# block 1

block_1/metal_stack.png
Only two layers are drawn.
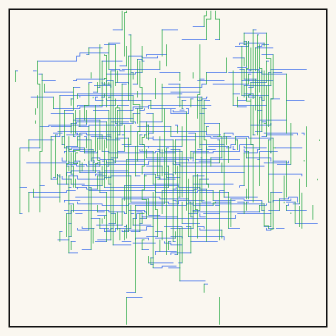
block_1/registers.png
The bar under the picture is 20 um long. Other sequential cells in the stronger grey, the rest of the logic in the fainter grey.
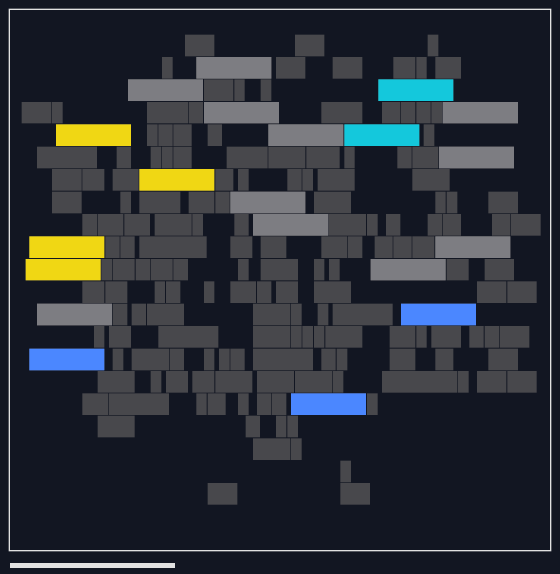
==> config.mk <==
export PLATFORM = sky130hd
export DESIGN_NAME = branch_ckpt_ctrl
export DESIGN_NICKNAME = d
export VERILOG_FILES = /design/src/rtl/ooo_pkg.sv /design/src/rtl/ckpt_age_mask.sv /design/src/rtl/branch_ckpt_ctrl.sv
export SDC_FILE = /design/constraint.sdc
export NUM_CORES = 1
export LEC_CHECK = 0
export CORE_UTILIZATION = 37
export DETAILED_ROUTE_END_ITERATION = 10
export PLACE_DENSITY = 0.66
export SLEW_MARGIN = 20
export SYNTH_ARGS = -nofsm -noshare
export SYNTH_HDL_FRONTEND = slang
export SYNTH_SLANG_ARGS = --single-unit
==> constraint.sdc <==
create_clock -name clk -period 7.4 [get_ports clk]
set_clock_uncertainty 0.15 [all_clocks]
set_input_delay 2.22 -clock clk [delete_from_list [all_inputs] [get_ports clk]]
set_output_delay 2.22 -clock clk [all_outputs]
set_load 0.05 [all_outputs]
==> src/rtl/ooo_pkg.sv <==
// Shared types for the out-of-order rename/checkpoint logic.
// Contents:
//   CKPT_ID_W    - default checkpoint ID width
//   NUM_CKPT     - number of checkpoints at the default width
//   ckpt_id_t    - checkpoint ID type at the default width
//   ckpt_state_e - recovery FSM states
package ooo_pkg;

    localparam int unsigned CKPT_ID_W = 2;
    localparam int unsigned NUM_CKPT  = 1 << CKPT_ID_W;

    typedef logic [CKPT_ID_W-1:0] ckpt_id_t;

    typedef enum logic [1:0] {
        IDLE,
        RECOVER,
        DRAIN
    } ckpt_state_e;

endpackage

==> src/rtl/ckpt_age_mask.sv <==
// Squash-mask generator for a circular checkpoint queue.
// Ports:
//   head, tail  in  CKPT_WIDTH+1 - queue pointers, MSB is the wrap bit
//   res_id      in  CKPT_WIDTH   - mispredicted checkpoint
//   squash_mask out 2**CKPT_WIDTH - res_id and every younger live entry
//   new_tail    out CKPT_WIDTH+1 - tail rewound to res_id, wrap bit relative to head
module ckpt_age_mask #(
    parameter int unsigned CKPT_WIDTH = 2
) (
    input  logic [CKPT_WIDTH:0]      head,
    input  logic [CKPT_WIDTH:0]      tail,
    input  logic [CKPT_WIDTH-1:0]    res_id,
    output logic [2**CKPT_WIDTH-1:0] squash_mask,
    output logic [CKPT_WIDTH:0]      new_tail
);

    localparam int unsigned N = 2**CKPT_WIDTH;

    logic [CKPT_WIDTH-1:0] head_idx;
    logic [CKPT_WIDTH-1:0] res_off;
    logic [CKPT_WIDTH:0]   count;

    always_comb begin
        head_idx = head[CKPT_WIDTH-1:0];
        count    = tail - head;
        // Age of res_id measured from head; modulo arithmetic handles wrap.
        res_off  = res_id - head_idx;
        // Adding the age to the full head pointer rebuilds the correct wrap bit.
        new_tail = head + {1'b0, res_off};
        squash_mask = '0;
        for (int i = 0; i < N; i++) begin
            logic [CKPT_WIDTH-1:0] ent_off;
            ent_off = CKPT_WIDTH'(i) - head_idx;
            squash_mask[i] = (ent_off >= res_off) && ({1'b0, ent_off} < count);
        end
    end

endmodule

==> src/rtl/branch_ckpt_ctrl.sv <==
// Branch checkpoint controller for the rename stage.
// Grants in-order checkpoint IDs, stalls decode when all are live, tracks
// out-of-order resolution and runs a fixed-length recovery on a mispredict.
// Ports:
//   clk, reset                         - clock, async active-high reset
//   dec_valid, dec_is_branch           - decode request
//   rename_ready                       - rename backpressure
//   ckpt_grant, ckpt_id, ckpt_full     - allocation result (combinational)
//   decode_stall                       - hold decode (combinational)
//   res_valid, res_id, res_mispredict  - branch resolution
//   branch_mispredict                  - one-cycle restore pulse
//   flush, restore_id                  - recovery window and restored checkpoint
//   live_count                         - allocated, unreleased checkpoints
module branch_ckpt_ctrl
    import ooo_pkg::*;
#(
    parameter int unsigned CKPT_WIDTH      = 2,
    parameter int unsigned RECOVERY_CYCLES = 3
) (
    input  logic                  clk,
    input  logic                  reset,
    input  logic                  dec_valid,
    input  logic                  dec_is_branch,
    input  logic                  rename_ready,
    output logic                  ckpt_grant,
    output logic [CKPT_WIDTH-1:0] ckpt_id,
    output logic                  ckpt_full,
    output logic                  decode_stall,
    input  logic                  res_valid,
    input  logic [CKPT_WIDTH-1:0] res_id,
    input  logic                  res_mispredict,
    output logic                  branch_mispredict,
    output logic                  flush,
    output logic [CKPT_WIDTH-1:0] restore_id,
    output logic [CKPT_WIDTH:0]   live_count
);

    localparam int unsigned N     = 2**CKPT_WIDTH;
    localparam int unsigned CNT_W = $clog2(RECOVERY_CYCLES + 1);

    ckpt_state_e           state_q, state_d;
    logic [CNT_W-1:0]      cnt_q, cnt_d;
    logic [CKPT_WIDTH:0]   head_q, head_d, tail_q, tail_d;
    logic [N-1:0]          live_q, live_d, resolved_q, resolved_d;
    logic [CKPT_WIDTH-1:0] restore_q, restore_d;

    logic [CKPT_WIDTH-1:0] head_idx, tail_idx;
    logic [N-1:0]          squash_mask;
    logic [CKPT_WIDTH:0]   new_tail;
    logic                  recover_start, correct_res, release_head;

    ckpt_age_mask #(
        .CKPT_WIDTH (CKPT_WIDTH)
    ) u_age_mask (
        .head        (head_q),
        .tail        (tail_q),
        .res_id      (res_id),
        .squash_mask (squash_mask),
        .new_tail    (new_tail)
    );

    always_comb begin
        head_idx      = head_q[CKPT_WIDTH-1:0];
        tail_idx      = tail_q[CKPT_WIDTH-1:0];
        live_count    = tail_q - head_q;
        ckpt_full     = (live_count == (CKPT_WIDTH+1)'(N));
        recover_start = res_valid & res_mispredict & live_q[res_id];
        correct_res   = res_valid & ~res_mispredict & live_q[res_id];
        release_head  = live_q[head_idx] & resolved_q[head_idx];
        ckpt_grant    = dec_valid & dec_is_branch & rename_ready & ~ckpt_full
                        & (state_q == IDLE) & ~recover_start;
        ckpt_id       = tail_idx;
        decode_stall  = (dec_valid & dec_is_branch & ckpt_full) | (state_q != IDLE)
                        | recover_start;
        branch_mispredict = (state_q == RECOVER);
        flush             = (state_q != IDLE);
        restore_id        = restore_q;
    end

    always_comb begin
        state_d    = state_q;
        cnt_d      = cnt_q;
        head_d     = head_q;
        tail_d     = tail_q;
        live_d     = live_q;
        resolved_d = resolved_q;
        restore_d  = restore_q;

        if (release_head) begin
            live_d[head_idx] = 1'b0;
            head_d           = head_q + 1'b1;
        end
        if (correct_res) begin
            resolved_d[res_id] = 1'b1;
        end
        if (ckpt_grant) begin
            live_d[tail_idx]     = 1'b1;
            resolved_d[tail_idx] = 1'b0;
            tail_d               = tail_q + 1'b1;
        end

        if (recover_start) begin
            // A new mispredict always wins, including one arriving mid-recovery.
            tail_d    = new_tail;
            live_d    = live_d & ~squash_mask;
            restore_d = res_id;
            state_d   = RECOVER;
        end else begin
            unique case (state_q)
                RECOVER: begin
                    if (RECOVERY_CYCLES >= 2) begin
                        state_d = DRAIN;
                        cnt_d   = CNT_W'(RECOVERY_CYCLES - 2);
                    end else begin
                        state_d = IDLE;
                    end
                end
                DRAIN: begin
                    if (cnt_q == '0) begin
                        state_d = IDLE;
                    end else begin
                        cnt_d = cnt_q - 1'b1;
                    end
                end
                default: ;
            endcase
        end
    end

    always_ff @(posedge clk or posedge reset) begin
        if (reset) begin
            state_q    <= IDLE;
            cnt_q      <= '0;
            head_q     <= '0;
            tail_q     <= '0;
            live_q     <= '0;
            resolved_q <= '0;
            restore_q  <= '0;
        end else begin
            state_q    <= state_d;
            cnt_q      <= cnt_d;
            head_q     <= head_d;
            tail_q     <= tail_d;
            live_q     <= live_d;
            resolved_q <= resolved_d;
            restore_q  <= restore_d;
        end
    end

endmodule
==> qor.rpt <==
STATUS
----------------------------------------------------------------------------
Result of the run ............................................. finished clean

FINAL LAYOUT
----------------------------------------------------------------------------
Tally of non-filler cells in the final layout .................          230
Fillers .......................................................          343
Non-clock buffering overhead ..................................        12.5%
Post-route standard cell area excluding fillers ...............    1800 um^2
Antenna fix cells .............................................            0
Proportion of cell area occupied by multi-input gates .........        49.1%
Fraction of layout cells with a size suffix above 1 ...........        6.04%

WORST HOLD PATH
----------------------------------------------------------------------------
Hold Path Class ...............................................      reg2reg

SYNTH
----------------------------------------------------------------------------
Dominant non-sequential cell family after synthesis ...........  adder cells
Ys Warns ......................................................            0
Adder-cell share of the synthesized area ......................        21.3%
Fraction of registers with async set or reset after synthesis .         100%
Avg Cell Area, Syn ............................................    9.21 um^2

GLOBAL ROUTE
----------------------------------------------------------------------------
Global Route met3 Usage .......................................        3.47%
Wire length of the first global-routing pass ..................      5.81 mm
GRT Overall Usage .............................................        17.7%
Antenna violations before repair ..............................            0

WORST SETUP PATH
----------------------------------------------------------------------------
Largest fanout on the critical path ...........................            5
Critical path's most frequent cell ............................ clkdlybuf4s50_1
Worst-path cell chain ......................................... clkdlybuf4s50_1 > mux4_2 > nand3_1 > nand3b_1 > clkdlybuf4s50_1
Number of cells on the critical path ..........................            5
Sum of buffers and inverters on the critical path .............            2

ROUTE
----------------------------------------------------------------------------
Met1 wire length ..............................................      1.51 mm

FINAL TIMING
----------------------------------------------------------------------------
Final-layout setup total negative slack .......................         0 ns
Fin worst setup slack .........................................     0.763 ns
Max-slew violation count ......................................            0

FLOORPLANNING
----------------------------------------------------------------------------
Number of primary I/O pins ....................................           21

CLOCK NETWORK
----------------------------------------------------------------------------
Clock root buffer master ......................................     clkbuf_8

PLACEMENT
----------------------------------------------------------------------------
Port Buf Inserts ..............................................           20

## Picture notes: block_1/metal_stack.png
| layer | colour | wire length |
|---|---|---|
| met2 | green | 1660 um |
| met1 | blue | 1510 um |

## Picture notes: block_1/registers.png
| name in the netlist | colour | sequential cells |
|---|---|---|
| resolved_q | yellow | 4 |
| cnt_q | cyan | 2 |
| head_q | blue | 3 |
not coloured: 11
fraction of area in registers: 27.8%
final core utilization: 47.7%
register cell area after layout: 500 um^2


# block 2

==> src/rtl/alsu_result_fifo.sv <==
// First-word-fall-through result FIFO for the ALSU: buffers {out, parity, invalid}
// entries and keeps a saturating invalid-result tally and a sticky drop flag.
module alsu_result_fifo #(
    parameter int WIDTH = 4,
    parameter int DEPTH = 4
) (
    input  logic                     clk,
    input  logic                     rst,
    input  logic                     wr_valid,
    input  logic [2*WIDTH-1:0]       wr_out,
    input  logic                     wr_parity,
    input  logic                     wr_invalid,
    input  logic                     rd_ready,
    input  logic                     clear,
    output logic                     rd_valid,
    output logic [2*WIDTH-1:0]       rd_out,
    output logic                     rd_parity,
    output logic                     rd_invalid,
    output logic                     full,
    output logic                     empty,
    output logic [$clog2(DEPTH):0]   count,
    output logic [7:0]               invalid_cnt,
    output logic                     overflow
);

    localparam int AW = $clog2(DEPTH);
    localparam int EW = 2*WIDTH + 2;
    localparam logic [AW:0]   FULL_CNT = (AW+1)'(DEPTH);
    localparam logic [AW:0]   CNT_ONE  = (AW+1)'(1);
    localparam logic [AW-1:0] PTR_ONE  = AW'(1);

    logic [EW-1:0] mem [DEPTH];
    logic [AW-1:0] wr_ptr;
    logic [AW-1:0] rd_ptr;
    logic          pop;
    logic          push;
    logic          drop;

    assign full     = (count == FULL_CNT);
    assign empty    = (count == '0);
    assign rd_valid = !empty;
    assign pop      = rd_valid && rd_ready;
    // A full FIFO still accepts a write when the head leaves in the same cycle.
    assign push     = wr_valid && (!full || pop);
    assign drop     = wr_valid && !push;

    assign {rd_out, rd_parity, rd_invalid} = mem[rd_ptr];

    always_ff @(posedge clk or posedge rst) begin
        if (rst) begin
            for (int i = 0; i < DEPTH; i++) begin
                mem[i] <= '0;
            end
        end else if (push) begin
            mem[wr_ptr] <= {wr_out, wr_parity, wr_invalid};
        end
    end

    always_ff @(posedge clk or posedge rst) begin
        if (rst) begin
            wr_ptr <= '0;
            rd_ptr <= '0;
            count  <= '0;
        end else begin
            if (push) begin
                wr_ptr <= wr_ptr + PTR_ONE;
            end
            if (pop) begin
                rd_ptr <= rd_ptr + PTR_ONE;
            end
            case ({push, pop})
                2'b10:   count <= count + CNT_ONE;
                2'b01:   count <= count - CNT_ONE;
                default: count <= count;
            endcase
        end
    end

    // Clear outranks any same-cycle increment or overflow set.
    always_ff @(posedge clk or posedge rst) begin
        if (rst) begin
            invalid_cnt <= '0;
            overflow    <= 1'b0;
        end else if (clear) begin
            invalid_cnt <= '0;
            overflow    <= 1'b0;
        end else begin
            if (push && wr_invalid && (invalid_cnt != 8'hFF)) begin
                invalid_cnt <= invalid_cnt + 8'd1;
            end
            if (drop) begin
                overflow <= 1'b1;
            end
        end
    end

endmodule
==> config.mk <==
export PLATFORM = sky130hd
export DESIGN_NAME = alsu_result_fifo
export DESIGN_NICKNAME = d
export VERILOG_FILES = /design/src/rtl/alsu_result_fifo.sv
export SDC_FILE = /design/constraint.sdc
export NUM_CORES = 1
export LEC_CHECK = 0
export ABC_AREA = 1
export ABC_CLOCK_PERIOD_IN_PS = 2500
export CAP_MARGIN = 20
export CORE_AREA = 2 2 75 77
export CTS_CLUSTER_DIAMETER = 100
export DETAILED_ROUTE_END_ITERATION = 7
export DIE_AREA = 0 0 77 79
export GPL_TIMING_DRIVEN = 0
export MAX_ROUTING_LAYER = met4
export PLACE_DENSITY = 0.87
export SLEW_MARGIN = 20
export SYNTH_ARGS = -nofsm -noshare
export SYNTH_HDL_FRONTEND = slang
export SYNTH_SLANG_ARGS = --single-unit
==> constraint.sdc <==
create_clock -name clk -period 2.5 [get_ports clk]
set_input_delay 0.5 -clock clk [delete_from_list [all_inputs] [get_ports clk]]
set_output_delay 0.5 -clock clk [all_outputs]
set_load 0.02 [all_outputs]
block_2/registers.png
The bar under the picture is 20 um long. Other sequential cells in the stronger grey, the rest of the logic in the fainter grey.
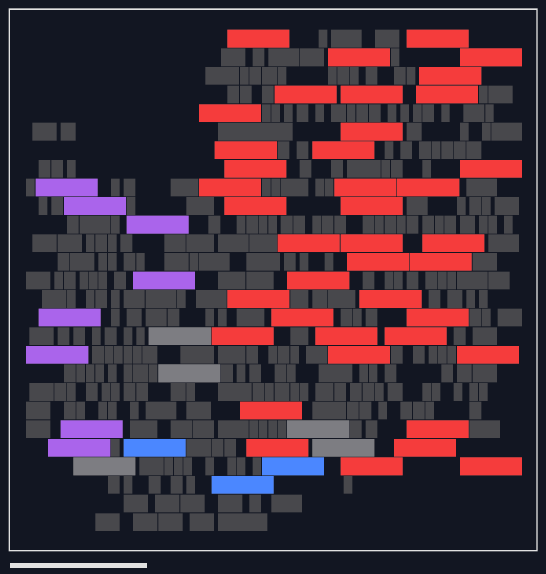
| name in the netlist | colour | sequential cells |
|---|---|---|
| count | blue | 3 |
| mem | red | 40 |
| invalid_cnt | purple | 8 |

==> qor.rpt <==
FINAL LAYOUT
-------------------------------------------------------------------------
Fillers ....................................................          450
Final core utilization .....................................        63.6%

ROUTE
-------------------------------------------------------------------------
Drt total wl ...............................................      6.54 mm
Antenna viol nets, final ...................................            0
Via total after detailed routing ...........................         2375

GLOBAL ROUTE
-------------------------------------------------------------------------
Met1 capacity usage during global routing ..................        28.2%
Vias in the first global route .............................         2319
Wire length of the first global-routing pass ...............      10.9 mm

CLOCK NETWORK
-------------------------------------------------------------------------
Maximum clock insertion buffer count .......................            2

STATUS
-------------------------------------------------------------------------
Result of the run .......................................... finished clean

POWER
-------------------------------------------------------------------------
Total power after layout ...................................      4.14 mW

FINAL TIMING
-------------------------------------------------------------------------
Minimum period implied by the final worst setup slack ......      2.43 ns

SYNTH
-------------------------------------------------------------------------
Yosys top cell by instances ................................      nand2_1
Count of flip-flops with a built-in enable after synthesis .            0

WORST SETUP PATH
-------------------------------------------------------------------------
Worst-path cell chain ...................................... inv_1 > clkbuf_2 > o21ai_0 > o22ai_1 > clkdlybuf4s50_1

WORST HOLD PATH
-------------------------------------------------------------------------
Worst Hold Path Cells ......................................            2


# block 3

block_3/final_clocks.png
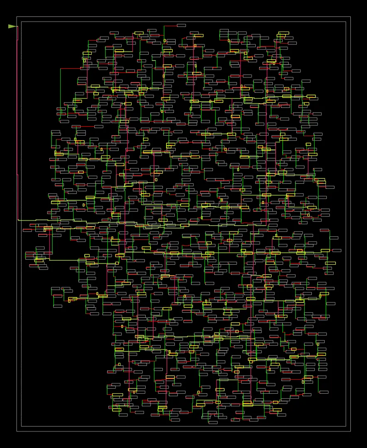
block_3/port_nets.png
The bar under the picture is 100 um long.
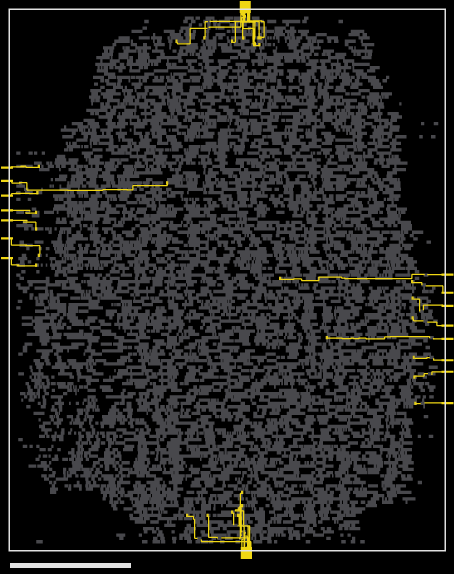
block_3/registers.png
The bar under the picture is 100 um long. Other sequential cells in the stronger grey, the rest of the logic in the fainter grey.
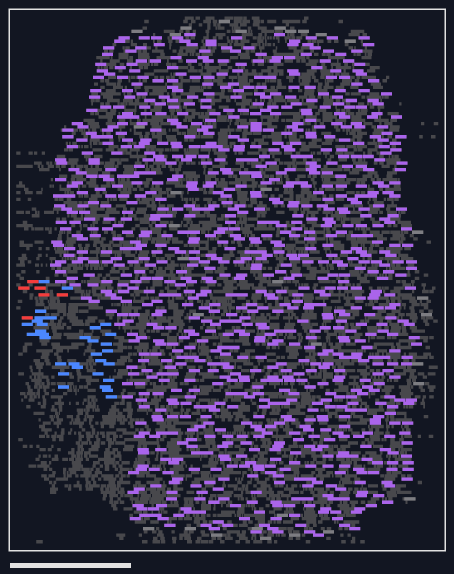
### src/rtl/regfile_sb.sv
// Decode-stage register file: two async read ports, two sync write ports, optional
// write-to-read bypass, and a per-register busy scoreboard with issue handshake.
module regfile_sb #(
  parameter int DATA_WIDTH = 32,
  parameter int NUM_REGS   = 32,
  parameter int ADDR_WIDTH = $clog2(NUM_REGS),
  parameter int BYPASS     = 1,
  parameter int DBG_REG    = 10
) (
  input  logic                  clk,
  input  logic                  rst_n,
  input  logic [ADDR_WIDTH-1:0] AD1,
  input  logic [ADDR_WIDTH-1:0] AD2,
  output logic [DATA_WIDTH-1:0] RD1,
  output logic [DATA_WIDTH-1:0] RD2,
  output logic                  busy1,
  output logic                  busy2,
  input  logic                  we0,
  input  logic [ADDR_WIDTH-1:0] wa0,
  input  logic [DATA_WIDTH-1:0] wd0,
  input  logic                  we1,
  input  logic [ADDR_WIDTH-1:0] wa1,
  input  logic [DATA_WIDTH-1:0] wd1,
  input  logic                  iss_valid,
  input  logic [ADDR_WIDTH-1:0] iss_addr,
  output logic                  iss_ready,
  output logic [ADDR_WIDTH:0]   busy_cnt,
  output logic [DATA_WIDTH-1:0] dbg_data
);

  logic [DATA_WIDTH-1:0] r_regs [NUM_REGS];
  logic [NUM_REGS-1:0]   r_busy;
  logic [ADDR_WIDTH:0]   r_cnt;

  logic                  w_wr0;
  logic                  w_wr1;
  logic                  w_wr0_eff;
  logic [NUM_REGS-1:0]   w_clr;
  logic                  w_set;
  logic [NUM_REGS-1:0]   w_busy_nxt;
  logic [ADDR_WIDTH:0]   w_cnt_nxt;
  logic [ADDR_WIDTH-1:0] w_ad   [2];
  logic [DATA_WIDTH-1:0] w_rd   [2];
  logic                  w_bsy  [2];

  assign w_wr0 = we0 && (wa0 != '0);
  assign w_wr1 = we1 && (wa1 != '0);
  // Load port wins a same-address collision, so the ALU write is suppressed.
  assign w_wr0_eff = w_wr0 && !(w_wr1 && (wa1 == wa0));

  always_comb begin
    w_clr = '0;
    if (w_wr0) w_clr[wa0] = 1'b1;
    if (w_wr1) w_clr[wa1] = 1'b1;
  end

  assign iss_ready = iss_valid &&
                     ((iss_addr == '0) || !r_busy[iss_addr] || w_clr[iss_addr]);
  assign w_set     = iss_ready && (iss_addr != '0);

  // NOTE: always_comb outputs get a default before any conditional update, so no latch is inferred.
  always_comb begin
    w_busy_nxt = r_busy & ~w_clr;
    if (w_set) w_busy_nxt[iss_addr] = 1'b1;
    w_cnt_nxt = '0;
    for (int i = 0; i < NUM_REGS; i++) begin
      w_cnt_nxt = w_cnt_nxt + (ADDR_WIDTH+1)'(w_busy_nxt[i]);
    end
  end

  // NOTE: the register array is in the async reset because the architectural state must read zero after reset.
  always_ff @(posedge clk or negedge rst_n) begin
    if (!rst_n) begin
      for (int i = 0; i < NUM_REGS; i++) r_regs[i] <= '0;
      r_busy <= '0;
      r_cnt  <= '0;
    end else begin
      // NOTE: sequential state uses non-blocking assignments so every register samples pre-edge values.
      if (w_wr0_eff) r_regs[wa0] <= wd0;
      if (w_wr1)     r_regs[wa1] <= wd1;
      r_busy <= w_busy_nxt;
      r_cnt  <= w_cnt_nxt;
    end
  end

  assign w_ad[0] = AD1;
  assign w_ad[1] = AD2;

  always_comb begin
    for (int p = 0; p < 2; p++) begin
      w_rd[p]  = r_regs[w_ad[p]];
      w_bsy[p] = r_busy[w_ad[p]];
      if (BYPASS != 0) begin
        if (w_wr1 && (wa1 == w_ad[p])) begin
          w_rd[p]  = wd1;
          w_bsy[p] = 1'b0;
        end else if (w_wr0 && (wa0 == w_ad[p])) begin
          w_rd[p]  = wd0;
          w_bsy[p] = 1'b0;
        end
      end
      if (w_ad[p] == '0) begin
        w_rd[p]  = '0;
        w_bsy[p] = 1'b0;
      end
    end
  end

  assign RD1      = w_rd[0];
  assign RD2      = w_rd[1];
  assign busy1    = w_bsy[0];
  assign busy2    = w_bsy[1];
  assign busy_cnt = r_cnt;

  generate
    if (DBG_REG == 0) begin : g_dbg_zero
      assign dbg_data = '0;
    end else begin : g_dbg_tap
      assign dbg_data = r_regs[DBG_REG];
    end
  endgenerate

endmodule

### config.mk
export PLATFORM = sky130hd
export DESIGN_NAME = regfile_sb
export DESIGN_NICKNAME = d
export VERILOG_FILES = /design/src/rtl/regfile_sb.sv
export SDC_FILE = /design/constraint.sdc
export NUM_CORES = 2
export LEC_CHECK = 0
export CAP_MARGIN = 5
export CORE_ASPECT_RATIO = 1.25
export CORE_MARGIN = 5
export CORE_UTILIZATION = 45
export CTS_CLUSTER_SIZE = 25
export DETAILED_ROUTE_END_ITERATION = 10
export SLEW_MARGIN = 10
export SYNTH_ARGS = -nofsm -noshare
export SYNTH_HDL_FRONTEND = slang
export SYNTH_SLANG_ARGS = --single-unit
### constraint.sdc
create_clock -name clk -period 8.59 [get_ports clk]
set_input_delay 2.1475 -clock clk [delete_from_list [all_inputs] [get_ports clk]]
set_output_delay 2.1475 -clock clk [all_outputs]
set_load 0.03 [all_outputs]
==> qor.rpt <==
FINAL TIMING
----------------------------------------------------------------------------
# setup viols final ...........................................            0

ROUTE
----------------------------------------------------------------------------
Routed wire length on met3 ....................................      26.8 mm
Met1 wire length ..............................................       103 mm

FINAL LAYOUT
----------------------------------------------------------------------------
Fillers .......................................................        13.5k
Multi-input gates .............................................         4346
Most common library cell in the layout ignoring fill and taps .      mux2i_1
Proportion of cell area occupied by multi-input gates .........        50.8%

WORST SETUP PATH
----------------------------------------------------------------------------
Capture point of the worst path ...............................      RD2[25]
Slowest stage delay, CP .......................................      0.81 ns
CP required ...................................................      6.44 ns

STATUS
----------------------------------------------------------------------------
Result of the run ............................................. finished clean

SYNTH
----------------------------------------------------------------------------
Adder-cell share of the synthesized area ......................       0.830%
Cell count listed in synth_stat.txt ...........................         6257

CLOCK NETWORK
----------------------------------------------------------------------------
CTS hold repair buffers .......................................            0

GLOBAL ROUTE
----------------------------------------------------------------------------
Pin count of the biggest net entering global routing ..........          170

About block_3/final_clocks.png:
count of clock-net buffers in the final layout: 172
clock buffers created by TritonCTS: 112
clock latency at the later pin of the worst-skew pair: 0.77 ns
clock distribution power: 4.98 mW
sink count of the clock tree: 1062

About block_3/port_nets.png:
| port | colour | bits | direction | edge | end cells | wire |
|---|---|---|---|---|---|---|
| RD2 | yellow | 32 | output | 9 top, 8 right, 8 bottom, 7 left | 32 | 1480 um |

About block_3/registers.png:
| name in the netlist | colour | sequential cells |
|---|---|---|
| busy_cnt | red | 6 |
| r_busy | blue | 32 |
| r_regs | purple | 992 |
register cell area after layout: 26600 um^2
power in sequential cells: 7.37 mW
fraction of area in registers: 34.6%


# block 4

block_4/port_nets.png
The bar under the picture is 20 um long.
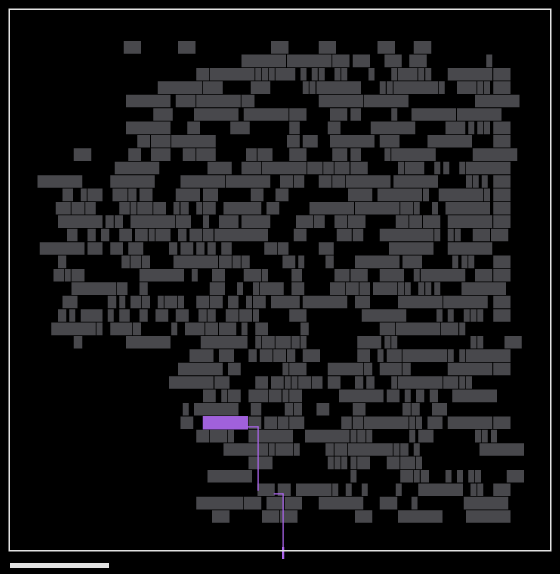
block_4/metal_stack.png
Only two layers are drawn.
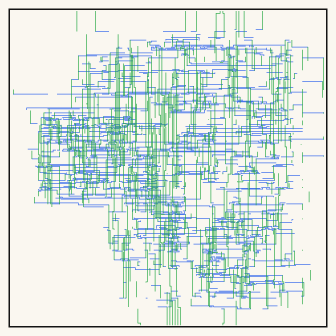
block_4/final_clocks.png
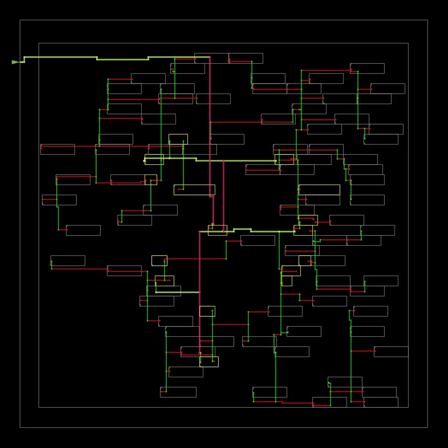
===== src/rtl/cpu_loader.sv =====
// cpu_loader: framed serial loader for the Forth CPU instruction RAM.
// Frame = 0xA5, LEN_HI, LEN_LO, LEN x {HI, LO}, CSUM, where CSUM is the XOR
// of every byte after the sync byte. The CPU is held in reset until a frame
// with a matching checksum has been fully written.
module cpu_loader #(
   parameter int width       = 16,
   parameter int iaddr_width = 10
) (
   input  logic                   clk,
   input  logic                   reset,
   input  logic [7:0]             rx_data_i,
   input  logic                   rx_valid_i,
   output logic                   rx_ready_o,
   output logic [iaddr_width-1:0] imem_waddr_o,
   output logic [width-1:0]       imem_wdata_o,
   output logic                   imem_write_o,
   output logic                   cpu_reset_o,
   output logic                   busy_o,
   output logic                   done_o,
   output logic                   error_o
);

   localparam logic [7:0]  SYNC_BYTE = 8'hA5;
   // Largest legal LEN: a program that fills every RAM location.
   // LEN is 16 bits on the wire, so one extra bit keeps the compare exact.
   localparam logic [16:0] MAX_LEN   = 17'(1) << iaddr_width;

   typedef enum logic [2:0] {
      ST_IDLE,
      ST_LEN_HI,
      ST_LEN_LO,
      ST_DATA_HI,
      ST_DATA_LO,
      ST_CSUM,
      ST_RUN,
      ST_ERR
   } state_t;

   state_t                 state_q, state_d;
   logic [iaddr_width-1:0] addr_q, addr_d;
   logic [iaddr_width:0]   remain_q, remain_d;
   logic [7:0]             len_hi_q, len_hi_d;
   logic [7:0]             hi_q, hi_d;
   logic [7:0]             csum_q, csum_d;

   logic                   rx_ready_q;
   logic                   write_q, write_d;
   logic [iaddr_width-1:0] waddr_q, waddr_d;
   logic [width-1:0]       wdata_q, wdata_d;
   logic                   cpu_reset_q, busy_q, done_q, error_q;

   logic                   accept;
   logic [16:0]            len_full;

   assign accept   = rx_valid_i & rx_ready_q;
   assign len_full = {1'b0, len_hi_q, rx_data_i};

   // Next-state and datapath decode; everything only moves on an accepted byte.
   always_comb begin
      state_d  = state_q;
      addr_d   = addr_q;
      remain_d = remain_q;
      len_hi_d = len_hi_q;
      hi_d     = hi_q;
      csum_d   = csum_q;
      write_d  = 1'b0;
      waddr_d  = waddr_q;
      wdata_d  = wdata_q;
      if (accept) begin
         case (state_q)
            ST_IDLE, ST_RUN, ST_ERR: begin
               // A sync byte (re)starts a frame from address 0 with a clean checksum.
               if (rx_data_i == SYNC_BYTE) begin
                  state_d = ST_LEN_HI;
                  addr_d  = '0;
                  csum_d  = '0;
               end
            end
            ST_LEN_HI: begin
               len_hi_d = rx_data_i;
               csum_d   = csum_q ^ rx_data_i;
               state_d  = ST_LEN_LO;
            end
            ST_LEN_LO: begin
               csum_d = csum_q ^ rx_data_i;
               if (len_full > MAX_LEN) begin
                  state_d = ST_ERR;
               end else if (len_full == 17'd0) begin
                  state_d = ST_CSUM;
               end else begin
                  remain_d = len_full[iaddr_width:0];
                  state_d  = ST_DATA_HI;
               end
            end
            ST_DATA_HI: begin
               hi_d    = rx_data_i;
               csum_d  = csum_q ^ rx_data_i;
               state_d = ST_DATA_LO;
            end
            ST_DATA_LO: begin
               csum_d   = csum_q ^ rx_data_i;
               write_d  = 1'b1;
               waddr_d  = addr_q;
               wdata_d  = {hi_q, rx_data_i};
               // The increment after the last word of a full-size frame is
               // never used: the next sync byte reloads the address.
               addr_d   = addr_q + 1'b1;
               remain_d = remain_q - 1'b1;
               state_d  = (remain_q == 1) ? ST_CSUM : ST_DATA_HI;
            end
            ST_CSUM: begin
               state_d = (rx_data_i == csum_q) ? ST_RUN : ST_ERR;
            end
            default: state_d = ST_IDLE;
         endcase
      end
   end

   // State, datapath and registered status outputs derived from the next state.
   always_ff @(posedge clk or posedge reset) begin
      if (reset) begin
         state_q     <= ST_IDLE;
         addr_q      <= '0;
         remain_q    <= '0;
         len_hi_q    <= '0;
         hi_q        <= '0;
         csum_q      <= '0;
         rx_ready_q  <= 1'b0;
         write_q     <= 1'b0;
         waddr_q     <= '0;
         wdata_q     <= '0;
         cpu_reset_q <= 1'b1;
         busy_q      <= 1'b0;
         done_q      <= 1'b0;
         error_q     <= 1'b0;
      end else begin
         state_q     <= state_d;
         addr_q      <= addr_d;
         remain_q    <= remain_d;
         len_hi_q    <= len_hi_d;
         hi_q        <= hi_d;
         csum_q      <= csum_d;
         rx_ready_q  <= 1'b1;
         write_q     <= write_d;
         waddr_q     <= waddr_d;
         wdata_q     <= wdata_d;
         cpu_reset_q <= (state_d != ST_RUN);
         busy_q      <= (state_d == ST_LEN_HI) || (state_d == ST_LEN_LO) ||
                        (state_d == ST_DATA_HI) || (state_d == ST_DATA_LO) ||
                        (state_d == ST_CSUM);
         done_q      <= (state_d == ST_RUN);
         error_q     <= (state_d == ST_ERR);
      end
   end

   assign rx_ready_o   = rx_ready_q;
   assign imem_write_o = write_q;
   assign imem_waddr_o = waddr_q;
   assign imem_wdata_o = wdata_q;
   assign cpu_reset_o  = cpu_reset_q;
   assign busy_o       = busy_q;
   assign done_o       = done_q;
   assign error_o      = error_q;

endmodule


===== config.mk =====
export PLATFORM = sky130hd
export DESIGN_NAME = cpu_loader
export DESIGN_NICKNAME = d
export VERILOG_FILES = /design/src/rtl/cpu_loader.sv
export SDC_FILE = /design/constraint.sdc
export NUM_CORES = 1
export LEC_CHECK = 0
export CAP_MARGIN = 5
export CORE_MARGIN = 5
export CORE_UTILIZATION = 40
export DETAILED_ROUTE_END_ITERATION = 16
export HOLD_SLACK_MARGIN = 0.1
export SYNTH_ARGS = -nofsm -noshare
export SYNTH_HDL_FRONTEND = slang
export SYNTH_SLANG_ARGS = --single-unit

===== constraint.sdc =====
create_clock -name clk -period 2.5 [get_ports clk]
set_clock_uncertainty 0.2 [all_clocks]
set_input_delay 0.25 -clock clk [delete_from_list [all_inputs] [get_ports clk]]
set_output_delay 0.25 -clock clk [all_outputs]
set_load 0.005 [all_outputs]

==> qor.rpt <==
STATUS
----------------------------------------------------------------------------
Result of the run ............................................. finished clean

CLOCK NETWORK
----------------------------------------------------------------------------
CTS hold repair buffers .......................................            0

WORST SETUP PATH
----------------------------------------------------------------------------
Worst Setup End Kind ..........................................         flop
Type of the setup path with the least slack ...................       in2reg

SYNTH
----------------------------------------------------------------------------
Fraction of registers with async set or reset after synthesis .         100%
Top cells by count, synth ..................................... 99 x nand2_1, 79 x dfrtp_1, 21 x nor2_1
Count of state elements after synthesis .......................           80

FINAL LAYOUT
----------------------------------------------------------------------------
Multi-input gates .............................................          299
Largest cell class ............................................    registers
Fillers .......................................................          900
Fraction of area in registers .................................        40.4%

GLOBAL ROUTE
----------------------------------------------------------------------------
Antenna violations before repair ..............................            0
Wire length of the first global-routing pass ..................      16.4 mm

POWER
----------------------------------------------------------------------------
Worst IR Drop VDD .............................................     0.484 mV
Power density over cell area .................................. 1050 nW/um^2

FLOORPLANNING
----------------------------------------------------------------------------
Horizontal die dimension ......................................       110 um

ROUTE
----------------------------------------------------------------------------
Via density per instance ......................................         5.36

## Picture notes: block_4/port_nets.png
| port | colour | bits | direction | edge | end cells | wire |
|---|---|---|---|---|---|---|
| error_o | purple | 1 | output | bottom | 1 | 28.1 um |

## Picture notes: block_4/metal_stack.png
| layer | colour | wire length |
|---|---|---|
| met2 | green | 4540 um |
| met1 | blue | 4310 um |

## Picture notes: block_4/final_clocks.png
sequential cell count: 80
clock buffers created by TritonCTS: 9
clock distribution power: 1.12 mW
clock latency at the later pin of the worst-skew pair: 0.35 ns


# block 5

block_5/final_clocks.png
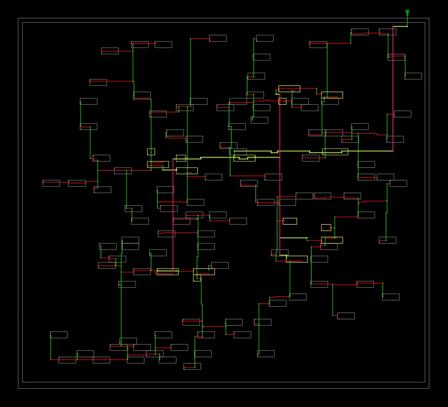
block_5/registers.png
The bar under the picture is 50 um long. Other sequential cells in the stronger grey, the rest of the logic in the fainter grey.
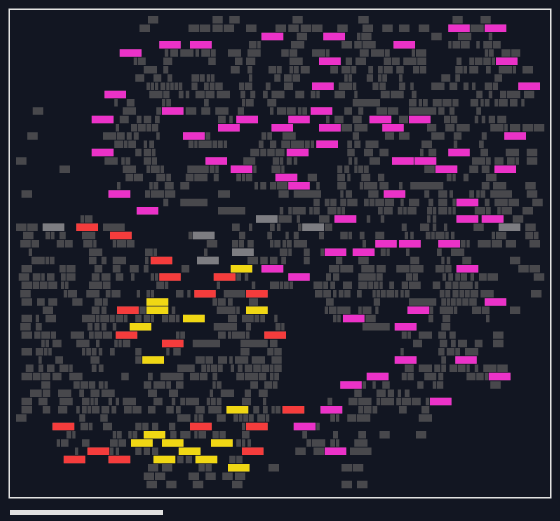
--- config.mk ---
export PLATFORM = sky130hd
export DESIGN_NAME = sine_voice_scheduler
export DESIGN_NICKNAME = d
export VERILOG_FILES = /design/src/rtl/sine_voice_scheduler_pkg.sv /design/src/rtl/dffr.sv /design/src/rtl/sine_voice_scheduler_fold.sv /design/src/rtl/sine_voice_scheduler.sv
export SDC_FILE = /design/constraint.sdc
export NUM_CORES = 1
export LEC_CHECK = 0
export CAP_MARGIN = 15
export CORE_ASPECT_RATIO = 0.9
export CORE_MARGIN = 1.5
export CORE_UTILIZATION = 30
export DETAILED_ROUTE_END_ITERATION = 8
export GPL_ROUTABILITY_DRIVEN = 1
export PLACE_DENSITY = 0.5
export SLEW_MARGIN = 20
export SYNTH_ARGS = -nofsm -noshare
export SYNTH_HDL_FRONTEND = slang
export SYNTH_SLANG_ARGS = --single-unit
--- constraint.sdc ---
create_clock -name clk -period 5.85 [get_ports clk]
set_clock_uncertainty 0.05 [all_clocks]
set_input_delay 1.755 -clock clk [delete_from_list [all_inputs] [get_ports clk]]
set_output_delay 1.755 -clock clk [all_outputs]
set_load 0.01 [all_outputs]
--- src/rtl/sine_voice_scheduler_pkg.sv ---
// ============================================================================
//  Module   : sine_voice_scheduler_pkg
//  Purpose  : Shared widths, phase field positions and FSM encoding for the
//             sine voice scheduler.
//  Revision : 1.0 - initial release
// ============================================================================
`default_nettype none

package sine_voice_scheduler_pkg;

    localparam int PHASE_W    = 22;
    localparam int ROM_ADDR_W = 10;
    localparam int STEP_W     = 20;
    localparam int SAMPLE_W   = 16;

    // Phase layout: [21:20] quadrant, [19:10] table index, [9:0] fraction.
    localparam int QUAD_MSB = 21;
    localparam int QUAD_LSB = 20;
    localparam int IDX_MSB  = 19;
    localparam int IDX_LSB  = 10;

    typedef enum logic [1:0] {
        ST_IDLE    = 2'd0,
        ST_FETCH   = 2'd1,
        ST_CAPTURE = 2'd2,
        ST_DONE    = 2'd3
    } state_e;

endpackage

`default_nettype wire

--- src/rtl/dffr.sv ---
// ============================================================================
//  Module   : dffr
//  Purpose  : Generic register with synchronous active-high reset and enable.
//  Revision : 1.0 - initial release
// ============================================================================
`default_nettype none

module dffr #(
    parameter int WIDTH = 1
) (
    input  logic             clk,
    input  logic             rst,
    input  logic             en,
    input  logic [WIDTH-1:0] d,
    output logic [WIDTH-1:0] q
);

    always_ff @(posedge clk) begin
        if (rst) begin
            q <= '0;
        end else if (en) begin
            q <= d;
        end
    end

endmodule

`default_nettype wire

--- src/rtl/sine_voice_scheduler_fold.sv ---
// ============================================================================
//  Module   : sine_voice_scheduler_fold
//  Purpose  : Quarter-wave fold: mirrors the table address in odd quadrants
//             and negates the magnitude in the lower half-period.
//  Revision : 1.0 - initial release
// ============================================================================
`default_nettype none

module sine_voice_scheduler_fold
    import sine_voice_scheduler_pkg::*;
(
    input  logic [1:0]                 addr_quad_i,
    input  logic [ROM_ADDR_W-1:0]      index_i,
    input  logic [1:0]                 data_quad_i,
    input  logic [SAMPLE_W-1:0]        rom_data_i,
    output logic [ROM_ADDR_W-1:0]      rom_addr_o,
    output logic signed [SAMPLE_W-1:0] folded_o
);

    // Address uses the live phase quadrant; sign uses the quadrant captured
    // alongside the ROM request, since data returns one cycle later.
    assign rom_addr_o = addr_quad_i[0] ? ~index_i : index_i;
    assign folded_o   = data_quad_i[1] ? $signed(~rom_data_i + 16'd1)
                                       : $signed(rom_data_i);

endmodule

`default_nettype wire

--- src/rtl/sine_voice_scheduler.sv ---
// ============================================================================
//  Module   : sine_voice_scheduler
//  Purpose  : Time-multiplexes one quarter-wave sine ROM across NUM_VOICES
//             phase accumulators and emits one mixed, saturated sample.
//  Revision : 1.0 - initial release
// ============================================================================
`default_nettype none

module sine_voice_scheduler
    import sine_voice_scheduler_pkg::*;
#(
    parameter int NUM_VOICES = 3,
    parameter int MIX_SHIFT  = 2
) (
    input  logic                         clk,
    input  logic                         reset,
    input  logic [STEP_W*NUM_VOICES-1:0] step_size,
    input  logic [NUM_VOICES-1:0]        voice_en,
    input  logic                         generate_next,
    output logic [ROM_ADDR_W-1:0]        rom_addr,
    input  logic [SAMPLE_W-1:0]          rom_data,
    output logic [SAMPLE_W-1:0]          sample,
    output logic                         sample_ready,
    output logic                         busy,
    output logic                         overrun
);

    localparam int ACC_W  = SAMPLE_W + 3;
    localparam int VIDX_W = (NUM_VOICES > 1) ? $clog2(NUM_VOICES) : 1;
    localparam logic [VIDX_W-1:0]       C_LAST_VOICE = VIDX_W'(NUM_VOICES - 1);
    localparam logic signed [ACC_W-1:0] C_SAT_MAX    = ACC_W'(32767);
    localparam logic signed [ACC_W-1:0] C_SAT_MIN    = -ACC_W'(32768);

    state_e                    state_q, state_d;
    logic [VIDX_W-1:0]         voice_q, voice_d;
    logic signed [ACC_W-1:0]   acc_q, acc_d;
    logic signed [ACC_W-1:0]   acc_sum;
    logic signed [ACC_W-1:0]   acc_shifted;
    logic [1:0]                quad_q, quad_d;
    logic [SAMPLE_W-1:0]       sample_q, sample_d;
    logic                      ready_q, ready_d;
    logic                      overrun_q, overrun_d;

    logic [PHASE_W-1:0]        phase_q [NUM_VOICES];
    logic [PHASE_W-1:0]        phase_d [NUM_VOICES];
    logic [NUM_VOICES-1:0]     phase_en;
    logic [PHASE_W-1:0]        cur_phase;
    logic [ROM_ADDR_W-1:0]     fold_addr;
    logic signed [SAMPLE_W-1:0] folded;

    genvar v;
    generate
        for (v = 0; v < NUM_VOICES; v++) begin : g_voice
            // A disabled voice is cleared so it restarts at phase 0 when re-enabled.
            assign phase_en[v] = (state_q == ST_CAPTURE) && (voice_q == VIDX_W'(v));
            assign phase_d[v]  = voice_en[v]
                               ? phase_q[v] + {2'b00, step_size[STEP_W*v +: STEP_W]}
                               : '0;

            dffr #(.WIDTH(PHASE_W)) u_phase (
                .clk (clk),
                .rst (reset),
                .en  (phase_en[v]),
                .d   (phase_d[v]),
                .q   (phase_q[v])
            );
        end
    endgenerate

    assign cur_phase = phase_q[voice_q];

    sine_voice_scheduler_fold u_fold (
        .addr_quad_i (cur_phase[QUAD_MSB:QUAD_LSB]),
        .index_i     (cur_phase[IDX_MSB:IDX_LSB]),
        .data_quad_i (quad_q),
        .rom_data_i  (rom_data),
        .rom_addr_o  (fold_addr),
        .folded_o    (folded)
    );

    assign acc_sum     = voice_en[voice_q]
                       ? acc_q + {{(ACC_W-SAMPLE_W){folded[SAMPLE_W-1]}}, folded}
                       : acc_q;
    assign acc_shifted = acc_sum >>> MIX_SHIFT;

    always_comb begin
        state_d   = state_q;
        voice_d   = voice_q;
        acc_d     = acc_q;
        quad_d    = quad_q;
        sample_d  = sample_q;
        ready_d   = 1'b0;
        overrun_d = overrun_q | (generate_next && (state_q != ST_IDLE));

        case (state_q)
            ST_IDLE: begin
                if (generate_next) begin
                    state_d = ST_FETCH;
                    voice_d = '0;
                    acc_d   = '0;
                end
            end
            ST_FETCH: begin
                quad_d  = cur_phase[QUAD_MSB:QUAD_LSB];
                state_d = ST_CAPTURE;
            end
            ST_CAPTURE: begin
                acc_d = acc_sum;
                if (voice_q == C_LAST_VOICE) begin
                    // Sample and pulse are registered so both are visible in DONE.
                    state_d = ST_DONE;
                    ready_d = 1'b1;
                    if (acc_shifted > C_SAT_MAX) begin
                        sample_d = 16'h7FFF;
                    end else if (acc_shifted < C_SAT_MIN) begin
                        sample_d = 16'h8000;
                    end else begin
                        sample_d = acc_shifted[SAMPLE_W-1:0];
                    end
                end else begin
                    voice_d = voice_q + VIDX_W'(1);
                    state_d = ST_FETCH;
                end
            end
            ST_DONE: begin
                state_d = ST_IDLE;
            end
            default: begin
                state_d = ST_IDLE;
            end
        endcase
    end

    always_ff @(posedge clk) begin
        if (reset) begin
            state_q   <= ST_IDLE;
            voice_q   <= '0;
            acc_q     <= '0;
            quad_q    <= '0;
            sample_q  <= '0;
            ready_q   <= 1'b0;
            overrun_q <= 1'b0;
        end else begin
            state_q   <= state_d;
            voice_q   <= voice_d;
            acc_q     <= acc_d;
            quad_q    <= quad_d;
            sample_q  <= sample_d;
            ready_q   <= ready_d;
            overrun_q <= overrun_d;
        end
    end

    assign rom_addr     = (state_q == ST_FETCH) ? fold_addr : '0;
    assign sample       = sample_q;
    assign sample_ready = ready_q;
    assign busy         = (state_q != ST_IDLE);
    assign overrun      = overrun_q;

endmodule

`default_nettype wire

==> qor.rpt <==
FINAL LAYOUT
-------------------------------------------------------------------------
Fraction of layout cells with a size suffix above 1 ........        6.35%
Tally of non-filler cells in the final layout ..............         1503
Post-route standard cell area excluding fillers ............   10100 um^2
Largest cell class .........................................  logic gates
Proportion of cell area occupied by multi-input gates ......        56.8%
Number of nets in the layout ...............................         1314

WORST SETUP PATH
-------------------------------------------------------------------------
Capture point of the worst path ............................   sample[14]
Sum of buffers and inverters on the critical path ..........            3
CP required ................................................      6.09 ns
Cell depth of the worst flop-to-flop path ..................           12
Worst-path cell chain ...................................... clkdlybuf4s50_1 > or4_4 > or3_4 > o31ai_4 > xor2_2 > inv_1 > ha_1 > inv_1 > o21ai_0 > o22ai_1 > a21oi_1 > xnor2_1 > a21boi_1 > or2_4 > a31o_4 > nor3_1

GLOBAL ROUTE
-------------------------------------------------------------------------
GRT Overall Usage ..........................................        16.4%
Pin count of the biggest net entering global routing .......           42
Overall overflow remaining after global route ..............            0
Global Route met3 Usage ....................................        2.45%
Wire length of the first global-routing pass ...............      37.2 mm

PLACEMENT
-------------------------------------------------------------------------
Pre-CTS setup slack ........................................   -0.0995 ns
Port Buf Inserts ...........................................          110
Final RePlAce weighted congestion ..........................        0.874

SYNTH
-------------------------------------------------------------------------
Avg Cell Area, Syn .........................................    7.94 um^2
Synth top area share .......................................        26.4%
Area fraction in compound gates ............................        27.1%
Count of flip-flops with a built-in enable after synthesis .            0
Yosys top cell by instances ................................       nor2_1
Top cells by count, synth .................................. 123 x nor2_1, 108 x dfxtp_1, 91 x nand2_1
Synth cell types ...........................................           64
Summed instance area of the synthesized netlist ............    8180 um^2
Count of state elements after synthesis ....................          108

CLOCK NETWORK
-------------------------------------------------------------------------
Sink count of the clock tree ...............................          108
Clock latency at the later pin of the worst-skew pair ......      0.36 ns

STATUS
-------------------------------------------------------------------------
Result of the run .......................................... finished clean

ROUTE
-------------------------------------------------------------------------
Via density per instance ...................................         5.06
Met1 wire length ...........................................      12.0 mm
Total length of routed met2 wires ..........................      10.1 mm
Detailed Routing Iterations Pass 1 .........................            4

FINAL TIMING
-------------------------------------------------------------------------
Highest clock rate .........................................      185 MHz
Fin worst setup slack ......................................     0.438 ns
Slew Limit Headroom ........................................        26.7%

WORST HOLD PATH
-------------------------------------------------------------------------
Terminating pin of the worst hold path ..................... g_voice[0].u_phase.q[0]

RUN
-------------------------------------------------------------------------
Max-cap violation count ....................................            0

## Picture notes: block_5/final_clocks.png
clock distribution power: 0.676 mW
count of clock-net buffers in the final layout: 9
sequential cell count: 108

## Picture notes: block_5/registers.png
| name in the netlist | colour | sequential cells |
|---|---|---|
| acc_q | red | 19 |
| sample | yellow | 16 |
| g_voice.u_phase.q | magenta | 66 |
not coloured: 7
final core utilization: 37.7%
register cell area after layout: 2160 um^2
power in sequential cells: 0.757 mW
fraction of area in registers: 21.3%


# block 6

File: src/rtl/seq_slice_mult.sv
// rtl/seq_slice_mult.sv - sequential signed multiplier summing slice partial products on one shared core
module seq_slice_mult #(
  parameter int SLICE_W = 8,
  parameter int NSLICE  = 2,
  localparam int D_W = NSLICE * (SLICE_W - 1) + 1,
  localparam int P_W = 2 * D_W
) (
  input  logic           i_clk,
  input  logic           i_rst_n,
  input  logic           i_valid,
  output logic           o_ready,
  input  logic [D_W-1:0] i_a,
  input  logic [D_W-1:0] i_b,
  input  logic           i_skip_low,
  output logic           o_valid,
  input  logic           i_ready,
  output logic [P_W-1:0] o_z,
  output logic           o_busy
);
  // Low slices are unsigned (S-1)-bit digits; the top slice carries the sign.
  localparam int S  = SLICE_W;
  localparam int DG = SLICE_W - 1;
  localparam int EW = P_W - 2 * SLICE_W;

  typedef enum logic [1:0] {IDLE = 2'd0, MUL = 2'd1, DONE = 2'd2} state_t;
  state_t state_q, state_d;

  logic [D_W-1:0] a_q, b_q;
  logic           skip_q;
  logic [1:0]     i_q, j_q;
  logic [P_W-1:0] acc_q, z_q;
  logic [S-1:0]   sa, sb;
  logic [2*S-1:0] pp;
  logic [P_W-1:0] term;
  logic           last_pp;
  logic           accept;

  function automatic logic [S-1:0] slice_of(input logic [D_W-1:0] x, input logic [1:0] k);
    logic [D_W-1:0] sh;
    logic [S-1:0]   s;
    sh = x >> (int'(k) * DG);
    s  = sh[S-1:0];
    if (int'(k) != NSLICE - 1) s[S-1] = 1'b0;
    return s;
  endfunction

  assign last_pp = (int'(i_q) == NSLICE - 1) && (int'(j_q) == NSLICE - 1);
  assign accept  = i_valid && (state_q == IDLE);
  assign o_z     = z_q;

  // Current partial product: shared signed core, then sign-extend and weight by slice position.
  always_comb begin
    sa   = slice_of(a_q, i_q);
    sb   = slice_of(b_q, j_q);
    pp   = {{S{sa[S-1]}}, sa} * {{S{sb[S-1]}}, sb};
    term = {{EW{pp[2*S-1]}}, pp} << ((int'(i_q) + int'(j_q)) * DG);
    if (skip_q && (i_q == 2'd0) && (j_q == 2'd0)) term = '0;
  end

  // State register.
  always_ff @(posedge i_clk or negedge i_rst_n) begin
    if (!i_rst_n) state_q <= IDLE;
    else          state_q <= state_d;
  end

  // Next state and handshake outputs; outputs depend on state only.
  always_comb begin
    state_d = state_q;
    o_ready = 1'b0;
    o_valid = 1'b0;
    o_busy  = 1'b0;
    case (state_q)
      IDLE: begin
        o_ready = 1'b1;
        if (i_valid) state_d = MUL;
      end
      MUL: begin
        o_busy = 1'b1;
        if (last_pp) state_d = DONE;
      end
      DONE: begin
        o_valid = 1'b1;
        if (i_ready) state_d = IDLE;
      end
      default: state_d = IDLE;
    endcase
  end

  // Operand latch, slice counters and accumulator; result register loads only on entry to DONE.
  always_ff @(posedge i_clk or negedge i_rst_n) begin
    if (!i_rst_n) begin
      a_q    <= '0;
      b_q    <= '0;
      skip_q <= 1'b0;
      acc_q  <= '0;
      z_q    <= '0;
      i_q    <= '0;
      j_q    <= '0;
    end else if (accept) begin
      a_q    <= i_a;
      b_q    <= i_b;
      skip_q <= i_skip_low;
      acc_q  <= '0;
      i_q    <= '0;
      j_q    <= '0;
    end else if (state_q == MUL) begin
      acc_q <= acc_q + term;
      if (last_pp) z_q <= acc_q + term;
      if (int'(j_q) == NSLICE - 1) begin
        j_q <= '0;
        i_q <= i_q + 2'd1;
      end else begin
        j_q <= j_q + 2'd1;
      end
    end
  end

endmodule

File: config.mk
export PLATFORM = sky130hd
export DESIGN_NAME = seq_slice_mult
export DESIGN_NICKNAME = d
export VERILOG_FILES = /design/src/rtl/seq_slice_mult.sv
export SDC_FILE = /design/constraint.sdc
export NUM_CORES = 1
export LEC_CHECK = 0
export ABC_CLOCK_PERIOD_IN_PS = 15000
export CORE_MARGIN = 2
export CORE_UTILIZATION = 53
export DETAILED_ROUTE_END_ITERATION = 7
export PLACE_DENSITY_LB_ADDON = 0.15
export SYNTH_ARGS = -nofsm -noshare
export SYNTH_HDL_FRONTEND = slang
export SYNTH_SLANG_ARGS = --single-unit
File: constraint.sdc
create_clock -name i_clk -period 15 [get_ports i_clk]
set_input_delay 3.75 -clock i_clk [delete_from_list [all_inputs] [get_ports i_clk]]
set_output_delay 3.75 -clock i_clk [all_outputs]
set_load 0.02 [all_outputs]
block_6/port_nets.png
The bar under the picture is 50 um long.
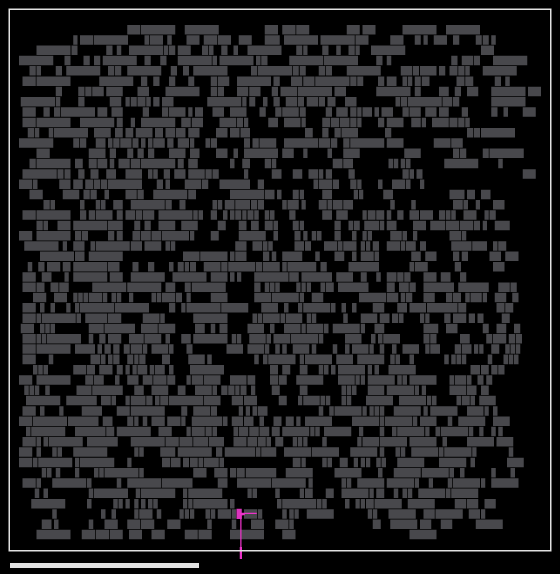
| port | colour | bits | direction | edge | end cells | wire |
|---|---|---|---|---|---|---|
| i_skip_low | magenta | 1 | input | bottom | 1 | 14.4 um |
number of primary I/O pins: 68
Port Buf Inserts: 67

block_6/zoom.png
Window x 16 to 56, y 87 to 127 um. Cells in grey, sequential cells in the stronger grey; small squares are vias.
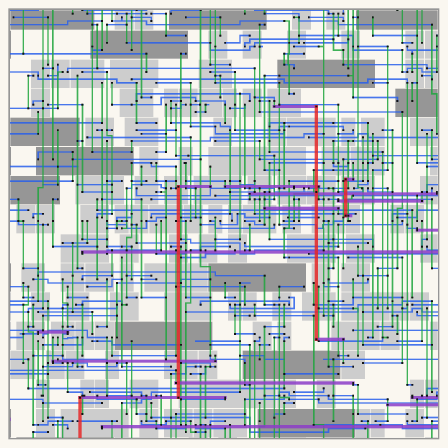
| layer | colour |
|---|---|
| met4 | red |
| met3 | purple |
| met1 | blue |
| met2 | green |
most frequent: o21ai_0 (22), nand3_1 (14), dfrtp_1 (12)
netlist names of flops here include: acc_q (10), o_z (2)
sequential cells in the window: 12
cells with their middle in the window: 134

block_6/metal_stack.png
Only two layers are drawn.
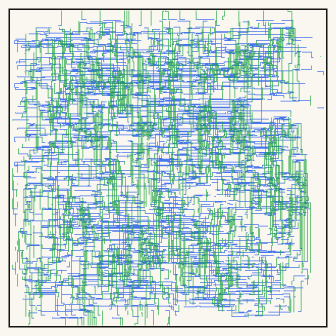
| layer | colour | wire length |
|---|---|---|
| met2 | green | 10700 um |
| met1 | blue | 12200 um |
via total after detailed routing: 8726
drt total wl: 24.7 mm
routed length per placed instance: 16.5 um

==> qor.rpt <==
SYNTH
--------------------------------------------------------------------
Count of state elements after synthesis ...............           97
Post-synthesis simple-gate area fraction ..............        19.3%
Top post-synthesis cells by area ...................... dfrtp_1 24%, fa_1 12%, ha_1 9.1%, nand2_1 7.1%, o21ai_0 4.8%
Synthesized netlist cell count ........................         1236
Top cells by count, synth ............................. 193 x nand2_1, 121 x nor2_1, 116 x inv_1

CLOCK NETWORK
--------------------------------------------------------------------
Clock latency at the later pin of the worst-skew pair .      0.37 ns
Clock transition at path regs .........................      0.08 ns
Clock root buffer master ..............................    clkbuf_16

STATUS
--------------------------------------------------------------------
Result of the run ..................................... finished clean

FINAL TIMING
--------------------------------------------------------------------
Skew final ............................................    0.0173 ns
Worst slack on hold paths .............................     0.479 ns
Worst Max-Slew Pin Slew ...............................      1.17 ns
Tcrit/Tclk final ......................................        74.0%

FINAL LAYOUT
--------------------------------------------------------------------
Multi-input gates .....................................          960
Register cell area after layout .......................    2430 um^2
Fraction of area in registers .........................        21.6%
Footprint of the multi-input gates ....................    7070 um^2
Top logic cells by instance count in the layout ....... 192 x nand2_1, 121 x nor2_1, 116 x inv_1, 97 x o21ai_0, 97 x dfrtp_1

FLOORPLANNING
--------------------------------------------------------------------
CORE AREA .............................................   18800 um^2

GLOBAL ROUTE
--------------------------------------------------------------------
GRT Overall Usage .....................................        25.9%
Vias in the first global route ........................         8493

WORST SETUP PATH
--------------------------------------------------------------------
Endpoint arrival time on the critical path ............     11.40 ns
Sum of buffers and inverters on the critical path .....            5

ROUTE
--------------------------------------------------------------------
Antenna viol nets, final ..............................            0


# block 7

$ cat config.mk
export PLATFORM = sky130hd
export DESIGN_NAME = otter_uart_tx
export DESIGN_NICKNAME = d
export VERILOG_FILES = /design/src/rtl/otter_io_pkg.sv /design/src/rtl/uart_tx_fifo.sv /design/src/rtl/otter_uart_tx.sv
export SDC_FILE = /design/constraint.sdc
export NUM_CORES = 1
export LEC_CHECK = 0
export CAP_MARGIN = 5
export CORE_AREA = 2 2 131 133
export CTS_CLUSTER_DIAMETER = 150
export DETAILED_ROUTE_END_ITERATION = 6
export DIE_AREA = 0 0 133 135
export PLACE_DENSITY_LB_ADDON = 0.2
export SLEW_MARGIN = 30
export SYNTH_ARGS = -nofsm -noshare
export SYNTH_HDL_FRONTEND = slang
export SYNTH_SLANG_ARGS = --single-unit
$ cat constraint.sdc
create_clock -name CLK -period 4 [get_ports CLK]
set_clock_uncertainty 0.2 [all_clocks]
set_input_delay 0.6 -clock CLK [delete_from_list [all_inputs] [get_ports CLK]]
set_output_delay 0.6 -clock CLK [all_outputs]
set_load 0.005 [all_outputs]
$ cat src/rtl/otter_io_pkg.sv
// rtl/otter_io_pkg.sv - shared constants and types for the OTTER UART transmitter
// Contents: register offsets, STATUS bit indices, uart_state_t, default divisor,
// and the bit-period reload helper.
package otter_io_pkg;

  localparam logic [31:0] OFF_TXDATA = 32'h0;
  localparam logic [31:0] OFF_STATUS = 32'h4;
  localparam logic [31:0] OFF_DIV    = 32'h8;

  localparam int ST_FULL      = 0;
  localparam int ST_EMPTY     = 1;
  localparam int ST_BUSY      = 2;
  localparam int ST_OVF       = 3;
  localparam int ST_COUNT_LSB = 4;
  localparam int ST_COUNT_MSB = 12;

  localparam logic [15:0] DEFAULT_DIVISOR = 16'd868;

  typedef enum logic [2:0] {
    IDLE   = 3'd0,
    START  = 3'd1,
    DATA   = 3'd2,
    PARITY = 3'd3,
    STOP   = 3'd4
  } uart_state_t;

  // Bit counter reload value; a divisor of 0 behaves as 1 clock per bit.
  function automatic logic [15:0] reload_of(input logic [15:0] div);
    return (div == 16'd0) ? 16'd0 : div - 16'd1;
  endfunction

endpackage

$ cat src/rtl/uart_tx_fifo.sv
// rtl/uart_tx_fifo.sv - synchronous FIFO holding bytes waiting to be transmitted
// Ports: clk, rst (sync, active high); push/din write side; pop/dout read side
// (dout is the current head, valid while !empty); full, empty, count status.
module uart_tx_fifo #(
  parameter int DEPTH = 16,
  parameter int WIDTH = 8
) (
  input  logic                     clk,
  input  logic                     rst,
  input  logic                     push,
  input  logic [WIDTH-1:0]         din,
  input  logic                     pop,
  output logic [WIDTH-1:0]         dout,
  output logic                     full,
  output logic                     empty,
  output logic [$clog2(DEPTH):0]   count
);

  localparam int AW = $clog2(DEPTH);
  localparam logic [AW:0] PTR_ONE = 1;

  logic [WIDTH-1:0] mem [DEPTH];
  // One extra MSB on each pointer distinguishes full from empty.
  logic [AW:0] wptr;
  logic [AW:0] rptr;

  always_ff @(posedge clk) begin
    if (rst) begin
      wptr <= '0;
      rptr <= '0;
    end else begin
      if (push) wptr <= wptr + PTR_ONE;
      if (pop)  rptr <= rptr + PTR_ONE;
    end
  end

  // Push while full is only issued together with a pop; the head is read
  // combinationally before the edge, so overwriting its slot is safe.
  always_ff @(posedge clk) begin
    if (push) mem[wptr[AW-1:0]] <= din;
  end

  assign dout  = mem[rptr[AW-1:0]];
  assign count = wptr - rptr;
  assign empty = (wptr == rptr);
  assign full  = (wptr[AW] != rptr[AW]) && (wptr[AW-1:0] == rptr[AW-1:0]);

endmodule

$ cat src/rtl/otter_uart_tx.sv
// rtl/otter_uart_tx.sv - memory-mapped 8N1 UART transmitter on the OTTER I/O bus
// Ports: CLK, RST (sync, active high); IOBUS_ADDR/IOBUS_OUT/IOBUS_WR CPU store
// side; RD_DATA combinational register read (0 outside the window); TX serial
// line (idle high); IRQ_EMPTY high while FIFO empty and transmitter idle.
// Registers: +0 TXDATA, +4 STATUS, +8 DIV.
// Option: define UART_TX_PARITY_EN for a parity bit (DIV bit 16 = odd parity).
module otter_uart_tx import otter_io_pkg::*; #(
  parameter logic [31:0] BASE_ADDR  = 32'h1100_0100,
  parameter int          FIFO_DEPTH = 16,
  parameter logic [15:0] DIVISOR    = DEFAULT_DIVISOR
) (
  input  logic        CLK,
  input  logic        RST,
  input  logic [31:0] IOBUS_ADDR,
  input  logic [31:0] IOBUS_OUT,
  input  logic        IOBUS_WR,
  output logic [31:0] RD_DATA,
  output logic        TX,
  output logic        IRQ_EMPTY
);

  localparam int CW = $clog2(FIFO_DEPTH) + 1;

  logic          sel_tx, sel_st, sel_div;
  logic          push_req, accept, pop;
  logic          full, empty, busy, bit_done;
  logic [7:0]    head;
  logic [CW-1:0] count;
  logic [15:0]   div_q, reload_q, cnt_q;
  logic [7:0]    data_q;
  logic [2:0]    idx_q;
  logic          ovf_q;
  uart_state_t   state, next_state;
  logic          unused_bits;

  assign sel_tx  = (IOBUS_ADDR == BASE_ADDR + OFF_TXDATA);
  assign sel_st  = (IOBUS_ADDR == BASE_ADDR + OFF_STATUS);
  assign sel_div = (IOBUS_ADDR == BASE_ADDR + OFF_DIV);

  assign bit_done = (cnt_q == 16'd0);
  // Load a new frame from idle, or straight out of the last stop clock so
  // back-to-back frames have no idle gap.
  assign pop      = !empty && ((state == IDLE) || ((state == STOP) && bit_done));
  assign push_req = IOBUS_WR && sel_tx;
  assign accept   = push_req && (!full || pop);

  uart_tx_fifo #(.DEPTH(FIFO_DEPTH), .WIDTH(8)) u_fifo (
    .clk   (CLK),
    .rst   (RST),
    .push  (accept),
    .din   (IOBUS_OUT[7:0]),
    .pop   (pop),
    .dout  (head),
    .full  (full),
    .empty (empty),
    .count (count)
  );

  // Overflow set has priority over a same-cycle clear.
  always_ff @(posedge CLK) begin
    if (RST) begin
      div_q <= DIVISOR;
      ovf_q <= 1'b0;
    end else begin
      if (IOBUS_WR && sel_div) div_q <= IOBUS_OUT[15:0];
      if (push_req && !accept) ovf_q <= 1'b1;
      else if (IOBUS_WR && sel_st && IOBUS_OUT[ST_OVF]) ovf_q <= 1'b0;
    end
  end

`ifdef UART_TX_PARITY_EN
  logic odd_q, par_q;
  always_ff @(posedge CLK) begin
    if (RST) begin
      odd_q <= 1'b0;
      par_q <= 1'b0;
    end else begin
      if (IOBUS_WR && sel_div) odd_q <= IOBUS_OUT[16];
      if (pop) par_q <= (^head) ^ odd_q;
    end
  end
`endif

  // Frame datapath: the divisor is captured at load, so DIV writes during a
  // frame only take effect on the next one.
  always_ff @(posedge CLK) begin
    if (RST) begin
      data_q   <= 8'd0;
      reload_q <= 16'd0;
      cnt_q    <= 16'd0;
      idx_q    <= 3'd0;
    end else if (pop) begin
      data_q   <= head;
      reload_q <= reload_of(div_q);
      cnt_q    <= reload_of(div_q);
      idx_q    <= 3'd0;
    end else if (state != IDLE) begin
      if (bit_done) begin
        cnt_q <= reload_q;
        if (state == DATA) idx_q <= idx_q + 3'd1;
      end else begin
        cnt_q <= cnt_q - 16'd1;
      end
    end
  end

  always_ff @(posedge CLK) begin
    if (RST) state <= IDLE;
    else     state <= next_state;
  end

  always_comb begin
    next_state = state;
    case (state)
      IDLE:   if (!empty) next_state = START;
      START:  if (bit_done) next_state = DATA;
      DATA:   if (bit_done && (idx_q == 3'd7)) begin
`ifdef UART_TX_PARITY_EN
                next_state = PARITY;
`else
                next_state = STOP;
`endif
              end
      PARITY: if (bit_done) next_state = STOP;
      STOP:   if (bit_done) next_state = empty ? IDLE : START;
      default: next_state = IDLE;
    endcase
  end

  always_comb begin
    TX = 1'b1;
    case (state)
      START:  TX = 1'b0;
      DATA:   TX = data_q[idx_q];
`ifdef UART_TX_PARITY_EN
      PARITY: TX = par_q;
`endif
      default: TX = 1'b1;
    endcase
    busy      = (state != IDLE);
    IRQ_EMPTY = empty && !busy;
  end

  always_comb begin
    RD_DATA = 32'd0;
    if (sel_st) begin
      RD_DATA[ST_FULL]  = full;
      RD_DATA[ST_EMPTY] = empty;
      RD_DATA[ST_BUSY]  = busy;
      RD_DATA[ST_OVF]   = ovf_q;
      RD_DATA[ST_COUNT_MSB:ST_COUNT_LSB] = 9'(count);
    end else if (sel_div) begin
      RD_DATA[15:0] = div_q;
`ifdef UART_TX_PARITY_EN
      RD_DATA[16] = odd_q;
`endif
    end
  end

  assign unused_bits = ^IOBUS_OUT[31:16];

endmodule

==> qor.rpt <==
STATUS
--------------------------------------------------------------------------------
Result of the run ................................................. finished clean

CLOCK NETWORK
--------------------------------------------------------------------------------
Clock transition at path regs .....................................      0.06 ns
Maximum clock insertion buffer count ..............................            3

FINAL LAYOUT
--------------------------------------------------------------------------------
Fraction of area in clock buffers and inverters ...................        6.02%
Most common library cell in the layout ignoring fill and taps .....     edfxtp_1
Largest cell class ................................................    registers
Proportion of cell area occupied by multi-input gates .............        34.0%
Top logic cells by instance count in the layout ................... 128 x edfxtp_1, 72 x dfxtp_1, 67 x clkdlybuf4s50_1, 56 x nand2_1, 54 x nor2_1
Antenna fix cells .................................................            0
Multi-input gates .................................................          472
Max FFs per register ..............................................          128

POWER
--------------------------------------------------------------------------------
Switching component of the power ..................................      2.11 mW
Sw frac ...........................................................        34.6%

GLOBAL ROUTE
--------------------------------------------------------------------------------
Most Used Layer, Global Route .....................................         met2
Wire length of the first global-routing pass ......................      35.3 mm
Met2 GRT Util .....................................................        45.4%
Overall overflow remaining after global route .....................            0

FINAL TIMING
--------------------------------------------------------------------------------
Max-slew violation count ..........................................            0
Highest clock rate ................................................      267 MHz
Final-layout setup total negative slack ...........................         0 ns

SYNTH
--------------------------------------------------------------------------------
Cell type with the largest total area after synthesis .............     edfxtp_1
Area fraction in compound gates ...................................        8.51%
Ys Warns ..........................................................            0
Dominant Register Cell ............................................     edfxtp_1
Synth cell types ..................................................           70
Synth top area share ..............................................        41.2%

PLACEMENT
--------------------------------------------------------------------------------
Pre-CTS setup slack ...............................................     0.318 ns
HPWL Detailed .....................................................      15.3 mm
Port Buf Inserts ..................................................           68

WORST SETUP PATH
--------------------------------------------------------------------------------
Worst r2r src .....................................................     cnt_q[2]
Cell type group with the largest total delay on the critical path . buffers and inverters
Reg-to-reg critical path endpoint .................................     cnt_q[7]
Endpoint arrival time on the critical path ........................      2.94 ns
Number of cells on the critical path ..............................            7

ROUTE
--------------------------------------------------------------------------------
Total length of routed met2 wires .................................      11.6 mm
DRC violation count after routing .................................            0
Routed wire length on met3 ........................................      1.42 mm
Met1 wire length ..................................................      8.76 mm

FLOORPLANNING
--------------------------------------------------------------------------------
Number of placement rows ..........................................           47
Horizontal die dimension ..........................................       133 um

WORST HOLD PATH
--------------------------------------------------------------------------------
Worst Hold Path Cells .............................................            2

RUN
--------------------------------------------------------------------------------
OpenROAD warning count ............................................           47

block_7/final_clocks.png
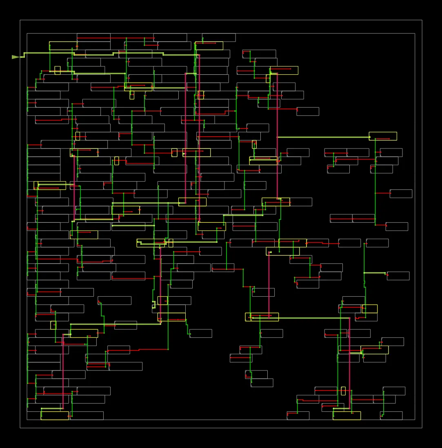
clock buffers created by TritonCTS: 22
sequential cell count: 201
clock distribution power: 1.83 mW

block_7/registers.png
The bar under the picture is 50 um long. Other sequential cells in the stronger grey, the rest of the logic in the fainter grey.
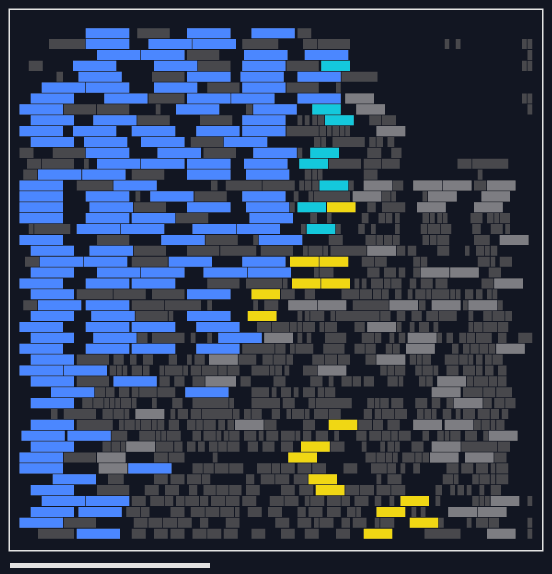
| name in the netlist | colour | sequential cells |
|---|---|---|
| u_fifo.mem | blue | 128 |
| data_q | cyan | 8 |
| div_q | yellow | 16 |
power in sequential cells: 2.37 mW
final core utilization: 66.6%
register cell area after layout: 5310 um^2
fraction of area in registers: 48.5%

block_7/port_nets.png
The bar under the picture is 50 um long.
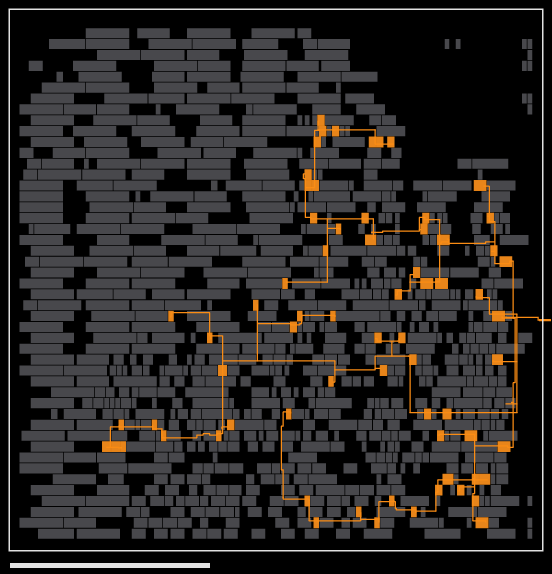
| port | colour | bits | direction | edge | end cells | wire |
|---|---|---|---|---|---|---|
| RST | orange | 1 | input | right | 69 | 705 um |


# block 8

block_8/metal_stack.png
Only two layers are drawn.
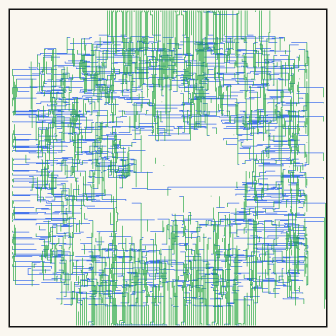
block_8/zoom.png
Window x 15 to 55, y 86 to 126 um. Cells in grey, sequential cells in the stronger grey; small squares are vias.
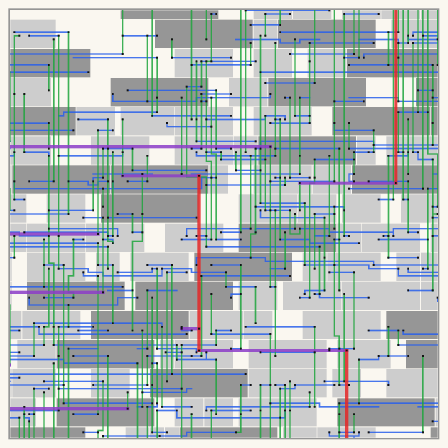
block_8/final_clocks.png
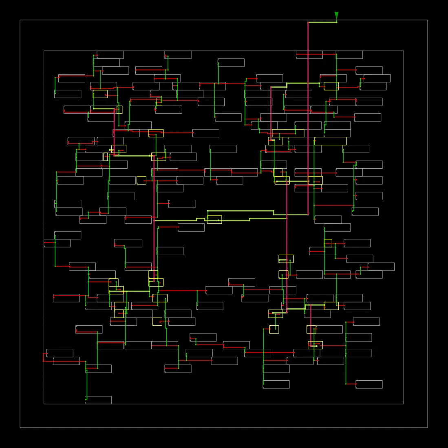
[src/rtl/mem_bus_arbiter_if.sv]
// Two-master memory bus bundle: request/response lines for ports 0 and 1 plus the shared memory lines.
// The slave modport is the arbiter's view; master is the view of the cpu/loader/memory side.
interface mem_bus_arbiter_if #(
   parameter int AW = 32,
   parameter int DW = 32
);
   logic          m0_req;
   logic          m0_we;
   logic [AW-1:0] m0_addr;
   logic [DW-1:0] m0_wdata;
   logic [DW-1:0] m0_rdata;
   logic          m0_ack;
   logic          m0_err;

   logic          m1_req;
   logic          m1_we;
   logic [AW-1:0] m1_addr;
   logic [DW-1:0] m1_wdata;
   logic [DW-1:0] m1_rdata;
   logic          m1_ack;
   logic          m1_err;

   logic          mem_en;
   logic          mem_we;
   logic [AW-1:0] mem_addr;
   logic [DW-1:0] mem_wdata;
   logic [DW-1:0] mem_rdata;
   logic          mem_ready;

   modport slave (
      input  m0_req, m0_we, m0_addr, m0_wdata,
      input  m1_req, m1_we, m1_addr, m1_wdata,
      input  mem_rdata, mem_ready,
      output m0_rdata, m0_ack, m0_err,
      output m1_rdata, m1_ack, m1_err,
      output mem_en, mem_we, mem_addr, mem_wdata
   );

   modport master (
      output m0_req, m0_we, m0_addr, m0_wdata,
      output m1_req, m1_we, m1_addr, m1_wdata,
      output mem_rdata, mem_ready,
      input  m0_rdata, m0_ack, m0_err,
      input  m1_rdata, m1_ack, m1_err,
      input  mem_en, mem_we, mem_addr, mem_wdata
   );
endinterface

[src/rtl/mem_bus_arbiter.sv]
// Round-robin arbiter giving two masters one-at-a-time access to a single memory bus,
// with a per-access timeout so a stalled memory returns an error instead of hanging the requester.
//
//  state  | meaning
//  IDLE   | no access; arbitrate between pending requests
//  ACCESS | memory access driven from latched request; wait for mem_ready or timeout
//  RESP   | one-cycle ack (and err) to the owner; update round-robin pointer
module mem_bus_arbiter #(
   parameter int AW      = 32,
   parameter int DW      = 32,
   parameter int TIMEOUT = 16
) (
   input  logic                clock,
   input  logic                reset,
   mem_bus_arbiter_if.slave    bus,
   output logic                owner,
   output logic                busy
);
   localparam int CW = (TIMEOUT > 2) ? $clog2(TIMEOUT) : 1;
   localparam logic [CW-1:0] TO_LOAD = CW'(TIMEOUT - 1);

   typedef enum logic [1:0] {IDLE, ACCESS, RESP} state_t;

   state_t        state_q;
   logic          owner_q;
   logic          last_owner_q;
   logic          we_q;
   logic [AW-1:0] addr_q;
   logic [DW-1:0] wdata_q;
   logic          mem_en_q;
   logic [CW-1:0] cnt_q;
   logic [DW-1:0] m0_rdata_q;
   logic [DW-1:0] m1_rdata_q;
   logic          m0_ack_q;
   logic          m1_ack_q;
   logic          m0_err_q;
   logic          m1_err_q;
   logic          grant_d;

   // Tie goes to the port that did not own the bus last; otherwise the lone requester wins.
   assign grant_d = (bus.m0_req && bus.m1_req) ? ~last_owner_q : bus.m1_req;

   always_ff @(posedge clock or negedge reset) begin
      if (!reset) begin
         state_q      <= IDLE;
         owner_q      <= 1'b0;
         last_owner_q <= 1'b1;
         we_q         <= 1'b0;
         addr_q       <= '0;
         wdata_q      <= '0;
         mem_en_q     <= 1'b0;
         cnt_q        <= '0;
         m0_rdata_q   <= '0;
         m1_rdata_q   <= '0;
         m0_ack_q     <= 1'b0;
         m1_ack_q     <= 1'b0;
         m0_err_q     <= 1'b0;
         m1_err_q     <= 1'b0;
      end else begin
         m0_ack_q <= 1'b0;
         m1_ack_q <= 1'b0;
         m0_err_q <= 1'b0;
         m1_err_q <= 1'b0;
         case (state_q)
            IDLE: begin
               if (bus.m0_req || bus.m1_req) begin
                  owner_q  <= grant_d;
                  we_q     <= grant_d ? bus.m1_we    : bus.m0_we;
                  addr_q   <= grant_d ? bus.m1_addr  : bus.m0_addr;
                  wdata_q  <= grant_d ? bus.m1_wdata : bus.m0_wdata;
                  cnt_q    <= TO_LOAD;
                  mem_en_q <= 1'b1;
                  state_q  <= ACCESS;
               end
            end
            ACCESS: begin
               if (bus.mem_ready) begin
                  mem_en_q <= 1'b0;
                  state_q  <= RESP;
                  if (owner_q) begin
                     m1_ack_q <= 1'b1;
                     if (!we_q) m1_rdata_q <= bus.mem_rdata;
                  end else begin
                     m0_ack_q <= 1'b1;
                     if (!we_q) m0_rdata_q <= bus.mem_rdata;
                  end
               end else if (cnt_q == '0) begin
                  // Timed out: abort with error; reads return zero.
                  mem_en_q <= 1'b0;
                  state_q  <= RESP;
                  if (owner_q) begin
                     m1_ack_q <= 1'b1;
                     m1_err_q <= 1'b1;
                     if (!we_q) m1_rdata_q <= '0;
                  end else begin
                     m0_ack_q <= 1'b1;
                     m0_err_q <= 1'b1;
                     if (!we_q) m0_rdata_q <= '0;
                  end
               end else begin
                  cnt_q <= cnt_q - CW'(1);
               end
            end
            RESP: begin
               last_owner_q <= owner_q;
               state_q      <= IDLE;
            end
            default: begin
               mem_en_q <= 1'b0;
               state_q  <= IDLE;
            end
         endcase
      end
   end

   assign bus.mem_en    = mem_en_q;
   assign bus.mem_we    = mem_en_q & we_q;
   assign bus.mem_addr  = addr_q;
   assign bus.mem_wdata = wdata_q;
   assign bus.m0_rdata  = m0_rdata_q;
   assign bus.m0_ack    = m0_ack_q;
   assign bus.m0_err    = m0_err_q;
   assign bus.m1_rdata  = m1_rdata_q;
   assign bus.m1_ack    = m1_ack_q;
   assign bus.m1_err    = m1_err_q;
   assign owner         = owner_q;
   assign busy          = (state_q != IDLE);

endmodule

[src/flat_wrapper.sv]
// flat-port wrapper written by rule: the top's interface ports become plain ports
module mem_bus_arbiter_flat 
#(
   parameter int AW      = 32,
   parameter int DW      = 32,
   parameter int TIMEOUT = 16
)
  (clock, reset, owner, busy, bus_m0_req, bus_m0_we, bus_m0_addr, bus_m0_wdata, bus_m1_req, bus_m1_we, bus_m1_addr, bus_m1_wdata, bus_mem_rdata, bus_mem_ready, bus_m0_rdata, bus_m0_ack, bus_m0_err, bus_m1_rdata, bus_m1_ack, bus_m1_err, bus_mem_en, bus_mem_we, bus_mem_addr, bus_mem_wdata);
  mem_bus_arbiter_if #(.AW(AW), .DW(DW)) bus_i ();
  input  logic clock;
  input  logic reset;
  output logic owner;
  output logic busy;
  input wire logic [$bits(bus_i.m0_req)-1:0] bus_m0_req;
  input wire logic [$bits(bus_i.m0_we)-1:0] bus_m0_we;
  input wire logic [$bits(bus_i.m0_addr)-1:0] bus_m0_addr;
  input wire logic [$bits(bus_i.m0_wdata)-1:0] bus_m0_wdata;
  input wire logic [$bits(bus_i.m1_req)-1:0] bus_m1_req;
  input wire logic [$bits(bus_i.m1_we)-1:0] bus_m1_we;
  input wire logic [$bits(bus_i.m1_addr)-1:0] bus_m1_addr;
  input wire logic [$bits(bus_i.m1_wdata)-1:0] bus_m1_wdata;
  input wire logic [$bits(bus_i.mem_rdata)-1:0] bus_mem_rdata;
  input wire logic [$bits(bus_i.mem_ready)-1:0] bus_mem_ready;
  output wire logic [$bits(bus_i.m0_rdata)-1:0] bus_m0_rdata;
  output wire logic [$bits(bus_i.m0_ack)-1:0] bus_m0_ack;
  output wire logic [$bits(bus_i.m0_err)-1:0] bus_m0_err;
  output wire logic [$bits(bus_i.m1_rdata)-1:0] bus_m1_rdata;
  output wire logic [$bits(bus_i.m1_ack)-1:0] bus_m1_ack;
  output wire logic [$bits(bus_i.m1_err)-1:0] bus_m1_err;
  output wire logic [$bits(bus_i.mem_en)-1:0] bus_mem_en;
  output wire logic [$bits(bus_i.mem_we)-1:0] bus_mem_we;
  output wire logic [$bits(bus_i.mem_addr)-1:0] bus_mem_addr;
  output wire logic [$bits(bus_i.mem_wdata)-1:0] bus_mem_wdata;
  assign bus_i.m0_req = bus_m0_req;
  assign bus_i.m0_we = bus_m0_we;
  assign bus_i.m0_addr = bus_m0_addr;
  assign bus_i.m0_wdata = bus_m0_wdata;
  assign bus_i.m1_req = bus_m1_req;
  assign bus_i.m1_we = bus_m1_we;
  assign bus_i.m1_addr = bus_m1_addr;
  assign bus_i.m1_wdata = bus_m1_wdata;
  assign bus_i.mem_rdata = bus_mem_rdata;
  assign bus_i.mem_ready = bus_mem_ready;
  assign bus_m0_rdata = bus_i.m0_rdata;
  assign bus_m0_ack = bus_i.m0_ack;
  assign bus_m0_err = bus_i.m0_err;
  assign bus_m1_rdata = bus_i.m1_rdata;
  assign bus_m1_ack = bus_i.m1_ack;
  assign bus_m1_err = bus_i.m1_err;
  assign bus_mem_en = bus_i.mem_en;
  assign bus_mem_we = bus_i.mem_we;
  assign bus_mem_addr = bus_i.mem_addr;
  assign bus_mem_wdata = bus_i.mem_wdata;
  mem_bus_arbiter #(.AW(AW), .DW(DW), .TIMEOUT(TIMEOUT)) u_core (.clock(clock), .reset(reset), .bus(bus_i), .owner(owner), .busy(busy));
endmodule
[config.mk]
export PLATFORM = sky130hd
export DESIGN_NAME = mem_bus_arbiter_flat
export DESIGN_NICKNAME = d
export VERILOG_FILES = /design/src/rtl/mem_bus_arbiter_if.sv /design/src/rtl/mem_bus_arbiter.sv /design/src/flat_wrapper.sv
export SDC_FILE = /design/constraint.sdc
export NUM_CORES = 1
export LEC_CHECK = 0
export ABC_AREA = 0
export CAP_MARGIN = 15
export CORE_MARGIN = 8
export CORE_UTILIZATION = 43
export CTS_BUF_LIST = sky130_fd_sc_hd__clkbuf_8
export DETAILED_ROUTE_END_ITERATION = 10
export MAX_ROUTING_LAYER = met4
export PLACE_DENSITY = 0.83
export SLEW_MARGIN = 20
export SYNTH_ARGS = -nofsm -noshare
export SYNTH_HDL_FRONTEND = slang
export SYNTH_SLANG_ARGS = --single-unit
[constraint.sdc]
create_clock -name clock -period 2 [get_ports clock]
set_input_delay 0.3 -clock clock [delete_from_list [all_inputs] [get_ports clock]]
set_output_delay 0.3 -clock clock [all_outputs]
set_load 0.02 [all_outputs]
==> qor.rpt <==
STATUS
---------------------------------------------------------------------------------------
Result of the run ........................................................ finished clean

FINAL LAYOUT
---------------------------------------------------------------------------------------
Post-route standard cell area excluding fillers ..........................   10500 um^2
Number of signal-net inverters in the final layout .......................            6
Most common library cell in the layout ignoring fill and taps ............ clkdlybuf4s50_1

SYNTH
---------------------------------------------------------------------------------------
Yosys top cell by instances ..............................................      dfrtp_1
Synth cell types .........................................................           35
Cell count listed in synth_stat.txt ......................................          434
Synthesized netlist cell count ...........................................          434
Top post-synthesis cells by area ......................................... dfrtp_1 52%, mux2_2 22%, mux2_4 13%, and2_1 3.1%, buf_12 1.8%
Summed instance area of the synthesized netlist ..........................    6750 um^2

PLACEMENT
---------------------------------------------------------------------------------------
Total placed cells including tap cells ...................................          952
HPWL Detailed ............................................................      15.5 mm

WORST SETUP PATH
---------------------------------------------------------------------------------------
Sum of buffers and inverters on the critical path ........................            1
Capture point of the worst path ..........................................        owner

CLOCK NETWORK
---------------------------------------------------------------------------------------
H-tree depth .............................................................            4

ROUTE
---------------------------------------------------------------------------------------
Total length of routed met2 wires ........................................      10.3 mm
Number of violations reported at the end of detailed-routing iteration 0 .          172

FINAL TIMING
---------------------------------------------------------------------------------------
Worst Max-Slew Pin Slew ..................................................     0.370 ns
# setup viols final ......................................................            0

GLOBAL ROUTE
---------------------------------------------------------------------------------------
Antenna violations before repair .........................................            0

POWER
---------------------------------------------------------------------------------------
Worst IR Drop VDD ........................................................      1.00 mV

About block_8/metal_stack.png:
| layer | colour | wire length |
|---|---|---|
| met2 | green | 10300 um |
| met1 | blue | 7610 um |
drt total wl: 19.8 mm
routed length per placed instance: 20.1 um
via total after detailed routing: 4815
GRT Overall Usage: 20.3%

About block_8/zoom.png:
| layer | colour |
|---|---|
| met3 | purple |
| met1 | blue |
| met4 | red |
| met2 | green |
most frequent: dfrtp_1 (23), mux2_4 (21), clkdlybuf4s50_1 (11)
sequential cells in the window: 23
netlist names of flops here include: u_core.bus.m0_rdata (11), u_core.bus.m1_rdata (9)
cells with their middle in the window: 83

About block_8/final_clocks.png:
clock distribution power: 2.31 mW
clock buffers created by TritonCTS: 17
clock latency at the later pin of the worst-skew pair: 0.44 ns
skew final: 0.0127 ns


# block 9

block_9/metal_stack.png
Only two layers are drawn.
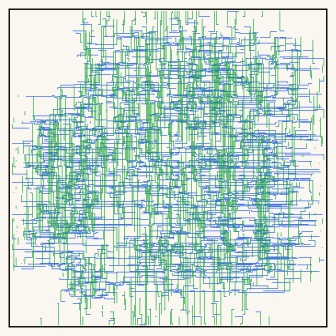
block_9/registers.png
The bar under the picture is 50 um long. Other sequential cells in the stronger grey, the rest of the logic in the fainter grey.
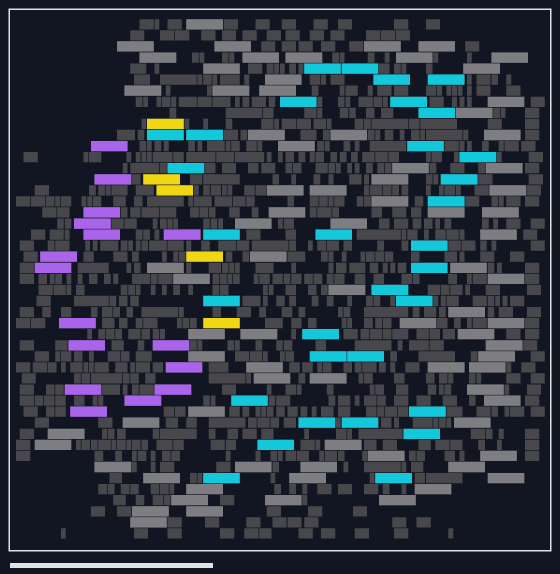
===== config.mk =====
export PLATFORM = sky130hd
export DESIGN_NAME = rot_dma_seq
export DESIGN_NICKNAME = d
export VERILOG_FILES = /design/src/rtl/rot_dma_seq.sv
export SDC_FILE = /design/constraint.sdc
export NUM_CORES = 1
export LEC_CHECK = 0
export CAP_MARGIN = 20
export CORE_UTILIZATION = 45
export DETAILED_ROUTE_END_ITERATION = 7
export MAX_ROUTING_LAYER = met4
export PLACE_DENSITY = 0.73
export REMOVE_ABC_BUFFERS = 1
export SYNTH_ARGS = -nofsm -noshare
export SYNTH_HDL_FRONTEND = slang
export SYNTH_SLANG_ARGS = --single-unit

===== constraint.sdc =====
create_clock -name I_SEQ_HCLK -period 8.7 [get_ports I_SEQ_HCLK]
set_input_delay 1.74 -clock I_SEQ_HCLK [delete_from_list [all_inputs] [get_ports I_SEQ_HCLK]]
set_output_delay 1.74 -clock I_SEQ_HCLK [all_outputs]
set_load 0.01 [all_outputs]

===== src/rtl/rot_dma_seq.sv =====
// Frame-level transfer sequencer: splits a frame into bursts of up to MAX_BURST words.
// Each chunk is a DMA read into the input buffer, a rotate-core pass, and a DMA write.
module rot_dma_seq #(
    parameter int unsigned MAX_BURST = 16,
    parameter int unsigned WORDS_W   = 16
) (
    input  logic               I_SEQ_HCLK,
    input  logic               I_SEQ_HRESET,
    input  logic               I_SEQ_START,
    input  logic               I_SEQ_ABORT,
    input  logic [31:0]        I_SEQ_SRC_ADDR,
    input  logic [31:0]        I_SEQ_DST_ADDR,
    input  logic [WORDS_W-1:0] I_SEQ_WORDS,
    input  logic               I_SEQ_DMA_DONE,
    input  logic               I_SEQ_CORE_DONE,
    output logic [31:0]        O_SEQ_DMA_ADDR,
    output logic [4:0]         O_SEQ_DMA_COUNT,
    output logic [2:0]         O_SEQ_DMA_SIZE,
    output logic               O_SEQ_DMA_WRITE,
    output logic               O_SEQ_DMA_START,
    output logic               O_SEQ_DMA_STOP,
    output logic               O_SEQ_IMEM_WRITE,
    output logic               O_SEQ_OMEM_WRITE,
    output logic               O_SEQ_CORE_START,
    output logic               O_SEQ_BUSY,
    output logic               O_SEQ_DONE,
    output logic               O_SEQ_ABORTED
);

    localparam int unsigned CNT_W     = 5;
    localparam int unsigned ADDR_W    = 32;
    localparam logic [2:0]  SIZE_WORD = 3'b010;

    typedef enum logic [2:0] {
        S_IDLE    = 3'd0,
        S_RD_REQ  = 3'd1,
        S_RD_WAIT = 3'd2,
        S_PROC    = 3'd3,
        S_WR_REQ  = 3'd4,
        S_WR_WAIT = 3'd5,
        S_NEXT    = 3'd6,
        S_FIN     = 3'd7
    } state_t;

    state_t state_q, state_d;

    logic [ADDR_W-1:0]  src_ptr_q, dst_ptr_q;
    logic [WORDS_W-1:0] rem_q;
    logic [CNT_W-1:0]   chunk_q;

    logic [CNT_W-1:0]   chunk_c;
    logic [WORDS_W-1:0] rem_after_c;
    logic [ADDR_W-1:0]  step_c;
    logic               abort_take_c;

    logic [ADDR_W-1:0]  dma_addr_q, dma_addr_d;
    logic [CNT_W-1:0]   dma_count_q, dma_count_d;
    logic               dma_write_q, dma_write_d;
    logic               dma_start_q, dma_start_d;
    logic               dma_stop_q, dma_stop_d;
    logic               imem_write_q, imem_write_d;
    logic               omem_write_q, omem_write_d;
    logic               core_start_q, core_start_d;
    logic               busy_q, busy_d;
    logic               done_q, done_d;
    logic               aborted_q, aborted_d;
    logic [2:0]         dma_size_q;

    // Chunk sizing and per-chunk advance
    always_comb begin
        if (rem_q >= WORDS_W'(MAX_BURST)) begin
            chunk_c = CNT_W'(MAX_BURST);
        end else begin
            chunk_c = CNT_W'(rem_q);
        end
        rem_after_c  = rem_q - WORDS_W'(chunk_q);
        step_c       = ADDR_W'(chunk_q) << 2;
        abort_take_c = I_SEQ_ABORT && (state_q != S_IDLE);
    end

    // State register
    always_ff @(posedge I_SEQ_HCLK or posedge I_SEQ_HRESET) begin
        if (I_SEQ_HRESET) begin
            state_q <= S_IDLE;
        end else begin
            state_q <= state_d;
        end
    end

    // Next-state logic; abort overrides every completion event
    always_comb begin
        state_d = state_q;
        unique case (state_q)
            S_IDLE: begin
                if (I_SEQ_START) begin
                    state_d = (I_SEQ_WORDS != '0) ? S_RD_REQ : S_FIN;
                end
            end
            S_RD_REQ:  state_d = S_RD_WAIT;
            S_RD_WAIT: if (I_SEQ_DMA_DONE)  state_d = S_PROC;
            S_PROC:    if (I_SEQ_CORE_DONE) state_d = S_WR_REQ;
            S_WR_REQ:  state_d = S_WR_WAIT;
            S_WR_WAIT: if (I_SEQ_DMA_DONE)  state_d = S_NEXT;
            S_NEXT:    state_d = (rem_after_c == '0) ? S_FIN : S_RD_REQ;
            S_FIN:     state_d = S_IDLE;
            default:   state_d = S_IDLE;
        endcase
        if (abort_take_c) begin
            state_d = S_IDLE;
        end
    end

    // Output decode; every value lands in a register one cycle later
    always_comb begin
        dma_addr_d   = dma_addr_q;
        dma_count_d  = dma_count_q;
        dma_write_d  = dma_write_q;
        dma_start_d  = 1'b0;
        dma_stop_d   = 1'b0;
        imem_write_d = 1'b0;
        omem_write_d = 1'b0;
        core_start_d = 1'b0;
        busy_d       = (state_q != S_IDLE);
        done_d       = 1'b0;
        aborted_d    = 1'b0;
        if (abort_take_c) begin
            dma_stop_d = 1'b1;
            aborted_d  = 1'b1;
            busy_d     = 1'b0;
        end else begin
            unique case (state_q)
                S_RD_REQ: begin
                    dma_addr_d  = src_ptr_q;
                    dma_count_d = chunk_c;
                    dma_write_d = 1'b0;
                    dma_start_d = 1'b1;
                end
                S_RD_WAIT: begin
                    imem_write_d = 1'b1;
                    core_start_d = I_SEQ_DMA_DONE;
                end
                S_PROC: omem_write_d = 1'b1;
                S_WR_REQ: begin
                    dma_addr_d  = dst_ptr_q;
                    dma_count_d = chunk_q;
                    dma_write_d = 1'b1;
                    dma_start_d = 1'b1;
                end
                S_FIN:   done_d = 1'b1;
                default: ;
            endcase
        end
    end

    // Frame pointers, remaining count and held chunk size
    always_ff @(posedge I_SEQ_HCLK or posedge I_SEQ_HRESET) begin
        if (I_SEQ_HRESET) begin
            src_ptr_q <= '0;
            dst_ptr_q <= '0;
            rem_q     <= '0;
            chunk_q   <= '0;
        end else begin
            unique case (state_q)
                S_IDLE: begin
                    if (I_SEQ_START) begin
                        src_ptr_q <= I_SEQ_SRC_ADDR;
                        dst_ptr_q <= I_SEQ_DST_ADDR;
                        rem_q     <= I_SEQ_WORDS;
                    end
                end
                S_RD_REQ: chunk_q <= chunk_c;
                S_NEXT: begin
                    src_ptr_q <= src_ptr_q + step_c;
                    dst_ptr_q <= dst_ptr_q + step_c;
                    rem_q     <= rem_after_c;
                end
                default: ;
            endcase
        end
    end

    // Output registers
    always_ff @(posedge I_SEQ_HCLK or posedge I_SEQ_HRESET) begin
        if (I_SEQ_HRESET) begin
            dma_addr_q   <= '0;
            dma_count_q  <= '0;
            dma_write_q  <= 1'b0;
            dma_start_q  <= 1'b0;
            dma_stop_q   <= 1'b0;
            imem_write_q <= 1'b0;
            omem_write_q <= 1'b0;
            core_start_q <= 1'b0;
            busy_q       <= 1'b0;
            done_q       <= 1'b0;
            aborted_q    <= 1'b0;
            dma_size_q   <= SIZE_WORD;
        end else begin
            dma_addr_q   <= dma_addr_d;
            dma_count_q  <= dma_count_d;
            dma_write_q  <= dma_write_d;
            dma_start_q  <= dma_start_d;
            dma_stop_q   <= dma_stop_d;
            imem_write_q <= imem_write_d;
            omem_write_q <= omem_write_d;
            core_start_q <= core_start_d;
            busy_q       <= busy_d;
            done_q       <= done_d;
            aborted_q    <= aborted_d;
            dma_size_q   <= SIZE_WORD;
        end
    end

    assign O_SEQ_DMA_ADDR   = dma_addr_q;
    assign O_SEQ_DMA_COUNT  = dma_count_q;
    assign O_SEQ_DMA_SIZE   = dma_size_q;
    assign O_SEQ_DMA_WRITE  = dma_write_q;
    assign O_SEQ_DMA_START  = dma_start_q;
    assign O_SEQ_DMA_STOP   = dma_stop_q;
    assign O_SEQ_IMEM_WRITE = imem_write_q;
    assign O_SEQ_OMEM_WRITE = omem_write_q;
    assign O_SEQ_CORE_START = core_start_q;
    assign O_SEQ_BUSY       = busy_q;
    assign O_SEQ_DONE       = done_q;
    assign O_SEQ_ABORTED    = aborted_q;

endmodule

==> qor.rpt <==
GLOBAL ROUTE
---------------------------------------------------------------------------------------
GRT Overall Usage ........................................................        25.9%

SYNTH
---------------------------------------------------------------------------------------
Post-synthesis simple-gate area fraction .................................        23.0%
Fraction of registers with async set or reset after synthesis ............         100%

STATUS
---------------------------------------------------------------------------------------
Result of the run ........................................................ finished clean

PLACEMENT
---------------------------------------------------------------------------------------
Port Buf Inserts .........................................................          131

POWER
---------------------------------------------------------------------------------------
Combinational power ......................................................      1.35 mW

FINAL TIMING
---------------------------------------------------------------------------------------
Max-slew violation count .................................................            0
Slew Limit Headroom ......................................................        28.1%
Skew final ...............................................................   0.00499 ns
Highest clock rate .......................................................      267 MHz

WORST SETUP PATH
---------------------------------------------------------------------------------------
Capture point of the worst path .......................................... dst_ptr_q[24]

FLOORPLANNING
---------------------------------------------------------------------------------------
Number of placement rows .................................................           47

FINAL LAYOUT
---------------------------------------------------------------------------------------
Non-clock buffering overhead .............................................        14.1%
Tally of non-filler cells in the final layout ............................         1200

ROUTE
---------------------------------------------------------------------------------------
Number of violations reported at the end of detailed-routing iteration 0 .          499

Notes on block_9/metal_stack.png above:
| layer | colour | wire length |
|---|---|---|
| met1 | blue | 9370 um |
| met2 | green | 10200 um |

Notes on block_9/registers.png above:
| name in the netlist | colour | sequential cells |
|---|---|---|
| rem_q | purple | 16 |
| chunk_q | yellow | 5 |
| src_ptr_q | cyan | 32 |
not coloured: 80


# block 10

$ cat src/rtl/vga_capture.sv
// Receive side of the VGA loopback: recovers line/frame timing from the sync edges,
// validates it against the nominal totals and emits visible pixels tagged with (x,y).
module vga_capture #(
  parameter int RGB_W    = 12,
  parameter int H_ACTIVE = 640,
  parameter int H_TOTAL  = 800,
  parameter int H_START  = 144,
  parameter int V_ACTIVE = 480,
  parameter int V_TOTAL  = 525,
  parameter int V_START  = 34,
  parameter int X_W      = 10,
  parameter int Y_W      = 10
) (
  input  logic             clk,
  input  logic             rst,
  input  logic             h_sync,
  input  logic             v_sync,
  input  logic [RGB_W-1:0] pixel_in,
  output logic             pix_valid,
  output logic [RGB_W-1:0] pix_data,
  output logic [X_W-1:0]   pix_x,
  output logic [Y_W-1:0]   pix_y,
  output logic             frame_start,
  output logic             locked,
  output logic             sync_err,
  output logic [7:0]       err_cnt
);

  typedef enum logic [1:0] {SEARCH, ARM, TRACK, LOCKED} state_t;

  localparam logic [X_W-1:0] H_LAST = X_W'(H_TOTAL - 1);
  localparam logic [X_W-1:0] H_LO   = X_W'(H_START);
  localparam logic [X_W-1:0] H_HI   = X_W'(H_START + H_ACTIVE);
  localparam logic [Y_W-1:0] V_LAST = Y_W'(V_TOTAL - 1);
  localparam logic [Y_W-1:0] V_LO   = Y_W'(V_START);
  localparam logic [Y_W-1:0] V_HI   = Y_W'(V_START + V_ACTIVE);

  state_t         state, next_state;
  logic           h_d, v_d;
  logic           hfall, vfall;
  logic           vfall_pend;
  logic           checking;
  logic           timing_err;
  logic           in_window;
  logic [X_W-1:0] h_cnt;
  logic [Y_W-1:0] v_cnt;

  assign hfall     = !h_sync & h_d;
  assign vfall     = !v_sync & v_d;
  assign checking  = (state == TRACK) || (state == LOCKED);
  assign in_window = (h_cnt >= H_LO) && (h_cnt < H_HI) &&
                     (v_cnt >= V_LO) && (v_cnt < V_HI);

  // A vfall coinciding with an hfall belongs to the line that hfall ends,
  // so it both satisfies that line's check and zeroes v_cnt on the same edge.
  always_comb begin
    timing_err = 1'b0;
    next_state = state;
    if (checking) begin
      if (hfall && (h_cnt != H_LAST))
        timing_err = 1'b1;
      if (!hfall && (h_cnt == H_LAST))
        timing_err = 1'b1;
      if (vfall && (v_cnt != V_LAST))
        timing_err = 1'b1;
      if (hfall && (v_cnt == V_LAST) && !vfall_pend && !vfall)
        timing_err = 1'b1;
    end
    case (state)
      SEARCH: if (vfall) next_state = ARM;
      ARM:    if (hfall) next_state = TRACK;
      TRACK: begin
        if (timing_err)
          next_state = SEARCH;
        else if (vfall)
          next_state = LOCKED;
      end
      LOCKED: if (timing_err) next_state = SEARCH;
      default: next_state = SEARCH;
    endcase
  end

  always_ff @(posedge clk) begin
    if (rst) begin
      state      <= SEARCH;
      h_d        <= 1'b1;
      v_d        <= 1'b1;
      h_cnt      <= '0;
      v_cnt      <= '0;
      vfall_pend <= 1'b0;
    end else begin
      state <= next_state;
      h_d   <= h_sync;
      v_d   <= v_sync;
      h_cnt <= hfall ? '0 : h_cnt + 1'b1;
      if (hfall) begin
        if ((state == ARM) || (checking && (vfall_pend || vfall)))
          v_cnt <= '0;
        else
          v_cnt <= v_cnt + 1'b1;
        vfall_pend <= 1'b0;
      end else if (checking && vfall && !timing_err) begin
        vfall_pend <= 1'b1;
      end
    end
  end

  // Output stage: one cycle behind the sampled inputs; data/x/y hold between pixels.
  always_ff @(posedge clk) begin
    if (rst) begin
      pix_valid   <= 1'b0;
      pix_data    <= '0;
      pix_x       <= '0;
      pix_y       <= '0;
      frame_start <= 1'b0;
      locked      <= 1'b0;
      sync_err    <= 1'b0;
      err_cnt     <= '0;
    end else begin
      pix_valid   <= 1'b0;
      frame_start <= 1'b0;
      sync_err    <= timing_err;
      locked      <= (next_state == LOCKED);
      if (timing_err && (err_cnt != 8'hFF))
        err_cnt <= err_cnt + 8'd1;
      if ((state == LOCKED) && !timing_err && in_window) begin
        pix_valid   <= 1'b1;
        pix_data    <= pixel_in;
        pix_x       <= h_cnt - H_LO;
        pix_y       <= v_cnt - V_LO;
        frame_start <= (h_cnt == H_LO) && (v_cnt == V_LO);
      end
    end
  end

endmodule

$ cat config.mk
export PLATFORM = sky130hd
export DESIGN_NAME = vga_capture
export DESIGN_NICKNAME = d
export VERILOG_FILES = /design/src/rtl/vga_capture.sv
export SDC_FILE = /design/constraint.sdc
export NUM_CORES = 1
export LEC_CHECK = 0
export CORE_MARGIN = 10
export CORE_UTILIZATION = 23
export CTS_BUF_LIST = sky130_fd_sc_hd__clkbuf_4
export DETAILED_ROUTE_END_ITERATION = 12
export GPL_ROUTABILITY_DRIVEN = 0
export HOLD_SLACK_MARGIN = 0.03
export PLACE_DENSITY_LB_ADDON = 0.3
export SETUP_SLACK_MARGIN = 0.4
export SYNTH_ARGS = -nofsm -noshare
export SYNTH_HDL_FRONTEND = slang
export SYNTH_SLANG_ARGS = --single-unit
$ cat constraint.sdc
create_clock -name clk -period 2.55 [get_ports clk]
set_clock_uncertainty 0.2 [all_clocks]
set_input_delay 0.51 -clock clk [delete_from_list [all_inputs] [get_ports clk]]
set_output_delay 0.51 -clock clk [all_outputs]
set_load 0.03 [all_outputs]
block_10/registers.png
The bar under the picture is 50 um long. Other sequential cells in the stronger grey, the rest of the logic in the fainter grey.
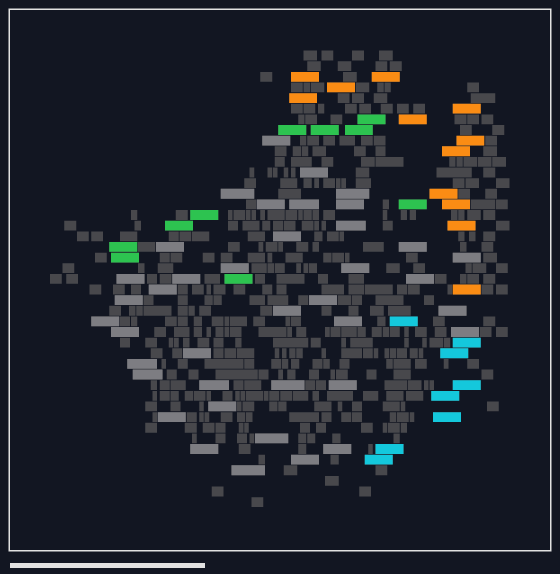
| name in the netlist | colour | sequential cells |
|---|---|---|
| pix_x | green | 10 |
| err_cnt | cyan | 8 |
| pix_data | orange | 12 |

==> qor.rpt <==
POWER
----------------------------------------------------------------------------
Switching component of the power ..............................     0.546 mW

SYNTH
----------------------------------------------------------------------------
Synthesized netlist cell count ................................          368
Dominant Register Cell ........................................      dfxtp_1
Post-synthesis simple-gate area fraction ......................        20.1%
Yosys top cell by instances ...................................      dfxtp_1
Post-synthesis share of cell area spent on xor and xnor gates .        9.01%
Count of flip-flops with a built-in enable after synthesis ....            0

FINAL LAYOUT
----------------------------------------------------------------------------
Area delta synth->final .......................................        53.4%
Post-route standard cell area excluding fillers ...............    4920 um^2
Nonclk buf count ..............................................          117
Fillers .......................................................         1451
Fraction of layout cells with a size suffix above 1 ...........        34.8%
Sequential cell count .........................................           69
Register containing the most flip-flops in the final layout ...     pix_data

FLOORPLANNING
----------------------------------------------------------------------------
Overall chip area .............................................   19100 um^2
CORE AREA .....................................................   13800 um^2

WORST SETUP PATH
----------------------------------------------------------------------------
Number of cells on the critical path ..........................            8
CP required ...................................................      2.75 ns

STATUS
----------------------------------------------------------------------------
Result of the run ............................................. finished clean

WORST HOLD PATH
----------------------------------------------------------------------------
Hold path start ...............................................     h_cnt[0]

RUN
----------------------------------------------------------------------------
OpenROAD warning count ........................................           35

CLOCK NETWORK
----------------------------------------------------------------------------
Clock latency at the later pin of the worst-skew pair .........      0.46 ns

FINAL TIMING
----------------------------------------------------------------------------
Highest clock rate ............................................      428 MHz

ROUTE
----------------------------------------------------------------------------
Highest signal layer in the routed design .....................         met4


# block 11

## config.mk

```make
export PLATFORM = sky130hd
export DESIGN_NAME = sprite_line_scheduler_flat
export DESIGN_NICKNAME = d
export VERILOG_FILES = /design/src/rtl/sprite_line_scheduler_if.sv /design/src/rtl/sprite_line_scheduler.sv /design/src/flat_wrapper.sv
export SDC_FILE = /design/constraint.sdc
export NUM_CORES = 1
export LEC_CHECK = 0
export CORE_MARGIN = 3
export CORE_UTILIZATION = 45
export DETAILED_ROUTE_END_ITERATION = 12
export PLACE_DENSITY_LB_ADDON = 0.25
export SYNTH_ARGS = -nofsm -noshare
export SYNTH_HDL_FRONTEND = slang
export SYNTH_SLANG_ARGS = --single-unit
```

## constraint.sdc

```tcl
create_clock -name clk -period 3.55 [get_ports clk]
set_clock_uncertainty 0.2 [all_clocks]
set_input_delay 0.71 -clock clk [delete_from_list [all_inputs] [get_ports clk]]
set_output_delay 0.71 -clock clk [all_outputs]
set_load 0.02 [all_outputs]
```

## src/rtl/sprite_line_scheduler_if.sv

```systemverilog
`default_nettype none
// ============================================================================
// Module   : sprite_line_scheduler_if
// Purpose  : Sprite table read port and bitmap ROM read port shared between
//            the line scheduler (master) and the table/ROM storage (slave).
// Revision : 1.0 - initial release
// ============================================================================
interface sprite_line_scheduler_if #(
    parameter int IDX_W  = 3,
    parameter int CODE_W = 4
);
    logic [IDX_W-1:0]  tbl_idx;
    logic [8:0]        tbl_x;
    logic [8:0]        tbl_y;
    logic [CODE_W-1:0] tbl_code;
    logic [CODE_W+3:0] rom_addr;
    logic [7:0]        rom_data;

    modport master (
        output tbl_idx,
        output rom_addr,
        input  tbl_x,
        input  tbl_y,
        input  tbl_code,
        input  rom_data
    );

    modport slave (
        input  tbl_idx,
        input  rom_addr,
        output tbl_x,
        output tbl_y,
        output tbl_code,
        output rom_data
    );
endinterface
`default_nettype wire

```

## src/rtl/sprite_line_scheduler.sv

```systemverilog
`default_nettype none
// ============================================================================
// Module   : sprite_line_scheduler
// Purpose  : Per-scanline sprite scheduler. In horizontal blank it scans the
//            sprite table for the next line and fetches one bitmap row per hit
//            into a small set of line slots; in active video it shifts slot
//            pixels out against hpos and resolves overlaps by slot priority.
// Options  : SPRITE_SCHED_MIRROR_EN - 16-pixel sprites whose right half
//            mirrors the left half of the fetched 8-bit row.
// Revision : 1.0 - initial release
// ============================================================================
module sprite_line_scheduler #(
    parameter int         NUM_SPRITES  = 8,
    parameter int         IDX_W        = 3,
    parameter int         MAX_SLOTS    = 4,
    parameter int         CODE_W       = 4,
    parameter logic [8:0] H_SCAN_START = 9'd320
) (
    input  logic                    clk,
    input  logic                    reset,
    input  logic [8:0]              hpos,
    input  logic [8:0]              vpos,
    sprite_line_scheduler_if.master bus,
    output logic                    gfx,
    output logic [IDX_W-1:0]        gfx_id,
    output logic                    overflow
);

`ifdef SPRITE_SCHED_MIRROR_EN
    localparam int c_pix_w = 4;
`else
    localparam int c_pix_w = 3;
`endif
    localparam logic [c_pix_w-1:0] c_pix_load = '1;
    localparam int                 c_cnt_w    = $clog2(MAX_SLOTS + 1);

    typedef enum logic [2:0] {
        IDLE  = 3'd0,
        SCAN  = 3'd1,
        FETCH = 3'd2,
        LATCH = 3'd3,
        DONE  = 3'd4
    } state_t;

    state_t               r_state;
    logic [IDX_W-1:0]     r_tbl_idx;
    logic [CODE_W+3:0]    r_rom_addr;
    logic [c_cnt_w-1:0]   r_count;
    logic                 r_overflow;
    logic [8:0]           r_cand_x;
    logic [IDX_W-1:0]     r_cand_id;

    logic [MAX_SLOTS-1:0] r_slot_valid;
    logic [7:0]           r_slot_row [MAX_SLOTS];
    logic [8:0]           r_slot_x   [MAX_SLOTS];
    logic [IDX_W-1:0]     r_slot_id  [MAX_SLOTS];

    logic [8:0]           w_dy;
    logic                 w_hit;
    logic                 w_room;
    logic                 w_last;
    logic                 w_scan_start;
    logic                 w_line_start;

    // Row offset of the current entry within its sprite on the next line;
    // modulo-512 wrap lets sprites straddle the top of the frame.
    assign w_dy         = (vpos + 9'd1) - bus.tbl_y;
    assign w_hit        = (w_dy < 9'd16);
    assign w_room       = (r_count < c_cnt_w'(MAX_SLOTS));
    assign w_last       = (r_tbl_idx == IDX_W'(NUM_SPRITES - 1));
    assign w_scan_start = (r_state == IDLE) && (hpos == H_SCAN_START);
    assign w_line_start = (hpos == 9'd0);

    assign bus.tbl_idx  = r_tbl_idx;
    assign bus.rom_addr = r_rom_addr;
    assign overflow     = r_overflow;

    // Table scan / ROM fetch sequencer that fills the line slots in blank.
    always_ff @(posedge clk or negedge reset) begin
        if (!reset) begin
            r_state      <= IDLE;
            r_tbl_idx    <= '0;
            r_rom_addr   <= '0;
            r_count      <= '0;
            r_overflow   <= 1'b0;
            r_cand_x     <= '0;
            r_cand_id    <= '0;
            r_slot_valid <= '0;
            for (int s = 0; s < MAX_SLOTS; s++) begin
                r_slot_row[s] <= '0;
                r_slot_x[s]   <= '0;
                r_slot_id[s]  <= '0;
            end
        end else begin
            case (r_state)
                IDLE: begin
                    if (w_scan_start) begin
                        r_state      <= SCAN;
                        r_slot_valid <= '0;
                        r_count      <= '0;
                        r_overflow   <= 1'b0;
                        r_tbl_idx    <= '0;
                    end
                end
                SCAN, FETCH, LATCH: begin
                    if (w_line_start) begin
                        // Out of blank time: keep what was latched, flag the loss.
                        r_state    <= IDLE;
                        r_overflow <= 1'b1;
                    end else if (r_state == SCAN) begin
                        if (w_hit && w_room) begin
                            r_rom_addr <= {bus.tbl_code, w_dy[3:0]};
                            r_cand_x   <= bus.tbl_x;
                            r_cand_id  <= r_tbl_idx;
                            r_state    <= FETCH;
                        end else begin
                            if (w_hit) begin
                                r_overflow <= 1'b1;
                            end
                            if (w_last) begin
                                r_state <= DONE;
                            end else begin
                                r_tbl_idx <= r_tbl_idx + IDX_W'(1);
                                r_state   <= SCAN;
                            end
                        end
                    end else if (r_state == FETCH) begin
                        r_state <= LATCH;
                    end else begin
                        for (int s = 0; s < MAX_SLOTS; s++) begin
                            if (r_count == c_cnt_w'(s)) begin
                                r_slot_row[s]   <= bus.rom_data;
                                r_slot_x[s]     <= r_cand_x;
                                r_slot_id[s]    <= r_cand_id;
                                r_slot_valid[s] <= 1'b1;
                            end
                        end
                        r_count <= r_count + c_cnt_w'(1);
                        if (w_last) begin
                            r_state <= DONE;
                        end else begin
                            r_tbl_idx <= r_tbl_idx + IDX_W'(1);
                            r_state   <= SCAN;
                        end
                    end
                end
                DONE: begin
                    if (w_line_start) begin
                        r_state <= IDLE;
                    end
                end
                default: r_state <= IDLE;
            endcase
        end
    end

    logic [MAX_SLOTS-1:0] w_slot_on;

    for (genvar s = 0; s < MAX_SLOTS; s++) begin : g_slot
        logic [c_pix_w-1:0] r_pcnt;
        logic               r_run;
        logic               w_load;
        logic [c_pix_w-1:0] w_cur;
        logic [2:0]         w_bit;

        // The counter value for the current column is the loaded value on
        // the start column so the pixel registers one cycle after hpos == x.
        assign w_load = r_slot_valid[s] && (hpos == r_slot_x[s]);
        assign w_cur  = w_load ? c_pix_load : r_pcnt;
`ifdef SPRITE_SCHED_MIRROR_EN
        assign w_bit  = w_cur[3] ? ~w_cur[2:0] : w_cur[2:0];
`else
        assign w_bit  = w_cur;
`endif
        assign w_slot_on[s] = r_slot_valid[s] && (w_load || r_run) && r_slot_row[s][w_bit];

        // Pixel span counter: counts down to zero and holds there.
        always_ff @(posedge clk or negedge reset) begin
            if (!reset) begin
                r_pcnt <= '0;
                r_run  <= 1'b0;
            end else if (w_scan_start) begin
                r_pcnt <= '0;
                r_run  <= 1'b0;
            end else begin
                r_pcnt <= (w_cur != '0) ? (w_cur - c_pix_w'(1)) : '0;
                r_run  <= (w_load || r_run) && (w_cur != '0);
            end
        end
    end

    logic             w_any;
    logic [IDX_W-1:0] w_win_id;

    // Lowest slot with a lit pixel wins; the descending walk lets it overwrite.
    always_comb begin
        w_any    = 1'b0;
        w_win_id = '0;
        for (int s = MAX_SLOTS - 1; s >= 0; s--) begin
            if (w_slot_on[s]) begin
                w_any    = 1'b1;
                w_win_id = r_slot_id[s];
            end
        end
    end

    // Registered pixel output; the winner index holds while nothing is lit.
    always_ff @(posedge clk or negedge reset) begin
        if (!reset) begin
            gfx    <= 1'b0;
            gfx_id <= '0;
        end else begin
            gfx <= w_any;
            if (w_any) begin
                gfx_id <= w_win_id;
            end
        end
    end

endmodule
`default_nettype wire

```

## src/flat_wrapper.sv

```systemverilog
// flat-port wrapper written by rule: the top's interface ports become plain ports
module sprite_line_scheduler_flat 
#(
    parameter int         NUM_SPRITES  = 8,
    parameter int         IDX_W        = 3,
    parameter int         MAX_SLOTS    = 4,
    parameter int         CODE_W       = 4,
    parameter logic [8:0] H_SCAN_START = 9'd320
)
  (clk, reset, hpos, vpos, gfx, gfx_id, overflow, bus_tbl_idx, bus_rom_addr, bus_tbl_x, bus_tbl_y, bus_tbl_code, bus_rom_data);
  sprite_line_scheduler_if #(.IDX_W(IDX_W), .CODE_W(CODE_W)) bus_i ();
  input  logic clk;
  input  logic reset;
  input  logic [8:0] hpos;
  input  logic [8:0] vpos;
  output logic gfx;
  output logic [IDX_W-1:0] gfx_id;
  output logic overflow;
  output wire logic [$bits(bus_i.tbl_idx)-1:0] bus_tbl_idx;
  output wire logic [$bits(bus_i.rom_addr)-1:0] bus_rom_addr;
  input wire logic [$bits(bus_i.tbl_x)-1:0] bus_tbl_x;
  input wire logic [$bits(bus_i.tbl_y)-1:0] bus_tbl_y;
  input wire logic [$bits(bus_i.tbl_code)-1:0] bus_tbl_code;
  input wire logic [$bits(bus_i.rom_data)-1:0] bus_rom_data;
  assign bus_tbl_idx = bus_i.tbl_idx;
  assign bus_rom_addr = bus_i.rom_addr;
  assign bus_i.tbl_x = bus_tbl_x;
  assign bus_i.tbl_y = bus_tbl_y;
  assign bus_i.tbl_code = bus_tbl_code;
  assign bus_i.rom_data = bus_rom_data;
  sprite_line_scheduler #(.NUM_SPRITES(NUM_SPRITES), .IDX_W(IDX_W), .MAX_SLOTS(MAX_SLOTS), .CODE_W(CODE_W), .H_SCAN_START(H_SCAN_START)) u_core (.clk(clk), .reset(reset), .hpos(hpos), .vpos(vpos), .bus(bus_i), .gfx(gfx), .gfx_id(gfx_id), .overflow(overflow));
endmodule
```

block_11/registers.png
The bar under the picture is 50 um long. Other sequential cells in the stronger grey, the rest of the logic in the fainter grey.
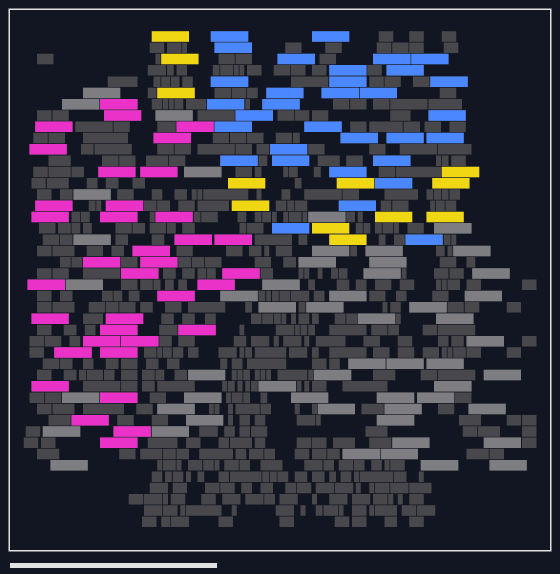
| name in the netlist | colour | sequential cells |
|---|---|---|
| u_core.r_slot_x | magenta | 36 |
| u_core.g_slot.r_pcnt | yellow | 12 |
| u_core.r_slot_row | blue | 32 |
not coloured: 54

==> qor.rpt <==
STATUS
----------------------------------------------------------------------------
Result of the run ............................................. finished clean

SYNTH
----------------------------------------------------------------------------
Dominant Register Cell ........................................      dfrtp_1
Post-synthesis share of cell area spent on xor and xnor gates .        5.39%
Cell count listed in synth_stat.txt ...........................          556
Post-synthesis chip area from yosys ...........................    6940 um^2

WORST SETUP PATH
----------------------------------------------------------------------------
Worst r2r src ................................................. u_core.r_slot_x[4]
CP required ...................................................      3.64 ns
Capture point of the worst path ............................... u_core.r_cand_x[1]

ROUTE
----------------------------------------------------------------------------
Via total after detailed routing ..............................         4603
Drt total wl ..................................................      14.7 mm
Routed length per placed instance .............................      17.2 um
Routed wire length on met3 ....................................       546 um

FLOORPLANNING
----------------------------------------------------------------------------
Number of tapcells ............................................          184

CLOCK NETWORK
----------------------------------------------------------------------------
Maximum clock insertion buffer count ..........................            2
CTS hold repair buffers .......................................            0

FINAL LAYOUT
----------------------------------------------------------------------------
Most common library cell in the layout ignoring fill and taps .      dfrtp_1
Top logic cells by instance count in the layout ............... 134 x dfrtp_1, 62 x clkdlybuf4s50_1, 48 x mux2_2, 35 x mux2_1, 35 x buf_4
Post-route standard cell area excluding fillers ...............    8720 um^2
Number of nets in the layout ..................................          731
Nonclk buf count ..............................................          108
Fraction of area in registers .................................        38.5%

GLOBAL ROUTE
----------------------------------------------------------------------------
Wire length of the first global-routing pass ..................      24.1 mm
Global Route met3 Usage .......................................        4.46%
Met1 capacity usage during global routing .....................        23.7%
GRT Overall Usage .............................................        18.4%

POWER
----------------------------------------------------------------------------
Share of power burned in registers ............................        41.3%
Internal power consumption ....................................      2.92 mW

PLACEMENT
----------------------------------------------------------------------------
Pre-CTS setup slack ...........................................    -0.536 ns
Post-detailed-placement cell area .............................    7980 um^2

FINAL TIMING
----------------------------------------------------------------------------
Tcrit/Tclk final ..............................................        96.3%
Slew Limit Headroom ...........................................        57.9%
Final-layout setup total negative slack .......................         0 ns
Max-slew violation count ......................................            0



## Gallery

A small window of the routed layout.
(a)
Window x 13 to 53, y 80 to 120 um. Cells in grey, sequential cells in the stronger grey; small squares are vias.
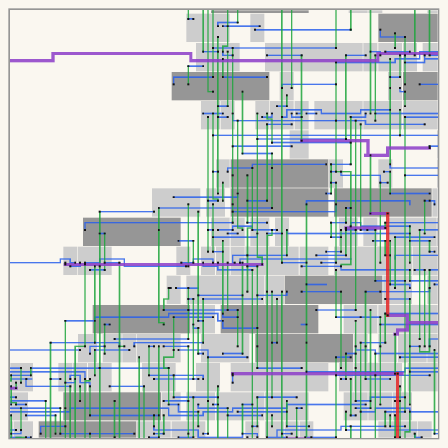
(b)
Window x 0 to 40, y 39 to 79 um. Cells in grey, sequential cells in the stronger grey; small squares are vias.
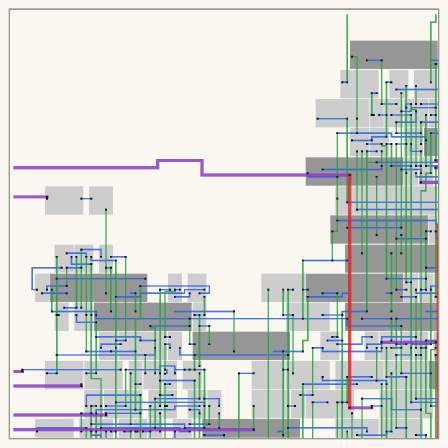
(c)
Window x 70 to 110, y 315 to 355 um. Cells in grey, sequential cells in the stronger grey; small squares are vias.
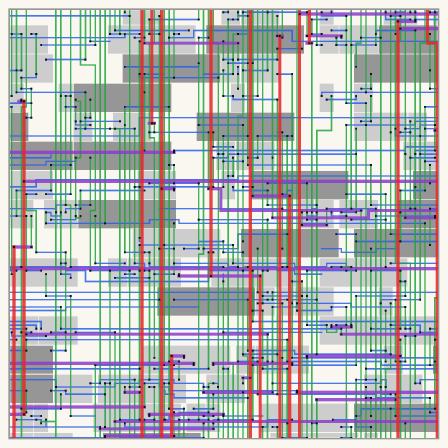
(d)
Window x 0 to 40, y 25 to 65 um. Cells in grey, sequential cells in the stronger grey; small squares are vias.
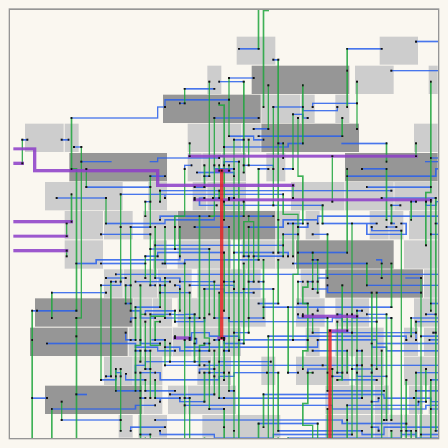
(e)
Window x 13 to 53, y 81 to 121 um. Cells in grey, sequential cells in the stronger grey; small squares are vias.
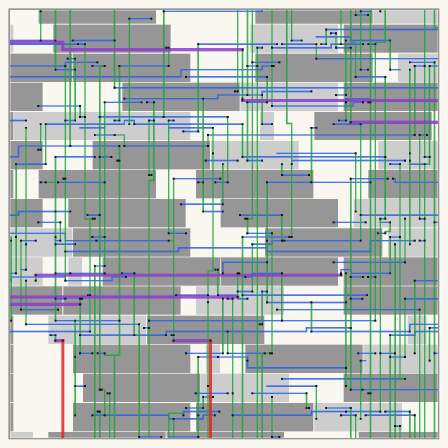
(f)
Window x 24 to 64, y 100 to 140 um. Cells in grey, sequential cells in the stronger grey; small squares are vias.
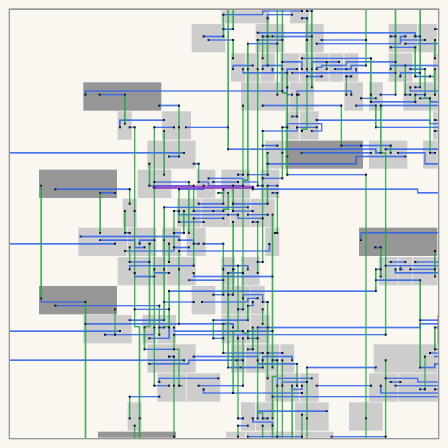
(e) comes from block 7.
(b) comes from block 2.
(c) comes from block 3.
(a) comes from block 9.
(f) comes from block 5.
(d) comes from block 1.

Key to (f):
| layer | colour |
|---|---|
| met2 | green |
| met1 | blue |
| met3 | purple |
netlist names of flops here include: g_voice.u_phase.q (5)
most frequent: nor2_1 (12), a21oi_1 (7), ha_1 (7)
sequential cells in the window: 5
cells with their middle in the window: 77


==> layout pictures side by side <==
Port wiring.
picture 1
The bar under the picture is 20 um long.
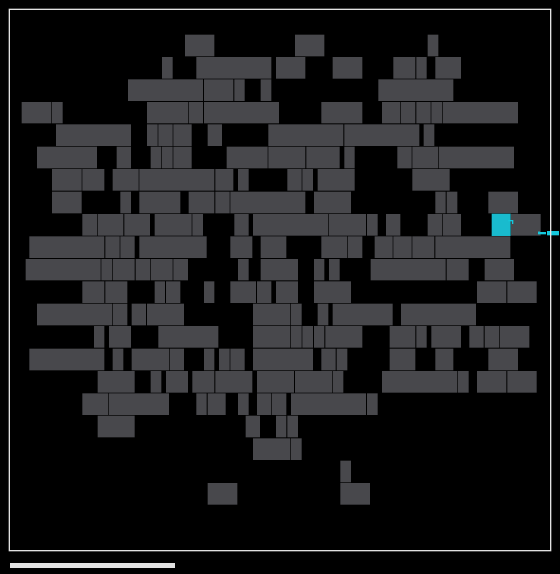
picture 2
The bar under the picture is 20 um long.
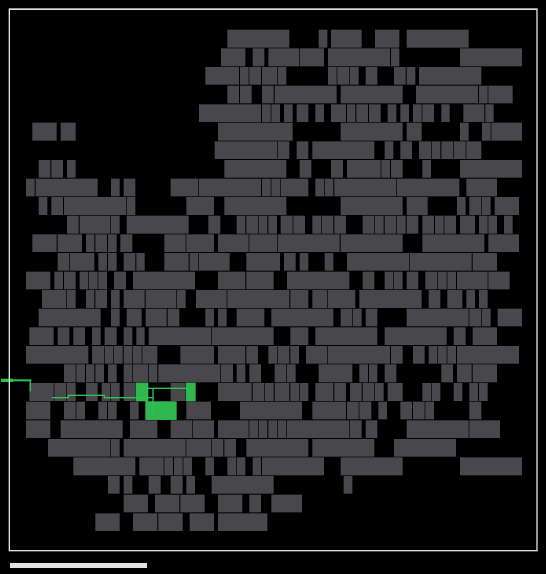
picture 3
The bar under the picture is 50 um long.
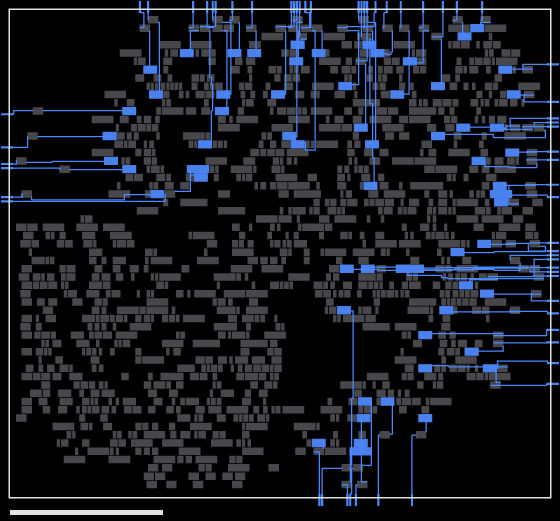
picture 4
The bar under the picture is 50 um long.
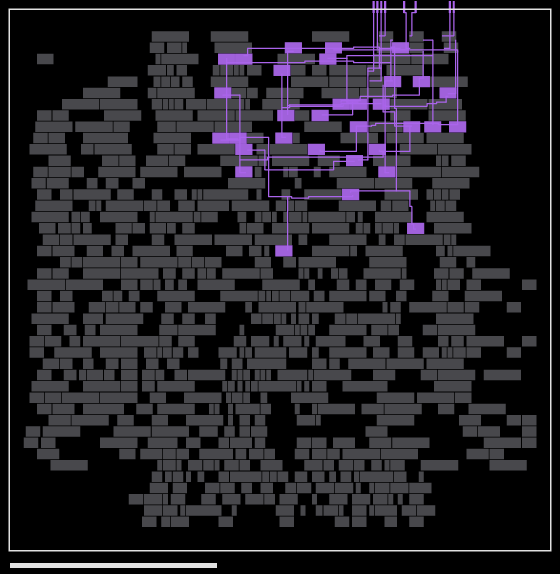
picture 5
The bar under the picture is 50 um long.
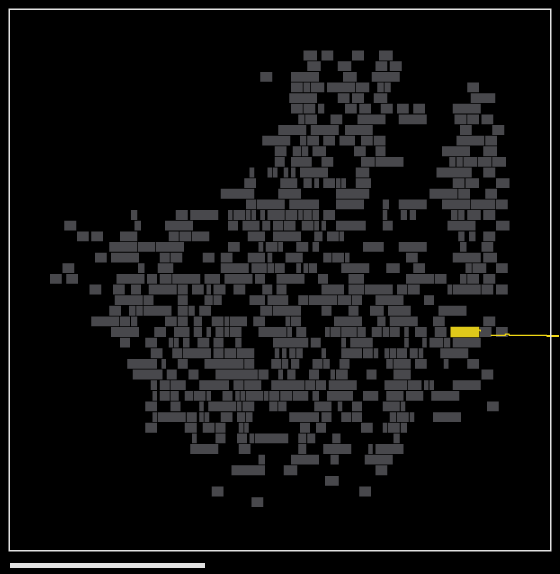
picture 6
The bar under the picture is 50 um long.
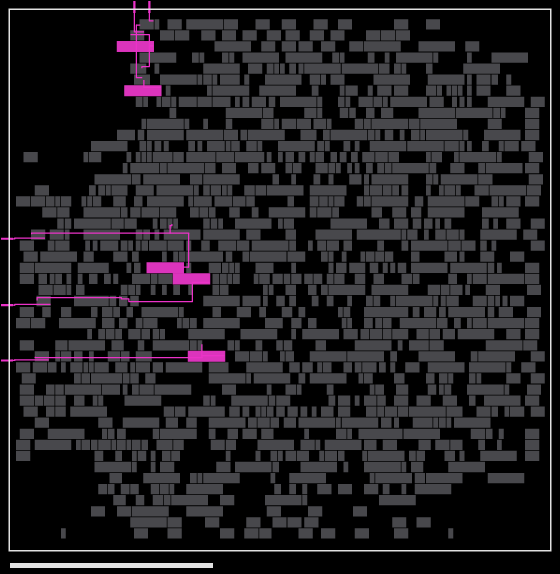
Picture 1 is block 1.
Picture 3 is block 5.
Picture 6 is block 9.
Picture 4 is block 11.
Picture 2 is block 2.
Picture 5 is block 10.
Of these, most cells: picture 3
Of these, smallest die: picture 1

Power is estimated from default activity; no workload was simulated.
